######## block 1 ########
### M3 wires, block 1

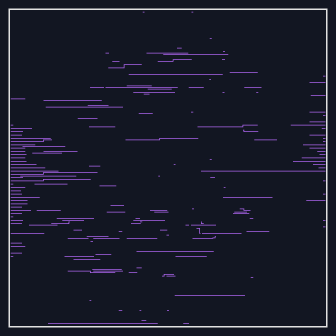

## config.mk

```make
export PLATFORM = sky130hd
export DESIGN_NAME = lbus_uart_master
export DESIGN_NICKNAME = d
export VERILOG_FILES = /design/src/rtl/lbus_uart_master.sv
export SDC_FILE = /design/constraint.sdc
export NUM_CORES = 1
export LEC_CHECK = 0
export CORE_MARGIN = 4
export CORE_UTILIZATION = 45
export DETAILED_ROUTE_END_ITERATION = 16
export GPL_ROUTABILITY_DRIVEN = 0
export PLACE_DENSITY = 0.85
export SYNTH_ARGS = -nofsm -noshare
export SYNTH_HDL_FRONTEND = slang
export SYNTH_SLANG_ARGS = --single-unit
```

## constraint.sdc

```tcl
create_clock -name clk -period 1.8 [get_ports clk]
set_input_delay 0.36 -clock clk [delete_from_list [all_inputs] [get_ports clk]]
set_output_delay 0.36 -clock clk [all_outputs]
set_load 0.05 [all_outputs]
```

## src/rtl/lbus_uart_master.sv

```systemverilog
// lbus_uart_master
//   Local-bus initiator fed by a UART byte stream (debug / boot-loader path).
//   Parses 'W' (0x57) + addr + data and 'R' (0x52) + addr frames, MSB first.
//   It then issues one single-word bus write or read. The result goes back
//   on the TX byte interface:
//     0x4B ('K')        write done
//     read data         read done, MSB first
//     0x3F ('?')        unknown command byte
//     0x54 ('T')        bus timeout
//
// Ports
//   clk, rst                  clock, synchronous active-high reset
//   rx_data, rx_valid         received byte stream (no backpressure)
//   tx_data, tx_valid,
//   tx_ready                  response byte stream (valid/ready)
//   waddr, wdata, wstrb,
//   wen, wready               bus write request / accept
//   raddr, ren, rdata,
//   rvalid                    bus read request / data return
//   busy                      FSM not idle
//   overrun                   1-cycle pulse when a received byte is dropped
//
// Configuration
//   LBUS_MASTER_TIMEOUT_EN    when defined, a bus access that sees no
//                             wready/rvalid within TIMEOUT_CYC cycles is
//                             abandoned and answered with 'T'.
module lbus_uart_master #(
    parameter int ADDR_W      = 32,
    parameter int DATA_W      = 32,
    parameter int STRB_W      = DATA_W / 8,
    parameter int TIMEOUT_CYC = 1024
) (
    input  logic              clk,
    input  logic              rst,
    input  logic [7:0]        rx_data,
    input  logic              rx_valid,
    output logic [7:0]        tx_data,
    output logic              tx_valid,
    input  logic              tx_ready,
    output logic [ADDR_W-1:0] waddr,
    output logic [DATA_W-1:0] wdata,
    output logic              wen,
    output logic [STRB_W-1:0] wstrb,
    input  logic              wready,
    output logic [ADDR_W-1:0] raddr,
    output logic              ren,
    input  logic [DATA_W-1:0] rdata,
    input  logic              rvalid,
    output logic              busy,
    output logic              overrun
);

    localparam int ADDR_B = ADDR_W / 8;
    localparam int DATA_B = DATA_W / 8;
    localparam int MAX_B  = (ADDR_B > DATA_B) ? ADDR_B : DATA_B;
    localparam int CNT_W  = (MAX_B > 1) ? $clog2(MAX_B) : 1;

    localparam logic [7:0] CMD_WR  = 8'h57;
    localparam logic [7:0] CMD_RD  = 8'h52;
    localparam logic [7:0] RSP_BAD = 8'h3F;
    localparam logic [7:0] RSP_OK  = 8'h4B;

`ifdef LBUS_MASTER_TIMEOUT_EN
    localparam logic [7:0] RSP_TO  = 8'h54;
    localparam int         TW      = (TIMEOUT_CYC > 1) ? $clog2(TIMEOUT_CYC) : 1;
    logic [TW-1:0]         wait_cnt;
    logic                  timed_out;
    assign timed_out = (wait_cnt == TW'(TIMEOUT_CYC - 1));
`endif

    typedef enum logic [2:0] {IDLE, ADDR, DATA, WR, RD, RESP} state_t;

    state_t            state;
    logic              is_write;
    logic [CNT_W-1:0]  cnt;        // byte index within the current state
    logic [CNT_W-1:0]  resp_last;  // index of the final response byte
    logic [ADDR_W-1:0] addr_sr;
    // Collects write data while a frame arrives.
    // Reused to shift out read data while responding.
    logic [DATA_W-1:0] data_sr;

    logic [ADDR_W-1:0] addr_next;
    logic [DATA_W-1:0] data_next;
    logic [DATA_W-1:0] data_shl;

    assign addr_next = (addr_sr << 8) | ADDR_W'(rx_data);
    assign data_next = (data_sr << 8) | DATA_W'(rx_data);
    assign data_shl  = data_sr << 8;

    assign busy = (state != IDLE);

    always_ff @(posedge clk) begin
        if (rst) begin
            state     <= IDLE;
            is_write  <= 1'b0;
            cnt       <= '0;
            resp_last <= '0;
            addr_sr   <= '0;
            data_sr   <= '0;
            tx_data   <= '0;
            tx_valid  <= 1'b0;
            waddr     <= '0;
            wdata     <= '0;
            wstrb     <= '0;
            wen       <= 1'b0;
            raddr     <= '0;
            ren       <= 1'b0;
            overrun   <= 1'b0;
`ifdef LBUS_MASTER_TIMEOUT_EN
            wait_cnt  <= '0;
`endif
        end else begin
            overrun <= 1'b0;
`ifdef LBUS_MASTER_TIMEOUT_EN
            // Held at zero outside WR/RD so every access starts a fresh count.
            wait_cnt <= '0;
`endif
            case (state)
                IDLE: begin
                    if (rx_valid) begin
                        cnt <= '0;
                        if (rx_data == CMD_WR || rx_data == CMD_RD) begin
                            is_write <= (rx_data == CMD_WR);
                            state    <= ADDR;
                        end else begin
                            tx_data   <= RSP_BAD;
                            tx_valid  <= 1'b1;
                            resp_last <= '0;
                            state     <= RESP;
                        end
                    end
                end

                ADDR: begin
                    if (rx_valid) begin
                        addr_sr <= addr_next;
                        if (cnt == CNT_W'(ADDR_B - 1)) begin
                            cnt <= '0;
                            if (is_write) begin
                                state <= DATA;
                            end else begin
                                raddr <= addr_next;
                                ren   <= 1'b1;
                                state <= RD;
                            end
                        end else begin
                            cnt <= cnt + 1'b1;
                        end
                    end
                end

                DATA: begin
                    if (rx_valid) begin
                        data_sr <= data_next;
                        if (cnt == CNT_W'(DATA_B - 1)) begin
                            cnt   <= '0;
                            waddr <= addr_sr;
                            wdata <= data_next;
                            wstrb <= '1;
                            wen   <= 1'b1;
                            state <= WR;
                        end else begin
                            cnt <= cnt + 1'b1;
                        end
                    end
                end

                // wen is high for the whole of WR, so wready alone marks the handshake.
                WR: begin
                    if (rx_valid) overrun <= 1'b1;
                    if (wready) begin
                        wen       <= 1'b0;
                        tx_data   <= RSP_OK;
                        tx_valid  <= 1'b1;
                        resp_last <= '0;
                        cnt       <= '0;
                        state     <= RESP;
                    end
`ifdef LBUS_MASTER_TIMEOUT_EN
                    else if (timed_out) begin
                        wen       <= 1'b0;
                        tx_data   <= RSP_TO;
                        tx_valid  <= 1'b1;
                        resp_last <= '0;
                        cnt       <= '0;
                        state     <= RESP;
                    end else begin
                        wait_cnt <= wait_cnt + 1'b1;
                    end
`endif
                end

                // ren is high for the whole of RD, so rvalid may land the cycle ren rises.
                RD: begin
                    if (rx_valid) overrun <= 1'b1;
                    if (rvalid) begin
                        ren       <= 1'b0;
                        data_sr   <= rdata;
                        tx_data   <= rdata[DATA_W-1 -: 8];
                        tx_valid  <= 1'b1;
                        resp_last <= CNT_W'(DATA_B - 1);
                        cnt       <= '0;
                        state     <= RESP;
                    end
`ifdef LBUS_MASTER_TIMEOUT_EN
                    else if (timed_out) begin
                        ren       <= 1'b0;
                        tx_data   <= RSP_TO;
                        tx_valid  <= 1'b1;
                        resp_last <= '0;
                        cnt       <= '0;
                        state     <= RESP;
                    end else begin
                        wait_cnt <= wait_cnt + 1'b1;
                    end
`endif
                end

                RESP: begin
                    if (rx_valid) overrun <= 1'b1;
                    if (tx_ready) begin
                        if (cnt == resp_last) begin
                            tx_valid <= 1'b0;
                            cnt      <= '0;
                            state    <= IDLE;
                        end else begin
                            cnt     <= cnt + 1'b1;
                            data_sr <= data_shl;
                            tx_data <= data_shl[DATA_W-1 -: 8];
                        end
                    end
                end

                default: state <= IDLE;
            endcase
        end
    end

endmodule
```

######## block 2 ########
`src/rtl/sincronizador_pkg.sv`:
```
// Shared types and constants for the 8b/10b code-group synchronizer:
// FSM state encoding, comma patterns, debug view and a saturating counter helper.
package sincronizador_pkg;

    localparam int CG_W  = 10;
    localparam int CNT_W = 4;
    localparam int LVL_W = 3;

    // Seven-bit comma prefix (bits a..g) in both running disparities.
    localparam logic [6:0] COMMA_POS = 7'b0011111;
    localparam logic [6:0] COMMA_NEG = 7'b1100000;

    typedef enum logic [1:0] {
        LOSS_OF_SYNC  = 2'd0,
        COMMA_DETECT  = 2'd1,
        ACQUIRE_SYNC  = 2'd2,
        SYNC_ACQUIRED = 2'd3
    } sync_state_t;

    typedef struct packed {
        sync_state_t      state;
        logic [CNT_W-1:0] comma_cnt;
        logic [CNT_W-1:0] good_cnt;
    } sync_dbg_t;

    function automatic logic [CNT_W-1:0] sat_inc(input logic [CNT_W-1:0] v,
                                                 input logic [CNT_W-1:0] lim);
        return (v < lim) ? v + 1'b1 : v;
    endfunction

endpackage

```
`src/rtl/sincronizador_n_if.sv`:
```
// Code-group stream into the synchronizer and its registered status back out.
// One code-group per clock, no back-pressure: there is no valid/ready pair, every cycle carries data.
interface sincronizador_n_if;
    import sincronizador_pkg::*;

    logic [CG_W-1:0]  rx_code_group;
    logic             rx_invalid;
    logic [CG_W-1:0]  rx_code_group_out;
    logic             code_status;
    logic             rx_even;
    logic [LVL_W-1:0] bad_level;

    modport master (
        output rx_code_group, rx_invalid,
        input  rx_code_group_out, code_status, rx_even, bad_level
    );

    modport slave (
        input  rx_code_group, rx_invalid,
        output rx_code_group_out, code_status, rx_even, bad_level
    );

endinterface

```
`src/rtl/sincronizador_n_comma_det.sv`:
```
// Combinational comma detector: flags a code-group whose a..g bits match either comma polarity.
module comma_det
    import sincronizador_pkg::*;
(
    input  logic [CG_W-1:0] code_group,
    output logic            comma
);

    logic [6:0] prefix;

    assign prefix = code_group[CG_W-1:CG_W-7];
    assign comma  = (prefix == COMMA_POS) || (prefix == COMMA_NEG);

endmodule

```
`src/rtl/sincronizador_n.sv`:
```
// 8b/10b receive synchronization FSM: acquires alignment on even-position commas and
// tracks link quality with a bad-level that rises on bad code-groups and decays on good runs.
module sincronizador_n
    import sincronizador_pkg::*;
#(
    parameter int N_COMMAS    = 3,
    parameter int MAX_BAD_LVL = 3,
    parameter int N_GOOD      = 4
) (
    input  logic             clk,
    input  logic             RESET,
    sincronizador_n_if.slave bus,
    output sync_dbg_t        dbg
);

    if (N_COMMAS < 1 || N_COMMAS > 15) begin : g_bad_n_commas
        $error("sincronizador_n: N_COMMAS must be in 1..15");
    end
    if (MAX_BAD_LVL < 1 || MAX_BAD_LVL > 7) begin : g_bad_max_bad_lvl
        $error("sincronizador_n: MAX_BAD_LVL must be in 1..7");
    end
    if (N_GOOD < 1 || N_GOOD > 15) begin : g_bad_n_good
        $error("sincronizador_n: N_GOOD must be in 1..15");
    end

    localparam logic [CNT_W-1:0] N_COMMAS_C = CNT_W'(N_COMMAS);
    localparam logic [CNT_W-1:0] N_GOOD_C   = CNT_W'(N_GOOD);
    localparam logic [LVL_W-1:0] MAX_BAD_C  = LVL_W'(MAX_BAD_LVL);

    logic comma;

    comma_det u_comma_det (
        .code_group (bus.rx_code_group),
        .comma      (comma)
    );

    sync_state_t      state_q, state_d;
    logic [CNT_W-1:0] comma_cnt_q, comma_cnt_d;
    logic [CNT_W-1:0] good_cnt_q, good_cnt_d;
    logic [LVL_W-1:0] bad_level_q, bad_level_d;
    logic             rx_even_q, rx_even_d;
    logic             code_status_q, code_status_d;
    logic [CG_W-1:0]  rx_code_group_out_q, rx_code_group_out_d;

    logic             next_even;
    logic             bad_cg;
    logic [CNT_W-1:0] good_inc;

    always_comb begin
        // A comma only counts as good when it would land on an even position.
        next_even           = ~rx_even_q;
        bad_cg              = bus.rx_invalid | (comma & ~next_even);
        good_inc            = good_cnt_q + 1'b1;

        state_d             = state_q;
        comma_cnt_d         = comma_cnt_q;
        good_cnt_d          = good_cnt_q;
        bad_level_d         = bad_level_q;
        rx_even_d           = next_even;
        rx_code_group_out_d = bus.rx_code_group;

        case (state_q)
            LOSS_OF_SYNC: begin
                if (comma) begin
                    state_d     = COMMA_DETECT;
                    comma_cnt_d = CNT_W'(1);
                    rx_even_d   = 1'b1;
                end
            end
            COMMA_DETECT: begin
                rx_even_d = 1'b0;
                if (bus.rx_invalid || comma) begin
                    state_d = LOSS_OF_SYNC;
                end else if (comma_cnt_q == N_COMMAS_C) begin
                    state_d     = SYNC_ACQUIRED;
                    bad_level_d = '0;
                    good_cnt_d  = '0;
                end else begin
                    state_d = ACQUIRE_SYNC;
                end
            end
            ACQUIRE_SYNC: begin
                if (bad_cg) begin
                    state_d = LOSS_OF_SYNC;
                end else if (comma) begin
                    state_d     = COMMA_DETECT;
                    comma_cnt_d = sat_inc(comma_cnt_q, N_COMMAS_C);
                    rx_even_d   = 1'b1;
                end
            end
            SYNC_ACQUIRED: begin
                if (bad_cg) begin
                    if (bad_level_q == MAX_BAD_C) begin
                        state_d = LOSS_OF_SYNC;
                    end else begin
                        bad_level_d = bad_level_q + 1'b1;
                        good_cnt_d  = '0;
                    end
                end else if (bad_level_q != '0) begin
                    // A full run of good groups pays back one bad-level step.
                    if (good_inc == N_GOOD_C) begin
                        bad_level_d = bad_level_q - 1'b1;
                        good_cnt_d  = '0;
                    end else begin
                        good_cnt_d = good_inc;
                    end
                end else begin
                    good_cnt_d = '0;
                end
            end
            default: state_d = LOSS_OF_SYNC;
        endcase

        if (state_d == LOSS_OF_SYNC) begin
            comma_cnt_d = '0;
            good_cnt_d  = '0;
            bad_level_d = '0;
        end

        code_status_d = (state_d == SYNC_ACQUIRED);
    end

    always_ff @(posedge clk) begin
        if (RESET) begin
            state_q             <= LOSS_OF_SYNC;
            comma_cnt_q         <= '0;
            good_cnt_q          <= '0;
            bad_level_q         <= '0;
            rx_even_q           <= 1'b0;
            code_status_q       <= 1'b0;
            rx_code_group_out_q <= '0;
        end else begin
            state_q             <= state_d;
            comma_cnt_q         <= comma_cnt_d;
            good_cnt_q          <= good_cnt_d;
            bad_level_q         <= bad_level_d;
            rx_even_q           <= rx_even_d;
            code_status_q       <= code_status_d;
            rx_code_group_out_q <= rx_code_group_out_d;
        end
    end

    assign bus.rx_code_group_out = rx_code_group_out_q;
    assign bus.code_status       = code_status_q;
    assign bus.rx_even           = rx_even_q;
    assign bus.bad_level         = bad_level_q;

    assign dbg.state     = state_q;
    assign dbg.comma_cnt = comma_cnt_q;
    assign dbg.good_cnt  = good_cnt_q;

endmodule

```
`src/flat_wrapper.sv`:
```
// flat-port wrapper written by rule: the top's interface ports become plain ports
module sincronizador_n_flat import sincronizador_pkg::*;
#(
    parameter int N_COMMAS    = 3,
    parameter int MAX_BAD_LVL = 3,
    parameter int N_GOOD      = 4
)
  (clk, RESET, dbg, bus_rx_code_group, bus_rx_invalid, bus_rx_code_group_out, bus_code_status, bus_rx_even, bus_bad_level);
  sincronizador_n_if bus_i ();
  input  logic clk;
  input  logic RESET;
  output sync_dbg_t dbg;
  input wire logic [$bits(bus_i.rx_code_group)-1:0] bus_rx_code_group;
  input wire logic [$bits(bus_i.rx_invalid)-1:0] bus_rx_invalid;
  output wire logic [$bits(bus_i.rx_code_group_out)-1:0] bus_rx_code_group_out;
  output wire logic [$bits(bus_i.code_status)-1:0] bus_code_status;
  output wire logic [$bits(bus_i.rx_even)-1:0] bus_rx_even;
  output wire logic [$bits(bus_i.bad_level)-1:0] bus_bad_level;
  assign bus_i.rx_code_group = bus_rx_code_group;
  assign bus_i.rx_invalid = bus_rx_invalid;
  assign bus_rx_code_group_out = bus_i.rx_code_group_out;
  assign bus_code_status = bus_i.code_status;
  assign bus_rx_even = bus_i.rx_even;
  assign bus_bad_level = bus_i.bad_level;
  sincronizador_n #(.N_COMMAS(N_COMMAS), .MAX_BAD_LVL(MAX_BAD_LVL), .N_GOOD(N_GOOD)) u_core (.clk(clk), .RESET(RESET), .bus(bus_i), .dbg(dbg));
endmodule
```
`config.mk`:
```
export PLATFORM = sky130hd
export DESIGN_NAME = sincronizador_n_flat
export DESIGN_NICKNAME = d
export VERILOG_FILES = /design/src/rtl/sincronizador_pkg.sv /design/src/rtl/sincronizador_n_if.sv /design/src/rtl/sincronizador_n_comma_det.sv /design/src/rtl/sincronizador_n.sv /design/src/flat_wrapper.sv
export SDC_FILE = /design/constraint.sdc
export NUM_CORES = 1
export LEC_CHECK = 0
export ABC_CLOCK_PERIOD_IN_PS = 2830
export CAP_MARGIN = 20
export CORE_MARGIN = 2
export CORE_UTILIZATION = 40
export DETAILED_ROUTE_END_ITERATION = 16
export PLACE_DENSITY = 0.74
export SETUP_SLACK_MARGIN = 0.3
export SLEW_MARGIN = 10
export SYNTH_ARGS = -nofsm -noshare
export SYNTH_HDL_FRONTEND = slang
export SYNTH_SLANG_ARGS = --single-unit
```
`constraint.sdc`:
```
create_clock -name clk -period 2.83 [get_ports clk]
set_input_delay 0.849 -clock clk [delete_from_list [all_inputs] [get_ports clk]]
set_output_delay 0.849 -clock clk [all_outputs]
set_load 0.01 [all_outputs]
```
######## block 3 ########
[src/rtl/bank_stream_reader.sv]
`default_nettype none
// +----------------------------------------------------------------------------+
// | Module  : bank_stream_reader                                               |
// | Purpose : Reads N coefficients from the interleaved coefficient banks and  |
// |           emits them in index order on a valid/ready stream.               |
// | Rev     : 1.0  initial release                                             |
// +----------------------------------------------------------------------------+
module bank_stream_reader #(
  parameter int N          = 256,
  parameter int NUM_BANK   = 4,
  parameter int ADDR_W     = 7,
  parameter int DATA_W     = 12,
  parameter int FIFO_DEPTH = 4
) (
  input  logic                       clk,
  input  logic                       rst_n,
  input  logic                       start,
  input  logic [ADDR_W-1:0]          base_addr,
  output logic                       busy,
  output logic                       done,
  output logic                       bank_en,
  output logic [NUM_BANK-1:0]        bank_ren,
  output logic [ADDR_W-1:0]          bank_raddr,
  input  logic [NUM_BANK*DATA_W-1:0] bank_q,
  output logic [DATA_W-1:0]          out_data,
  output logic [7:0]                 out_idx,
  output logic                       out_last,
  output logic                       out_valid,
  input  logic                       out_ready
);

  localparam int c_IW = $clog2(N);
  localparam int c_BW = $clog2(NUM_BANK);
  localparam int c_PW = (FIFO_DEPTH > 1) ? $clog2(FIFO_DEPTH) : 1;
  localparam int c_CW = $clog2(FIFO_DEPTH + 1) + 1;

  typedef enum logic [1:0] {
    S_IDLE  = 2'd0,
    S_ISSUE = 2'd1,
    S_DRAIN = 2'd2
  } state_t;

  state_t               r_state;
  logic [ADDR_W-1:0]    r_base;
  logic [c_IW-1:0]      r_issue_idx;
  logic                 r_busy;
  logic                 r_done;
  logic                 r_bank_en;
  logic [NUM_BANK-1:0]  r_bank_ren;
  logic [ADDR_W-1:0]    r_bank_raddr;

  // Stage a travels with the read request, stage b with the returned bank Q.
  logic                 r_a_v;
  logic [c_BW-1:0]      r_a_bank;
  logic [7:0]           r_a_idx;
  logic                 r_a_last;
  logic                 r_b_v;
  logic [c_BW-1:0]      r_b_bank;
  logic [7:0]           r_b_idx;
  logic                 r_b_last;

  logic [DATA_W-1:0]    r_mem_data [FIFO_DEPTH];
  logic [7:0]           r_mem_idx  [FIFO_DEPTH];
  logic                 r_mem_last [FIFO_DEPTH];
  logic [c_PW-1:0]      r_wptr;
  logic [c_PW-1:0]      r_rptr;
  logic [c_CW-1:0]      r_count;

  logic                 w_push;
  logic                 w_pop;
  logic                 w_credit;
  logic                 w_last_issue;
  logic [c_BW-1:0]      w_issue_bank;
  logic [ADDR_W-1:0]    w_issue_row;
  logic [DATA_W-1:0]    w_q_sel;

  assign out_valid    = (r_count != '0);
  assign out_data     = r_mem_data[r_rptr];
  assign out_idx      = r_mem_idx[r_rptr];
  assign out_last     = r_mem_last[r_rptr];
  assign busy         = r_busy;
  assign done         = r_done;
  assign bank_en      = r_bank_en;
  assign bank_ren     = r_bank_ren;
  assign bank_raddr   = r_bank_raddr;

  assign w_push       = r_b_v;
  assign w_pop        = out_valid & out_ready;
  // Reads already requested or returning count against the FIFO space.
  assign w_credit     = (r_count + c_CW'(r_a_v) + c_CW'(r_b_v)) < c_CW'(FIFO_DEPTH);
  assign w_last_issue = (r_issue_idx == c_IW'(N - 1));
  assign w_issue_bank = r_issue_idx[c_BW-1:0];
  assign w_issue_row  = ADDR_W'(r_issue_idx >> c_BW);

  always_comb begin
    w_q_sel = '0;
    for (int b = 0; b < NUM_BANK; b++) begin
      if (r_b_bank == c_BW'(b)) begin
        w_q_sel = bank_q[b*DATA_W +: DATA_W];
      end
    end
  end

  always_ff @(posedge clk or negedge rst_n) begin
    if (!rst_n) begin
      r_state      <= S_IDLE;
      r_base       <= '0;
      r_issue_idx  <= '0;
      r_busy       <= 1'b0;
      r_done       <= 1'b0;
      r_bank_en    <= 1'b0;
      r_bank_ren   <= '0;
      r_bank_raddr <= '0;
      r_a_v        <= 1'b0;
      r_a_bank     <= '0;
      r_a_idx      <= '0;
      r_a_last     <= 1'b0;
      r_b_v        <= 1'b0;
      r_b_bank     <= '0;
      r_b_idx      <= '0;
      r_b_last     <= 1'b0;
    end else begin
      r_done     <= 1'b0;
      r_bank_ren <= '0;
      r_a_v      <= 1'b0;
      r_b_v      <= r_a_v;
      r_b_bank   <= r_a_bank;
      r_b_idx    <= r_a_idx;
      r_b_last   <= r_a_last;
      case (r_state)
        S_IDLE: begin
          // Index 0 is requested on the accepting edge to reach the 2-cycle latency.
          if (start) begin
            r_base       <= base_addr;
            r_busy       <= 1'b1;
            r_bank_en    <= 1'b1;
            r_bank_ren   <= NUM_BANK'(1);
            r_bank_raddr <= base_addr;
            r_a_v        <= 1'b1;
            r_a_bank     <= '0;
            r_a_idx      <= '0;
            r_a_last     <= 1'b0;
            r_issue_idx  <= c_IW'(1);
            r_state      <= S_ISSUE;
          end
        end
        S_ISSUE: begin
          if (w_credit) begin
            r_bank_ren   <= NUM_BANK'(1) << w_issue_bank;
            r_bank_raddr <= r_base + w_issue_row;
            r_a_v        <= 1'b1;
            r_a_bank     <= w_issue_bank;
            r_a_idx      <= 8'(r_issue_idx);
            r_a_last     <= w_last_issue;
            r_issue_idx  <= r_issue_idx + c_IW'(1);
            if (w_last_issue) begin
              r_state <= S_DRAIN;
            end
          end
        end
        S_DRAIN: begin
          // The last-tagged entry is the final one, so its pop empties everything.
          if (w_pop && out_last) begin
            r_done    <= 1'b1;
            r_busy    <= 1'b0;
            r_bank_en <= 1'b0;
            r_state   <= S_IDLE;
          end
        end
        default: r_state <= S_IDLE;
      endcase
    end
  end

  always_ff @(posedge clk or negedge rst_n) begin
    if (!rst_n) begin
      r_wptr  <= '0;
      r_rptr  <= '0;
      r_count <= '0;
      for (int e = 0; e < FIFO_DEPTH; e++) begin
        r_mem_data[e] <= '0;
        r_mem_idx[e]  <= '0;
        r_mem_last[e] <= 1'b0;
      end
    end else begin
      if (w_push) begin
        r_mem_data[r_wptr] <= w_q_sel;
        r_mem_idx[r_wptr]  <= r_b_idx;
        r_mem_last[r_wptr] <= r_b_last;
        r_wptr <= (r_wptr == c_PW'(FIFO_DEPTH - 1)) ? '0 : r_wptr + c_PW'(1);
      end
      if (w_pop) begin
        r_rptr <= (r_rptr == c_PW'(FIFO_DEPTH - 1)) ? '0 : r_rptr + c_PW'(1);
      end
      case ({w_push, w_pop})
        2'b10:   r_count <= r_count + c_CW'(1);
        2'b01:   r_count <= r_count - c_CW'(1);
        default: r_count <= r_count;
      endcase
    end
  end

endmodule
`default_nettype wire

[config.mk]
export PLATFORM = sky130hd
export DESIGN_NAME = bank_stream_reader
export DESIGN_NICKNAME = d
export VERILOG_FILES = /design/src/rtl/bank_stream_reader.sv
export SDC_FILE = /design/constraint.sdc
export NUM_CORES = 1
export LEC_CHECK = 0
export CAP_MARGIN = 5
export CORE_AREA = 4 4 95 133
export CTS_CLUSTER_DIAMETER = 40
export DETAILED_ROUTE_END_ITERATION = 10
export DIE_AREA = 0 0 99 137
export HOLD_SLACK_MARGIN = 0.1
export PLACE_DENSITY = 0.94
export SETUP_SLACK_MARGIN = 0.02
export SLEW_MARGIN = 20
export SYNTH_ARGS = -nofsm -noshare
export SYNTH_HDL_FRONTEND = slang
export SYNTH_SLANG_ARGS = --single-unit
export TNS_END_PERCENT = 20
[constraint.sdc]
create_clock -name clk -period 7.2 [get_ports clk]
set_input_delay 2.16 -clock clk [delete_from_list [all_inputs] [get_ports clk]]
set_output_delay 2.16 -clock clk [all_outputs]
set_load 0.05 [all_outputs]
######## block 4 ########
==> config.mk <==
export PLATFORM = sky130hd
export DESIGN_NAME = multi_freq_divider_flat
export DESIGN_NICKNAME = d
export VERILOG_FILES = /design/src/rtl/multi_freq_divider_if.sv /design/src/rtl/multi_freq_divider.sv /design/src/flat_wrapper.sv
export SDC_FILE = /design/constraint.sdc
export NUM_CORES = 1
export LEC_CHECK = 0
export CORE_MARGIN = 1.5
export CORE_UTILIZATION = 30
export CTS_CLUSTER_SIZE = 16
export DETAILED_ROUTE_END_ITERATION = 8
export GPL_TIMING_DRIVEN = 0
export HOLD_SLACK_MARGIN = 0.03
export MAX_ROUTING_LAYER = met4
export SYNTH_ARGS = -nofsm -noshare
export SYNTH_HDL_FRONTEND = slang
export SYNTH_SLANG_ARGS = --single-unit
==> constraint.sdc <==
create_clock -name clk -period 6.9 [get_ports clk]
set_clock_uncertainty 0.1 [all_clocks]
set_input_delay 1.035 -clock clk [delete_from_list [all_inputs] [get_ports clk]]
set_output_delay 1.035 -clock clk [all_outputs]
set_load 0.005 [all_outputs]
==> src/rtl/multi_freq_divider_if.sv <==
// Bundle of per-channel divider controls and outputs shared by the driver and the divider.
// Latency: n/a (signal container only).
// Backpressure: none; all signals are level/strobe, there is no handshake.
// Ports: master drives en/load/load_sel/load_div/load_duty/evt_clr and observes
//        tick/sq/evt_cnt/evt_wrap; slave is the divider side.
interface multi_freq_divider_if #(
    parameter int CHANNELS = 2,
    parameter int DIV_W    = 8,
    parameter int EVT_W    = 7
);
    logic [CHANNELS-1:0]       en;
    logic                      load;
    logic [CHANNELS-1:0]       load_sel;
    logic [DIV_W-1:0]          load_div;
    logic [DIV_W-1:0]          load_duty;
    logic [CHANNELS-1:0]       evt_clr;
    logic [CHANNELS-1:0]       tick;
    logic [CHANNELS-1:0]       sq;
    logic [CHANNELS*EVT_W-1:0] evt_cnt;
    logic [CHANNELS-1:0]       evt_wrap;

    modport master (
        output en, load, load_sel, load_div, load_duty, evt_clr,
        input  tick, sq, evt_cnt, evt_wrap
    );

    modport slave (
        input  en, load, load_sel, load_div, load_duty, evt_clr,
        output tick, sq, evt_cnt, evt_wrap
    );
endinterface

==> src/rtl/multi_freq_divider.sv <==
// Multi-channel programmable divider: per channel a 1-cycle tick, a duty-controlled square wave
// and a wrapping tick counter. Latency: outputs are registered, updated on the edge moving ph.
// Backpressure: none; divisor/duty writes are shadowed and take effect at the period boundary.
// Ports: clk, reset (sync, active-high); bus (slave modport) carries en, load, load_sel,
//        load_div, load_duty, evt_clr in and tick, sq, evt_cnt, evt_wrap out.
module multi_freq_divider #(
    parameter int CHANNELS = 2,
    parameter int DIV_W    = 8,
    parameter int EVT_W    = 7,
    parameter int DEF_DIV  = 10
) (
    input  logic                 clk,
    input  logic                 reset,
    multi_freq_divider_if.slave  bus
);
    localparam logic [DIV_W-1:0] RST_DIV  = DIV_W'(DEF_DIV);
    localparam logic [DIV_W-1:0] RST_DUTY = DIV_W'(DEF_DIV / 2);
    // Period used when the divisor is programmed to 0.
    localparam logic [DIV_W:0]   FULL_P   = {1'b1, {DIV_W{1'b0}}};

    for (genvar c = 0; c < CHANNELS; c++) begin : g_ch
        logic [DIV_W-1:0] ph_q;
        logic [DIV_W-1:0] act_div_q, act_duty_q;
        logic [DIV_W-1:0] sh_div_q, sh_duty_q;
        logic             tick_q, sq_q, wrap_q;
        logic [EVT_W-1:0] cnt_q;

        logic             wr;
        logic [DIV_W-1:0] new_div, new_duty, use_duty, ph_nxt;
        logic [DIV_W:0]   period;
        logic             last, fire;

        assign wr = bus.load & bus.load_sel[c];

        // A write on this very edge overrides the shadow so it can be picked up by an
        // immediate copy (disabled) or by a wrap happening on the same edge.
        assign new_div  = wr ? bus.load_div  : sh_div_q;
        assign new_duty = wr ? bus.load_duty : sh_duty_q;

        assign period = (act_div_q == '0) ? FULL_P : {1'b0, act_div_q};
        assign last   = ({1'b0, ph_q} == period - 1'b1);
        assign ph_nxt = last ? '0 : ph_q + 1'b1;
        // The first cycle of a new period already belongs to the new duty setting.
        assign use_duty = last ? new_duty : act_duty_q;
        assign fire     = bus.en[c] & last;

        always_ff @(posedge clk) begin
            if (reset) begin
                ph_q       <= '0;
                act_div_q  <= RST_DIV;
                act_duty_q <= RST_DUTY;
                sh_div_q   <= RST_DIV;
                sh_duty_q  <= RST_DUTY;
                tick_q     <= 1'b0;
                sq_q       <= 1'b0;
                cnt_q      <= '0;
                wrap_q     <= 1'b0;
            end else begin
                if (wr) begin
                    sh_div_q  <= bus.load_div;
                    sh_duty_q <= bus.load_duty;
                end

                if (!bus.en[c]) begin
                    ph_q       <= '0;
                    tick_q     <= 1'b0;
                    sq_q       <= 1'b0;
                    act_div_q  <= new_div;
                    act_duty_q <= new_duty;
                end else begin
                    ph_q   <= ph_nxt;
                    tick_q <= last;
                    sq_q   <= (ph_nxt < use_duty);
                    if (last) begin
                        act_div_q  <= new_div;
                        act_duty_q <= new_duty;
                    end
                end

                // Clear beats a coincident increment; the dropped tick is not counted.
                if (bus.evt_clr[c]) begin
                    cnt_q  <= '0;
                    wrap_q <= 1'b0;
                end else if (fire) begin
                    cnt_q  <= cnt_q + 1'b1;
                    wrap_q <= &cnt_q;
                end else begin
                    wrap_q <= 1'b0;
                end
            end
        end

        assign bus.tick[c]                  = tick_q;
        assign bus.sq[c]                    = sq_q;
        assign bus.evt_wrap[c]              = wrap_q;
        assign bus.evt_cnt[c*EVT_W +: EVT_W] = cnt_q;
    end
endmodule

==> src/flat_wrapper.sv <==
// flat-port wrapper written by rule: the top's interface ports become plain ports
module multi_freq_divider_flat 
#(
    parameter int CHANNELS = 2,
    parameter int DIV_W    = 8,
    parameter int EVT_W    = 7,
    parameter int DEF_DIV  = 10
)
  (clk, reset, bus_en, bus_load, bus_load_sel, bus_load_div, bus_load_duty, bus_evt_clr, bus_tick, bus_sq, bus_evt_cnt, bus_evt_wrap);
  multi_freq_divider_if #(.CHANNELS(CHANNELS), .DIV_W(DIV_W), .EVT_W(EVT_W)) bus_i ();
  input  logic clk;
  input  logic reset;
  input wire logic [$bits(bus_i.en)-1:0] bus_en;
  input wire logic [$bits(bus_i.load)-1:0] bus_load;
  input wire logic [$bits(bus_i.load_sel)-1:0] bus_load_sel;
  input wire logic [$bits(bus_i.load_div)-1:0] bus_load_div;
  input wire logic [$bits(bus_i.load_duty)-1:0] bus_load_duty;
  input wire logic [$bits(bus_i.evt_clr)-1:0] bus_evt_clr;
  output wire logic [$bits(bus_i.tick)-1:0] bus_tick;
  output wire logic [$bits(bus_i.sq)-1:0] bus_sq;
  output wire logic [$bits(bus_i.evt_cnt)-1:0] bus_evt_cnt;
  output wire logic [$bits(bus_i.evt_wrap)-1:0] bus_evt_wrap;
  assign bus_i.en = bus_en;
  assign bus_i.load = bus_load;
  assign bus_i.load_sel = bus_load_sel;
  assign bus_i.load_div = bus_load_div;
  assign bus_i.load_duty = bus_load_duty;
  assign bus_i.evt_clr = bus_evt_clr;
  assign bus_tick = bus_i.tick;
  assign bus_sq = bus_i.sq;
  assign bus_evt_cnt = bus_i.evt_cnt;
  assign bus_evt_wrap = bus_i.evt_wrap;
  multi_freq_divider #(.CHANNELS(CHANNELS), .DIV_W(DIV_W), .EVT_W(EVT_W), .DEF_DIV(DEF_DIV)) u_core (.clk(clk), .reset(reset), .bus(bus_i));
endmodule
### Register map, names as in the netlist, block 2

Other sequential cells in the stronger gray, the rest of the logic in the fainter gray.
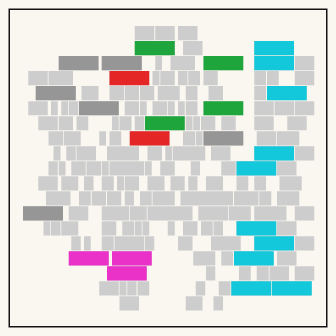
[`u_core.state_q`] red | flops: 2
[`u_core.bus.bad_level`] magenta | flops: 3
[`u_core.comma_cnt_q`] green | flops: 4 | where: top middle
[`u_core.bus.rx_code_group_out`] cyan | flops: 10
not colored: 6

==> flow_metrics.py, block 2 <==
# Metrics from the implementation run
metrics = {
    "logic_synthesis": {
        "syn-num-nets": 134,
        "top_area_cell": "dfxtp_1",
        "yosys-stat-cells": 117,
        "ys_sh_xor": 0.0232,
    },
    "floorplanning": {
        "core_util_floorplan": 0.415,
    },
    "cells_and_area": {
        "nClkBuffers": 4,
        "largest_class": "combinational gates",
        "diodes": 0,
        "final_cells": 203,
    },
    "setup_path": {
        "r2r-end": "u_core.bus.bad_level[2]",
        "worstPathArrival_ps": 2720,
    },
    "route": {
        "dr.pass1.iters": 4,
    },
    "outcome": {
        "outcome": "finished clean",
    },
    "clock_tree": {
        "cts_tree": "yes",
        "numCtsBuffers": 3,
    },
    "final_timing": {
        "timing.final.crit_share": 0.870,
        "finalClockSkew_ps": 5.96,
        "post-route-min-period_ps": 2460,
        "fmax_ghz": 0.406,
        "slew_headroom": 0.765,
    },
    "hold_path": {
        "hold_path_class": "reg -> reg",
        "min_from": "u_core.bus.bad_level[1]",
    },
    "power": {
        "p_leak_nw": 0.650,
        "p_switching_mw": 0.129,
    },
    "placed_design": {
        "dpl.hpwl_um": 2010,
        "dp_cells": 195,
        "place_congestion": 0.796,
    },
}
[block 2: repair_timing]
action                                  4_1_cts  5_1_grt
buffers inserted                              3        1
pin swaps                                     7        6
endpoints found under the setup margin       11        6
resized                                      22       14
[block 2: worst reg2reg max path, stage by stage (launching register included)]
cell,delay [ps]
dfxtp_1,380
nor4b_2,190
a221oi_4,320
inv_2,80
fa_2,410
xnor2_2,160
or4b_4,480
a21oi_2,120
[block 2: stage by stage]
step / TNS [ps] / instance area (µm²) / worst slack [ps]
after detailed placement: -1900 / 1630 / -328
final: 0 / 1710 / 369
after global routing: 0 / 1710 / 308
after floorplan: 0 / 1140 / 152
after CTS: 0 / 1680 / 310
after global placement: -1260 / 1630 / -273
[block 2: layer usage]
layer	track usage	vias to the layer above	part of all wire
li1	-	535	-
met1	0.178	490	0.41
met2	0.333	34	0.52
met3	0.0590	2	0.070
met4	0.0332	0	0.0038
met5	0	-	0
[block 2: state kept, by name (all words and copies together), names as in the netlist]
name / flops
u_core.bus.code_status: 1
u_core.bus.rx_code_group_out: 10
u_core.good_cnt_q: 4
u_core.comma_cnt_q: 4
u_core.bus.rx_even: 1
u_core.bus.bad_level: 3
u_core.state_q: 2
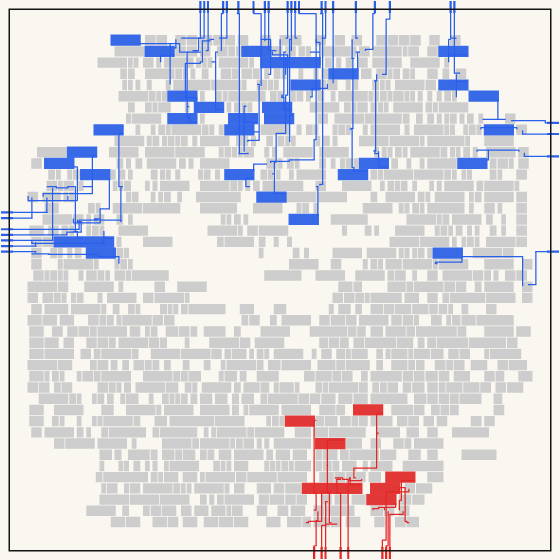
*Port wiring, block 1*
[`tx_data`] red | direction: output | edge: bottom | end cells: 8 | buffers: 8 | wire: 238 µm
[`raddr`] blue | direction: output | edge: 21 top, 7 left, 4 right | end cells: 32 | buffers: 32 | wire: 1,060 µm

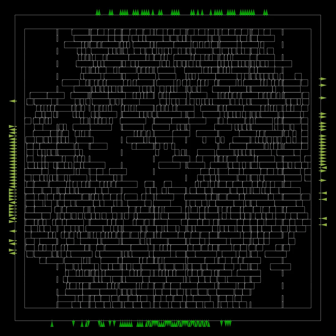
*Cell outlines without signal wires, block 1*
sequential share of cell area: 0.359
Core Region: 14,700 µm²
final std cells w/o fill: 1,226
Seq cells: 172
filler cell count: 1,206

About 'M3 wires' of block 1:
nets with wire on the layer: 119
share of all routed wire: 6.7%
wire length on this layer: 1,390 µm

==> flow_metrics.py, block 1 <==
# Metrics from the implementation run
metrics = {
    "final_timing": {
        "finalWorstSetupSlack_ps": -38.9,
        "finalClockSkew_ps": 12.0,
        "finalSetupTns_ps": -49.4,
        "setup-violations-final": 2,
    },
    "clock_tree": {
        "clock-sinks": 172,
        "post_cts_buffers": 2,
        "cts_tree": "yes",
        "cts-resized-gates": 17,
    },
    "global_routing": {
        "grt_max_degree": 53,
    },
    "outcome": {
        "outcome": "finished, violations left",
        "violations": "negative setup slack",
    },
    "setup_path": {
        "startpoint_type": "input port",
        "cp_top_family": "buffers and inverters",
    },
    "floorplanning": {
        "core_util_floorplan": 0.464,
    },
    "power": {
        "clockPowerShare": 0.320,
    },
    "logic_synthesis": {
        "synthesis.area_um2": 6820,
    },
    "route": {
        "drt_iter0_drc": 476,
    },
    "flow_run": {
        "warning_count": 28,
    },
}
## block 1: cell usage after synthesis (7+ instances only)
| cell type | n |
|---|---|
| a21oi_1 | 168 |
| clkbuf_1 | 55 |
| dfxtp_1 | 172 |
| a211oi_1 | 9 |
| o21ai_0 | 22 |
| nand2_1 | 278 |
| mux2i_1 | 7 |
| nor3b_1 | 8 |
| a311oi_1 | 22 |
| nand2b_1 | 8 |
| buf_2 | 10 |
| nand4_1 | 7 |
## block 1: worst paths after layout
kind	to	slack, ps
worst max register to register	tx_data[6]	-40
worst max-delay path	tx_data[6]	-40
worst min register to register	waddr[30]	450
worst min-delay path	waddr[0]	320
## block 1: stage by stage
step | util | instance area [µm²] | hold slack [ps] | power, mW
6_report | 0.655 | 9620 | 325 | 11.6
3_5_place_dp | 0.591 | 8680 | 446 | 7.61
5_1_grt | 0.655 | 9620 | 324 | 12.1
3_3_place_gp | 0.591 | 8680 | 439 | 7.56
4_1_cts | 0.639 | 9390 | 290 | 11.4
2_1_floorplan | - | 6870 | 432 | 6.46
## block 1: state kept, by name, indices dropped and copies added (netlist names), 2 cells and up
signal and cells:
wdata 32, data_sr 24, cnt 2, state 3, waddr 32, raddr 32
tx_data 8, addr_sr 32
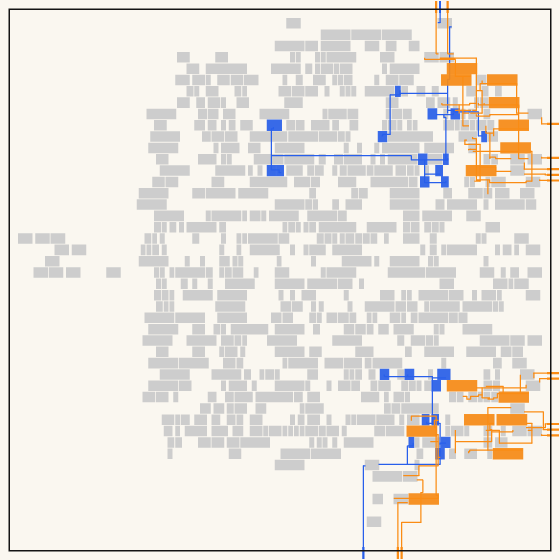
*Port wiring, block 4*
[`bus_en`] blue | direction: input | edge: 1 bottom, 1 top | end cells: 22 | buffers: 3 | wire: 238 µm
[`bus_evt_cnt`] orange | direction: output | edge: 10 right, 2 bottom, 2 top | end cells: 14 | buffers: 14 | wire: 519 µm

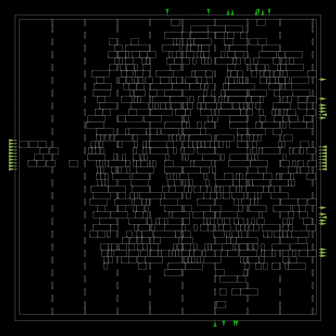
*Cell outlines without signal wires, block 4*
Final Util: 0.370
filler cell count: 1,643
sequential share of cell area: 0.343

==> flow_metrics.py, block 4 <==
# Metrics from the implementation run
metrics = {
    "setup_path": {
        "cp.required_ps": 7080,
        "cp-startpoint": "u_core.g_ch[1].act_div_q[0]",
        "cp_cell_sequence": "inv_1 -> ha_1 -> nand2b_1 -> nor4_1 -> or4b_1 -> a2111oi_4 -> nand2_2 -> buf_2 -> clkbuf_1 -> a21oi_1 -> a21oi_1 -> ha_1 -> a21oi_1 -> nor2b_1 -> o21ai_0 -> nand2_1 -> or4_1 -> a31oi_1 -> a21o_1",
        "cp_top_family": "simple AND/OR/NAND/NOR gates",
    },
    "logic_synthesis": {
        "ys_sh_xor": 0.0691,
        "ys_seq_share": 0.416,
        "syn-num-nets": 612,
    },
    "final_timing": {
        "fmax_ghz": 0.215,
        "finalHoldViolCount": 0,
        "rsz0062_at_grt": "no",
        "post-route-min-period_ps": 4650,
    },
    "power": {
        "pg_clk_mw": 0.509,
        "p_comb_frac": 0.119,
        "powerDensity_nw_per_um2": 220,
    },
    "outcome": {
        "outcome": "finished clean",
    },
    "placed_design": {
        "dpl.hpwl_um": 8980,
    },
    "floorplanning": {
        "die-width_um": 130,
    },
    "clock_tree": {
        "root_buffer": "clkbuf_16",
    },
    "global_routing": {
        "top_usage_layer": "met2",
        "grt_max_degree": 17,
    },
    "hold_path": {
        "min_to": "u_core.g_ch[1].sh_div_q[6]",
    },
    "cells_and_area": {
        "final_cells": 841,
    },
    "route": {
        "vias": 4015,
        "drtAntennaViolNets": 0,
    },
}
block 4: stage by stage:
step | util | setup WS, ps | cell area [µm²] | power, mW | hold WS, ps
after floorplan | - | 2970 | 4810 | 0.731 | 337
after global placement | 0.350 | 2400 | 5530 | 0.781 | 360
after detailed placement | 0.350 | 2320 | 5530 | 0.786 | 364
after CTS | 0.370 | 2280 | 5830 | 1.29 | 374
after global routing | 0.370 | 1890 | 5830 | 1.34 | 392
final | 0.370 | 2250 | 5830 | 1.28 | 369
block 4: cell families after synthesis:
| group | Yosys count |
|---|---|
| AND-OR/OR-AND | 105 |
| AND/OR/NAND/NOR | 238 |
| multiplexers | 19 |
| flip-flops | 100 |
| adder cells (fa/ha/maj) | 22 |
| buffers and inverters | 43 |
| XOR/XNOR | 38 |
block 4: layout make-up:
type | count | area (µm²)
Clock inverter | 5 | 61.3
Sequential cell | 100 | 2000
Clock buffer | 11 | 243
Timing Repair Buffer | 44 | 440
Multi-Input combinational cell | 422 | 2620
Fill cell | 1643 | 9940
Inverter | 8 | 30.0
Buffer | 35 | 161
Tap cell | 216 | 270
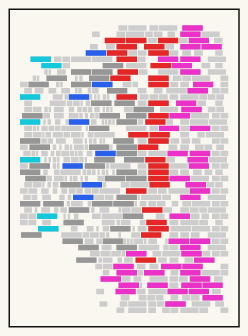
*Register map, names as in the netlist, block 3*
Other sequential cells in the stronger gray, the rest of the logic in the fainter gray.
[`bank_raddr`] cyan | flops: 7
[`r_issue_idx`] blue | flops: 8
[`r_mem_data`] magenta | flops: 48
[`r_mem_idx`] red | flops: 32

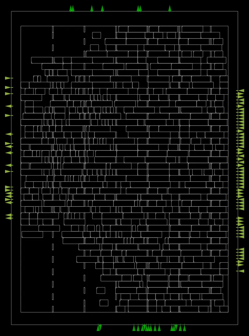
*Cell outlines without signal wires, block 3*
filler cell count: 678
sequential share of cell area: 0.433
Seq cells: 142
Final Util: 0.724
Rows: 46

==> flow_metrics.py, block 3 <==
# Metrics from the implementation run
metrics = {
    "outcome": {
        "outcome": "finished clean",
    },
    "power": {
        "clockPowerShare": 0.194,
        "power_mw": 4.15,
        "p_leak_nw": 3.56,
    },
    "setup_path": {
        "cp.required_ps": 5040,
        "end_kind": "primary output",
        "cp_slowest_cell": "dfrtp_1",
        "cp-startpoint": "r_rptr[1]",
        "cp.depth": 2,
    },
    "logic_synthesis": {
        "synthCells": 471,
        "synthMuxAreaShare": 0.280,
        "top_cell_area_share": 0.536,
        "ys_warn_count": 0,
        "top_cells_by_area": "dfrtp_1 54%, mux2_2 16%, mux4_2 11%",
    },
    "cells_and_area": {
        "logic_area_um2": 2920,
        "sh_comb_area": 0.355,
    },
    "clock_tree": {
        "cts-resized-gates": 0,
    },
    "route": {
        "drcViolationCount": 0,
    },
    "hold_path": {
        "min_to": "r_b_idx[4]",
    },
    "final_timing": {
        "post-route-min-period_ps": 4890,
        "rsz0062_at_grt": "no",
        "slew_headroom": 0.273,
        "slew_viol_final": 0,
    },
}
==> block 3: layer usage <==
layer | part of all wire | up-vias | routed length, µm | GRT usage
met3 | 0.045 | 13 | 643 | 0.0459
li1 | - | 1919 | - | -
met4 | 0.011 | 0 | 153 | 0.0661
met5 | 0 | - | 0 | 0
met1 | 0.39 | 2253 | 5560 | 0.263
met2 | 0.55 | 135 | 7870 | 0.411
==> block 3: flip-flops by register name (all words and copies together), names as in the netlist, 2 cells and up <==
name,flops
r_a_idx,7
r_count,4
r_rptr,2
r_b_idx,8
r_issue_idx,8
bank_raddr,7
r_mem_last,4
bank_ren,4
r_wptr,2
r_state,2
r_base,7
r_mem_idx,32
r_mem_data,48
==> block 3: synthesized netlist by cell type, types with 2 or more instances <==
library cell	instances
buf_2	6
nand3_1	6
o21ai_0	28
a211oi_1	6
nand2_1	37
nor2_1	11
and2_1	2
mux4_2	33
xor2_1	5
nor3b_1	2
and3_1	8
a21oi_1	5
ha_1	19
xnor2_1	2
o31ai_1	5
buf_6	2
or2_2	2
o31a_1	2
dfrtp_1	142
mux2i_1	3
inv_1	7
mux2_2	96
a21o_1	3
clkbuf_1	18

## Gallery

Wire density map.
shot_01.png
26 x 26 tiles, from black (low) to pale yellow (high), scaled to the fullest tile. Values are wire area over tile area, all layers added.
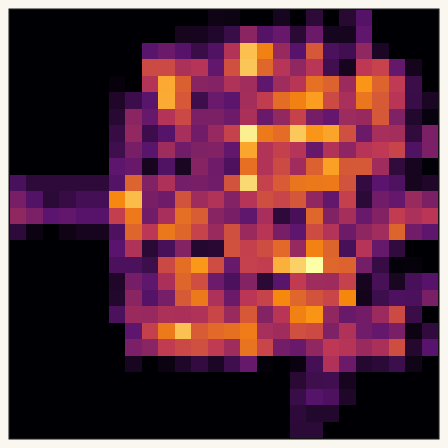
shot_02.png
11 x 11 tiles, from black (low) to pale yellow (high), scaled to the fullest tile. Values are wire area over tile area, all layers added.
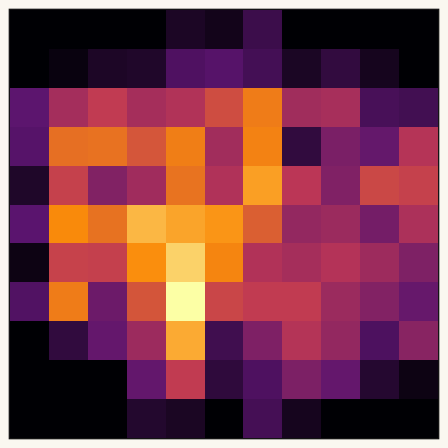
shot_03.png
20 x 27 tiles, from black (low) to pale yellow (high), scaled to the fullest tile. Values are wire area over tile area, all layers added.
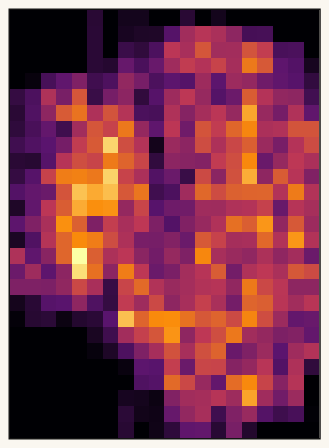
shot_04.png
26 x 26 tiles, from black (low) to pale yellow (high), scaled to the fullest tile. Values are wire area over tile area, all layers added.
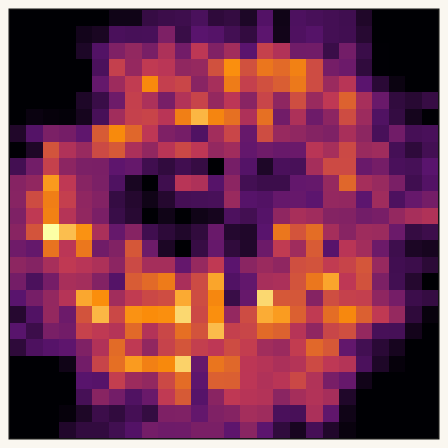
- block 4 = shot_01.png
- block 1 = shot_04.png
- block 2 = shot_02.png
- block 3 = shot_03.png


######## block 5 ########
### Register map, names as in the netlist, block 5

Other sequential cells in the stronger gray, the rest of the logic in the fainter gray.
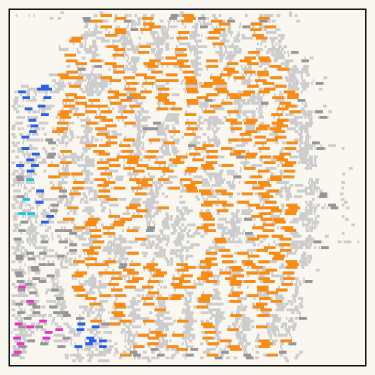

--- config.mk ---
export PLATFORM = sky130hd
export DESIGN_NAME = alu_issue_ctrl
export DESIGN_NICKNAME = d
export VERILOG_FILES = /design/src/rtl/alu_pkg.sv /design/src/rtl/alu_cond_eval.sv /design/src/rtl/alu_issue_ctrl.sv
export SDC_FILE = /design/constraint.sdc
export NUM_CORES = 1
export LEC_CHECK = 0
export CAP_MARGIN = 20
export CORE_UTILIZATION = 33
export DETAILED_ROUTE_END_ITERATION = 16
export GPL_TIMING_DRIVEN = 1
export PLACE_DENSITY = 0.46
export SLEW_MARGIN = 20
export SYNTH_ARGS = -nofsm -noshare
export SYNTH_HDL_FRONTEND = slang
export SYNTH_HIERARCHICAL = 1
export SYNTH_SLANG_ARGS = --single-unit
--- constraint.sdc ---
create_clock -name clk -period 4.35 [get_ports clk]
set_input_delay 0.6525 -clock clk [delete_from_list [all_inputs] [get_ports clk]]
set_output_delay 0.6525 -clock clk [all_outputs]
set_load 0.05 [all_outputs]
--- src/rtl/alu_pkg.sv ---
// rtl/alu_pkg.sv - shared constants and types for the ALU issue controller
package alu_pkg;

  // Instruction word field positions
  localparam int COND_LSB = 28;
  localparam int OP_LSB   = 24;
  localparam int S_BIT    = 23;
  localparam int RD_LSB   = 19;
  localparam int RN_LSB   = 15;
  localparam int RM_LSB   = 11;
  localparam int IMM_W    = 11;

  // Flag register bit indices {N,Z,C,V}
  localparam int FLAG_N = 3;
  localparam int FLAG_Z = 2;
  localparam int FLAG_C = 1;
  localparam int FLAG_V = 0;

  typedef enum logic [3:0] {
    OP_ADD = 4'h0, OP_SUB = 4'h1, OP_RSB = 4'h2, OP_ADC = 4'h3,
    OP_SBC = 4'h4, OP_AND = 4'h5, OP_ORR = 4'h6, OP_EOR = 4'h7,
    OP_BIC = 4'h8, OP_MOV = 4'h9, OP_MVN = 4'hA, OP_CMP = 4'hB
  } opcode_e;

  typedef enum logic [3:0] {
    COND_EQ = 4'h0, COND_NE = 4'h1, COND_CS = 4'h2, COND_CC = 4'h3,
    COND_MI = 4'h4, COND_PL = 4'h5, COND_VS = 4'h6, COND_VC = 4'h7,
    COND_HI = 4'h8, COND_LS = 4'h9, COND_GE = 4'hA, COND_LT = 4'hB,
    COND_GT = 4'hC, COND_LE = 4'hD, COND_AL = 4'hE, COND_NV = 4'hF
  } cond_e;

  typedef enum logic [1:0] {
    ST_IDLE = 2'd0,
    ST_READ = 2'd1,
    ST_EXEC = 2'd2,
    ST_WB   = 2'd3
  } state_e;

  // Opcodes above CMP are reserved and never commit
  function automatic logic op_legal(input logic [3:0] op);
    return (op <= OP_CMP);
  endfunction

endpackage

--- src/rtl/alu_cond_eval.sv ---
// rtl/alu_cond_eval.sv - condition code evaluation against NZCV flags
module alu_cond_eval
  import alu_pkg::*;
(
  input  logic [3:0] cond_i,
  input  logic [3:0] flags_i,
  output logic       pass_o
);

  logic n, z, c, v;

  assign n = flags_i[FLAG_N];
  assign z = flags_i[FLAG_Z];
  assign c = flags_i[FLAG_C];
  assign v = flags_i[FLAG_V];

  // Decode the 16 condition codes into a single pass bit
  always_comb begin
    pass_o = 1'b0;
    case (cond_i)
      COND_EQ: pass_o = z;
      COND_NE: pass_o = !z;
      COND_CS: pass_o = c;
      COND_CC: pass_o = !c;
      COND_MI: pass_o = n;
      COND_PL: pass_o = !n;
      COND_VS: pass_o = v;
      COND_VC: pass_o = !v;
      COND_HI: pass_o = c && !z;
      COND_LS: pass_o = !c || z;
      COND_GE: pass_o = (n == v);
      COND_LT: pass_o = (n != v);
      COND_GT: pass_o = !z && (n == v);
      COND_LE: pass_o = z || (n != v);
      COND_AL: pass_o = 1'b1;
      default: pass_o = 1'b0;
    endcase
  end

endmodule

--- src/rtl/alu_issue_ctrl.sv ---
// rtl/alu_issue_ctrl.sv - single-issue operand/writeback controller for MASTER_ALU
module alu_issue_ctrl
  import alu_pkg::*;
#(
  parameter int ALU_LAT = 1
) (
  input  logic        clk,
  input  logic        reset,
  input  logic        in_valid,
  output logic        in_ready,
  input  logic [31:0] instr,
  input  logic        host_we,
  input  logic [3:0]  host_addr,
  input  logic [31:0] host_wdata,
  input  logic [3:0]  dbg_addr,
  output logic [31:0] dbg_rdata,
  output logic [31:0] alu_reg1,
  output logic [31:0] alu_reg2,
  output logic [15:0] alu_iv,
  output logic [3:0]  alu_opcode,
  output logic [3:0]  alu_cond,
  output logic        alu_s,
  output logic [3:0]  alu_flag,
  input  logic [31:0] alu_result,
  input  logic [3:0]  alu_new_flag,
  output logic        done,
  output logic        skipped,
  output logic        illegal,
  output logic [3:0]  flags
);

  localparam logic [3:0] LAT_LAST = 4'(ALU_LAT - 1);

  state_e      state_q;
  logic [31:0] instr_q;
  logic [3:0]  cnt_q;
  logic [31:0] result_q;
  logic [3:0]  new_flag_q;
  logic [3:0]  flags_q;
  logic [31:0] regs_q [16];
  logic [31:0] alu_reg1_q, alu_reg2_q;
  logic [15:0] alu_iv_q;
  logic [3:0]  alu_opcode_q, alu_cond_q;
  logic        alu_s_q;
  logic        done_q, skipped_q, illegal_q;

  logic [3:0]       cond_w, op_w, rd_w, rn_w, rm_w;
  logic             s_w;
  logic [IMM_W-1:0] imm_w;
  logic             legal_w;
  logic             cond_pass;

  // Field decode of the latched instruction word
  assign cond_w  = instr_q[COND_LSB +: 4];
  assign op_w    = instr_q[OP_LSB +: 4];
  assign s_w     = instr_q[S_BIT];
  assign rd_w    = instr_q[RD_LSB +: 4];
  assign rn_w    = instr_q[RN_LSB +: 4];
  assign rm_w    = instr_q[RM_LSB +: 4];
  assign imm_w   = instr_q[IMM_W-1:0];
  assign legal_w = op_legal(op_w);

  // Flags only change at the end of WB, so this value is stable from EXEC through WB
  alu_cond_eval u_cond_eval (
    .cond_i  (cond_w),
    .flags_i (flags_q),
    .pass_o  (cond_pass)
  );

  assign in_ready   = (state_q == ST_IDLE);
  assign dbg_rdata  = regs_q[dbg_addr];
  assign alu_reg1   = alu_reg1_q;
  assign alu_reg2   = alu_reg2_q;
  assign alu_iv     = alu_iv_q;
  assign alu_opcode = alu_opcode_q;
  assign alu_cond   = alu_cond_q;
  assign alu_s      = alu_s_q;
  assign alu_flag   = flags_q;
  assign flags      = flags_q;
  assign done       = done_q;
  assign skipped    = skipped_q;
  assign illegal    = illegal_q;

  // Issue FSM: accept, read operands, wait out ALU latency, retire and commit
  always_ff @(posedge clk) begin
    if (reset) begin
      state_q      <= ST_IDLE;
      instr_q      <= '0;
      cnt_q        <= '0;
      result_q     <= '0;
      new_flag_q   <= '0;
      flags_q      <= '0;
      alu_reg1_q   <= '0;
      alu_reg2_q   <= '0;
      alu_iv_q     <= '0;
      alu_opcode_q <= '0;
      alu_cond_q   <= '0;
      alu_s_q      <= 1'b0;
      done_q       <= 1'b0;
      skipped_q    <= 1'b0;
      illegal_q    <= 1'b0;
      for (int i = 0; i < 16; i++) begin
        regs_q[i] <= '0;
      end
    end else begin
      done_q    <= 1'b0;
      skipped_q <= 1'b0;
      illegal_q <= 1'b0;
      unique case (state_q)
        ST_IDLE: begin
          // Host writes land on this edge, so a same-edge accept sees them in READ
          if (host_we) begin
            regs_q[host_addr] <= host_wdata;
          end
          if (in_valid) begin
            instr_q <= instr;
            state_q <= ST_READ;
          end
        end
        ST_READ: begin
          alu_reg1_q   <= regs_q[rn_w];
          alu_reg2_q   <= regs_q[rm_w];
          alu_iv_q     <= {5'b0, imm_w};
          alu_opcode_q <= op_w;
          alu_cond_q   <= cond_w;
          alu_s_q      <= s_w;
          cnt_q        <= '0;
          state_q      <= ST_EXEC;
        end
        ST_EXEC: begin
          if (cnt_q == LAT_LAST) begin
            result_q   <= alu_result;
            new_flag_q <= alu_new_flag;
            done_q     <= 1'b1;
            illegal_q  <= !legal_w;
            skipped_q  <= legal_w && !cond_pass;
            state_q    <= ST_WB;
          end else begin
            cnt_q <= cnt_q + 4'd1;
          end
        end
        ST_WB: begin
          if (legal_w && cond_pass) begin
            if (op_w != OP_CMP) begin
              regs_q[rd_w] <= result_q;
            end
            if (s_w || (op_w == OP_CMP)) begin
              flags_q <= new_flag_q;
            end
          end
          state_q <= ST_IDLE;
        end
      endcase
    end
  end

endmodule

######## block 6 ########
$ cat src/rtl/uart_tx_param.sv
// rtl/uart_tx_param.sv - parametrised UART transmitter with optional TX FIFO
//
// Serialises DATA_BITS-wide words as start, data (LSB first), optional parity
// and STOP_BITS stop bits. Each bit lasts CLKS_PER_BIT clocks. A word accepted
// in the last stop cycle starts the next frame with no idle gap.
// Optional macro UART_TX_FIFO_EN adds a FIFO_DEPTH-entry queue ahead of the
// serialiser.
//
// Ports:
//   clk      in   system clock, rising edge
//   rst      in   synchronous reset, active-high
//   tx_load  in   write strobe, accepted when tx_load && tx_ready
//   tx_data  in   word to send, captured on accept
//   tx_ready out  a word can be accepted this cycle
//   tx       out  registered serial line, idle high
//   tx_busy  out  a frame is on the line

module uart_tx_param #(
   parameter int CLKS_PER_BIT = 434,
   parameter int DATA_BITS    = 8,
   parameter int PARITY       = 0,
   parameter int STOP_BITS    = 1,
   parameter int FIFO_DEPTH   = 4
) (
   input  logic                 clk,
   input  logic                 rst,
   input  logic                 tx_load,
   input  logic [DATA_BITS-1:0] tx_data,
   output logic                 tx_ready,
   output logic                 tx,
   output logic                 tx_busy
);

   localparam int            CW        = (CLKS_PER_BIT > 1) ? $clog2(CLKS_PER_BIT) : 1;
   localparam logic [CW-1:0] BAUD_LAST = CW'(CLKS_PER_BIT - 1);
   localparam logic [3:0]    DATA_LAST = 4'(DATA_BITS - 1);
   localparam logic [3:0]    STOP_LAST = 4'(STOP_BITS - 1);

   if (CLKS_PER_BIT < 2) begin : g_bad_cpb
      $error("uart_tx_param: CLKS_PER_BIT must be >= 2");
   end
   if (DATA_BITS < 5 || DATA_BITS > 9) begin : g_bad_data
      $error("uart_tx_param: DATA_BITS must be 5..9");
   end
   if (PARITY < 0 || PARITY > 2) begin : g_bad_par
      $error("uart_tx_param: PARITY must be 0, 1 or 2");
   end
   if (STOP_BITS < 1 || STOP_BITS > 2) begin : g_bad_stop
      $error("uart_tx_param: STOP_BITS must be 1 or 2");
   end
   if (FIFO_DEPTH < 2 || (FIFO_DEPTH & (FIFO_DEPTH - 1)) != 0) begin : g_bad_depth
      $error("uart_tx_param: FIFO_DEPTH must be a power of 2 >= 2");
   end

   typedef enum logic [2:0] {S_IDLE, S_START, S_DATA, S_PAR, S_STOP} state_t;

   state_t               r_state, w_state_nxt;
   logic [CW-1:0]        r_baud;
   logic [3:0]           r_bit_cnt;
   logic [DATA_BITS-1:0] r_shift, w_shift_nxt, w_word;
   logic                 r_par, r_tx, r_run;
   logic                 w_tx_nxt, w_bit_done, w_last_stop, w_can_start, w_load;

   assign w_bit_done  = (r_baud == BAUD_LAST);
   assign w_last_stop = (r_state == S_STOP) && w_bit_done && (r_bit_cnt == STOP_LAST);
   // A new frame may begin from idle or straight out of the final stop cycle.
   assign w_can_start = (r_state == S_IDLE) || w_last_stop;

`ifdef UART_TX_FIFO_EN
   localparam int AW = $clog2(FIFO_DEPTH);

   logic [DATA_BITS-1:0] r_mem [FIFO_DEPTH];
   logic [AW-1:0]        r_wr_ptr, r_rd_ptr;
   logic [AW:0]          r_count;
   logic                 w_empty, w_full, w_push_req, w_push, w_pop;

   assign w_empty    = (r_count == '0);
   assign w_full     = (r_count == (AW+1)'(FIFO_DEPTH));
   assign tx_ready   = r_run && !w_full;
   assign w_push_req = tx_load && tx_ready;
   assign w_load     = w_can_start && (!w_empty || w_push_req);
   assign w_pop      = w_load && !w_empty;
   // An empty queue with a starting serialiser hands the word straight over.
   assign w_push     = w_push_req && !(w_empty && w_load);
   assign w_word     = w_empty ? tx_data : r_mem[r_rd_ptr];

   always_ff @(posedge clk) begin
      if (w_push) r_mem[r_wr_ptr] <= tx_data;
   end

   always_ff @(posedge clk) begin
      if (rst) begin
         r_wr_ptr <= '0;
         r_rd_ptr <= '0;
         r_count  <= '0;
      end else begin
         if (w_push) r_wr_ptr <= r_wr_ptr + 1'b1;
         if (w_pop)  r_rd_ptr <= r_rd_ptr + 1'b1;
         case ({w_push, w_pop})
            2'b10:   r_count <= r_count + 1'b1;
            2'b01:   r_count <= r_count - 1'b1;
            default: r_count <= r_count;
         endcase
      end
   end
`else
   assign tx_ready = r_run && w_can_start;
   assign w_load   = tx_load && tx_ready;
   assign w_word   = tx_data;
`endif

   // State register and datapath registers.
   always_ff @(posedge clk) begin
      if (rst) begin
         r_state   <= S_IDLE;
         r_baud    <= '0;
         r_bit_cnt <= '0;
         r_shift   <= '0;
         r_par     <= 1'b0;
         r_tx      <= 1'b1;
         r_run     <= 1'b0;
      end else begin
         // r_run holds tx_ready low until the first edge after reset releases.
         r_run   <= 1'b1;
         r_state <= w_state_nxt;
         r_shift <= w_shift_nxt;
         r_tx    <= w_tx_nxt;
         if (w_load) r_par <= (^w_word) ^ (PARITY == 1);
         if (r_state == S_IDLE || w_bit_done) r_baud <= '0;
         else                                 r_baud <= r_baud + 1'b1;
         // Shared counter: data bits in DATA, stop bits in STOP.
         if (w_state_nxt != r_state) r_bit_cnt <= '0;
         else if (w_bit_done)        r_bit_cnt <= r_bit_cnt + 1'b1;
      end
   end

   // Next-state logic.
   always_comb begin
      w_state_nxt = r_state;
      case (r_state)
         S_IDLE:  if (w_load) w_state_nxt = S_START;
         S_START: if (w_bit_done) w_state_nxt = S_DATA;
         S_DATA:  if (w_bit_done && r_bit_cnt == DATA_LAST)
                     w_state_nxt = (PARITY != 0) ? S_PAR : S_STOP;
         S_PAR:   if (w_bit_done) w_state_nxt = S_STOP;
         S_STOP:  if (w_last_stop) w_state_nxt = w_load ? S_START : S_IDLE;
         default: w_state_nxt = S_IDLE;
      endcase
   end

   // Output logic: tx is registered, so it is computed from the next state.
   always_comb begin
      w_shift_nxt = r_shift;
      if (w_load)                             w_shift_nxt = w_word;
      else if (r_state == S_DATA && w_bit_done) w_shift_nxt = r_shift >> 1;
      case (w_state_nxt)
         S_START: w_tx_nxt = 1'b0;
         S_DATA:  w_tx_nxt = w_shift_nxt[0];
         S_PAR:   w_tx_nxt = r_par;
         default: w_tx_nxt = 1'b1;
      endcase
   end

   assign tx      = r_tx;
   assign tx_busy = (r_state != S_IDLE);

endmodule
$ cat config.mk
export PLATFORM = sky130hd
export DESIGN_NAME = uart_tx_param
export DESIGN_NICKNAME = d
export VERILOG_FILES = /design/src/rtl/uart_tx_param.sv
export SDC_FILE = /design/constraint.sdc
export NUM_CORES = 1
export LEC_CHECK = 0
export CORE_ASPECT_RATIO = 1.4
export CORE_MARGIN = 5
export CORE_UTILIZATION = 35
export DETAILED_ROUTE_END_ITERATION = 6
export PLACE_DENSITY = 0.64
export RECOVER_POWER = 100
export SLEW_MARGIN = 10
export SYNTH_ARGS = -nofsm -noshare
export SYNTH_HDL_FRONTEND = slang
export SYNTH_SLANG_ARGS = --single-unit
$ cat constraint.sdc
create_clock -name clk -period 2.1 [get_ports clk]
set_input_delay 0.315 -clock clk [delete_from_list [all_inputs] [get_ports clk]]
set_output_delay 0.315 -clock clk [all_outputs]
set_load 0.005 [all_outputs]
### M3 wires, block 6

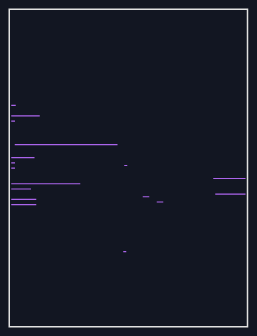
longest straight run: 26.4 µm
main direction: horizontal

==> flow_metrics.py, block 6 <==
# Metrics from the implementation run
metrics = {
    "route": {
        "drtAntennaViolNets": 0,
        "vias": 1029,
        "wl_per_cell_um": 11.6,
        "dr.pass1.iters": 4,
        "wirelength_um": 2360,
        "viasPerCell": 5.04,
    },
    "cells_and_area": {
        "fin_area_um2": 1550,
        "fillCellCount": 377,
        "final_core_util": 0.424,
    },
    "final_timing": {
        "finalHoldViolCount": 0,
        "hold_slack_ps": 516,
        "slew_headroom": 0.761,
        "rsz0062_at_grt": "no",
        "finalSetupTns_ps": 0,
        "finalClockSkew_ps": 2.15,
    },
    "power": {
        "seq_power_share": 0.575,
        "p_switching_mw": 0.213,
        "ir_drop_uv": 337,
        "p_comb_frac": 0.115,
    },
    "logic_synthesis": {
        "edf_count": 0,
        "synthCells": 145,
        "synthMuxAreaShare": 0.0699,
        "ys.flops": 27,
        "syn-num-nets": 160,
    },
    "setup_path": {
        "cp.required_ps": 1780,
        "worst-setup-path-type": "reg -> out",
        "cp_slowest_cell": "dlygate4sd3_1",
        "r2r_setup_slack_ps": 210,
        "startpoint_type": "register",
    },
    "global_routing": {
        "gr-total-overflow": 0,
    },
    "clock_tree": {
        "cts_tree": "yes",
        "cts_hold_buffers": 0,
        "clock-sinks": 27,
        "insertion_delay_ps": 270,
        "clkSlewWorstSetupHoldPaths_ps": 90,
    },
    "hold_path": {
        "hold_path_class": "reg -> reg",
    },
    "floorplanning": {
        "coreArea_um2": 3640,
        "fp-row-count": 26,
        "die_area_um2": 5080,
    },
    "outcome": {
        "outcome": "finished clean",
    },
    "placed_design": {
        "dp_cells": 200,
    },
}
-- block 6: power by group through the flow --
stage	Sequential (mW)	Combinational, mW	Clock, mW
4_1_cts	0.539	0.112	0.303
2_1_floorplan	0.549	0.0665	0
3_5_place_dp	0.551	0.112	0
6_report	0.539	0.108	0.291
3_3_place_gp	0.551	0.111	0
5_1_grt	0.542	0.121	0.320
-- block 6: metal layers --
metal  vias to the layer above  global-route usage  part of all wire
met5                         -                   0                 0
met1                       476               0.130              0.45
met3                         4              0.0233             0.041
met2                        18               0.188              0.50
li1                        531                   -                 -
met4                         0              0.0446             0.014
-- block 6: registers in the layout (all words and copies together) (netlist names) --
signal,flops
r_baud,9
r_bit_cnt,4
r_par,1
r_run,1
r_shift,8
r_state,3
tx,1
-- block 6: worst paths after layout --
check / start / end / cells past startpoint
max: r_state[2] / tx_busy / 2
min: r_par / r_par / 2
max reg2reg: r_baud[1] / tx / 7
min reg2reg: r_par / r_par / 2
-- block 6: cell type report --
cell class,instances,share of cell area
clock buffer,4,0.0291
inverter,5,0.0121
multi-input combinational,108,0.467
sequential,27,0.350
tap,42,0.0340
timing repair buffer,18,0.108
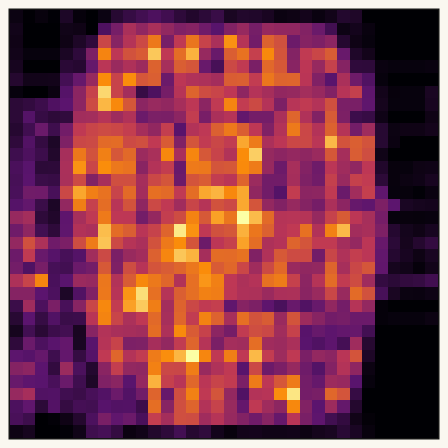
*Wire density map, block 5*
34 x 34 tiles, from black (low) to pale yellow (high), scaled to the fullest tile. Values are wire area over tile area, all layers added.
mean over tiles: 0.24
emptiest ninth of the die: bottom right
densest ninth of the die: middle

About 'Register map, names as in the netlist' of block 5:
[`result_q`] blue | flops: 32 | where: a column on the left
[`alu_iv`] magenta | flops: 11 | where: bottom left
[`alu_flag`] cyan | flops: 4 | where: left middle
[`regs_q`] orange | flops: 512
not colored: 118

==> flow_metrics.py, block 5 <==
# Metrics from the implementation run
metrics = {
    "route": {
        "vias": 31200,
        "drcViolationCount": 0,
        "drt_iter0_drc": 3940,
        "dr.pass1.iters": 6,
    },
    "cells_and_area": {
        "layout_top_cells": "616 x a21oi_1, 536 x mux2i_1, 512 x edfxtp_1, 335 x nand2_1, 215 x clkdlybuf4s50_1",
        "nMultiInputCombCells": 2264,
        "sh_comb_area": 0.399,
        "area_growth_pct": 18.2,
        "nonClkBufAreaFrac": 0.0844,
        "clockNetworkAreaShare": 0.0576,
        "largest_class": "flip-flops and latches",
        "flop-count": 677,
    },
    "setup_path": {
        "r2r_setup_slack_ps": 610,
        "r2r_cells": 9,
        "startpoint_type": "input port",
    },
    "floorplanning": {
        "die-width_um": 341,
        "num_tap_cells": 1512,
        "die_area_um2": 116000,
    },
    "final_timing": {
        "finalWorstSetupSlack_ps": 519,
        "finalHoldViolCount": 0,
        "setup-violations-final": 0,
        "finalSetupTns_ps": 0,
        "rsz0062_at_grt": "no",
        "slew_viol_final": 0,
    },
    "logic_synthesis": {
        "yosys-stat-cells": 3287,
        "ys_sh_xor": 0.000659,
        "top_cells_by_area": "edfxtp_1 40%, mux2i_1 14%, mux4_2 9.5%",
        "edf_count": 512,
        "synthMuxAreaShare": 0.252,
        "synth_cell_types": 48,
        "ys_warn_count": 6,
    },
    "placed_design": {
        "port-buffer-count": 239,
        "place_area_um2": 42300,
        "dpl.hpwl_um": 98400,
    },
    "hold_path": {
        "holdPathStages": 2,
        "min_from": "instr_q[9]",
    },
    "flow_run": {
        "maxCapViolations": 0,
    },
    "global_routing": {
        "grt_max_degree": 67,
        "grt_pass1_wl_um": 236000,
    },
    "clock_tree": {
        "clkSlewWorstSetupHoldPaths_ps": 60,
        "cts_tree": "yes",
    },
    "outcome": {
        "outcome": "finished clean",
    },
}
==> block 5: power by group <==
part           leakage [nW]  switching, mW  internal, mW  total (mW)
clock network          1.26           2.89          3.93        6.82
logic                  7.04           3.49          1.87        5.36
registers              6.64          0.564          7.46        8.02
total                  14.9           6.95          13.3        20.2
==> block 5: sequential cells by signal, summed over array words and instances (netlist names) <==
name / flops
state_q: 2
alu_reg2: 32
alu_flag: 4
illegal: 1
cnt_q: 4
skipped: 1
alu_s: 1
alu_cond: 4
new_flag_q: 4
instr_q: 32
alu_reg1: 32
alu_iv: 11
done: 1
alu_opcode: 4
result_q: 32
regs_q: 512
==> block 5: worst max-delay path: stages <==
cell and delay [ps]:
clkbuf_8 340, buf_12 300, mux4_2 540, mux4_2 550, clkdlybuf4s50_1 750
==> block 5: layer usage <==
layer  GRT usage  part of all wire  vias to the layer above
li1            -                 -                    12800
met1       0.375              0.40                    15900
met4       0.123             0.043                        6
met2       0.453              0.46                     2126
met3      0.0538             0.095                      454
met5           0           0.00020                        -


==> notes/layouts.md <==
Pictures saved along the way, in no particular order.

Register map, names as in the netlist.
Other sequential cells in the stronger gray, the rest of the logic in the fainter gray.
(a)
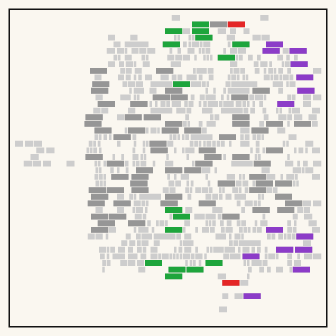
(b)
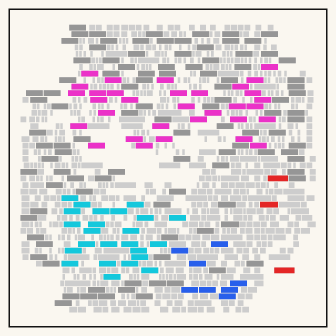
(c)
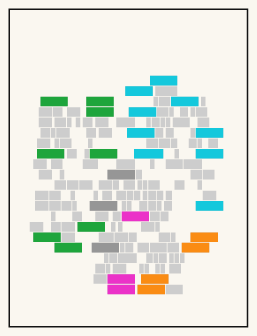
- (c) = block 6
- (b) = block 1
- (a) = block 4

Key to (c):
[`r_bit_cnt`] orange | flops: 4
[`r_shift`] green | flops: 8
[`r_baud`] cyan | flops: 9
[`r_state`] magenta | flops: 3


==> layout pictures side by side <==
M3 wires.
Plate I
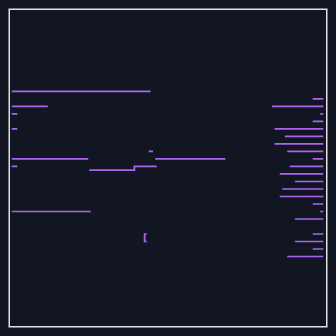
Plate II
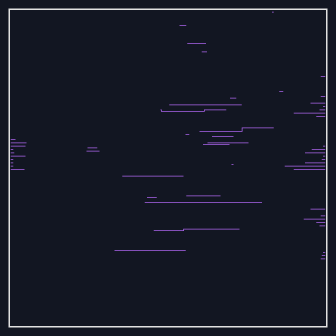
Plate III
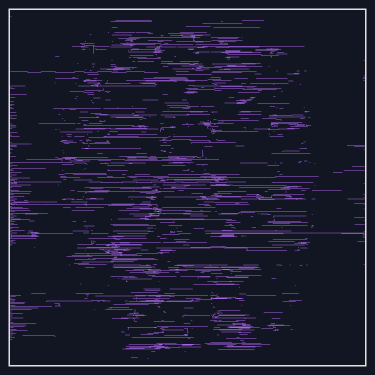
Plate IV
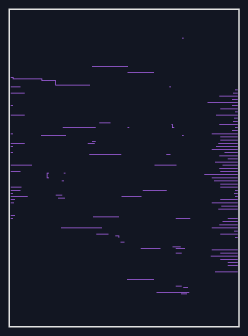
Plate II: block 4
Plate I: block 2
Plate III: block 5
Plate IV: block 3

Power is estimated from default activity; no workload was simulated.
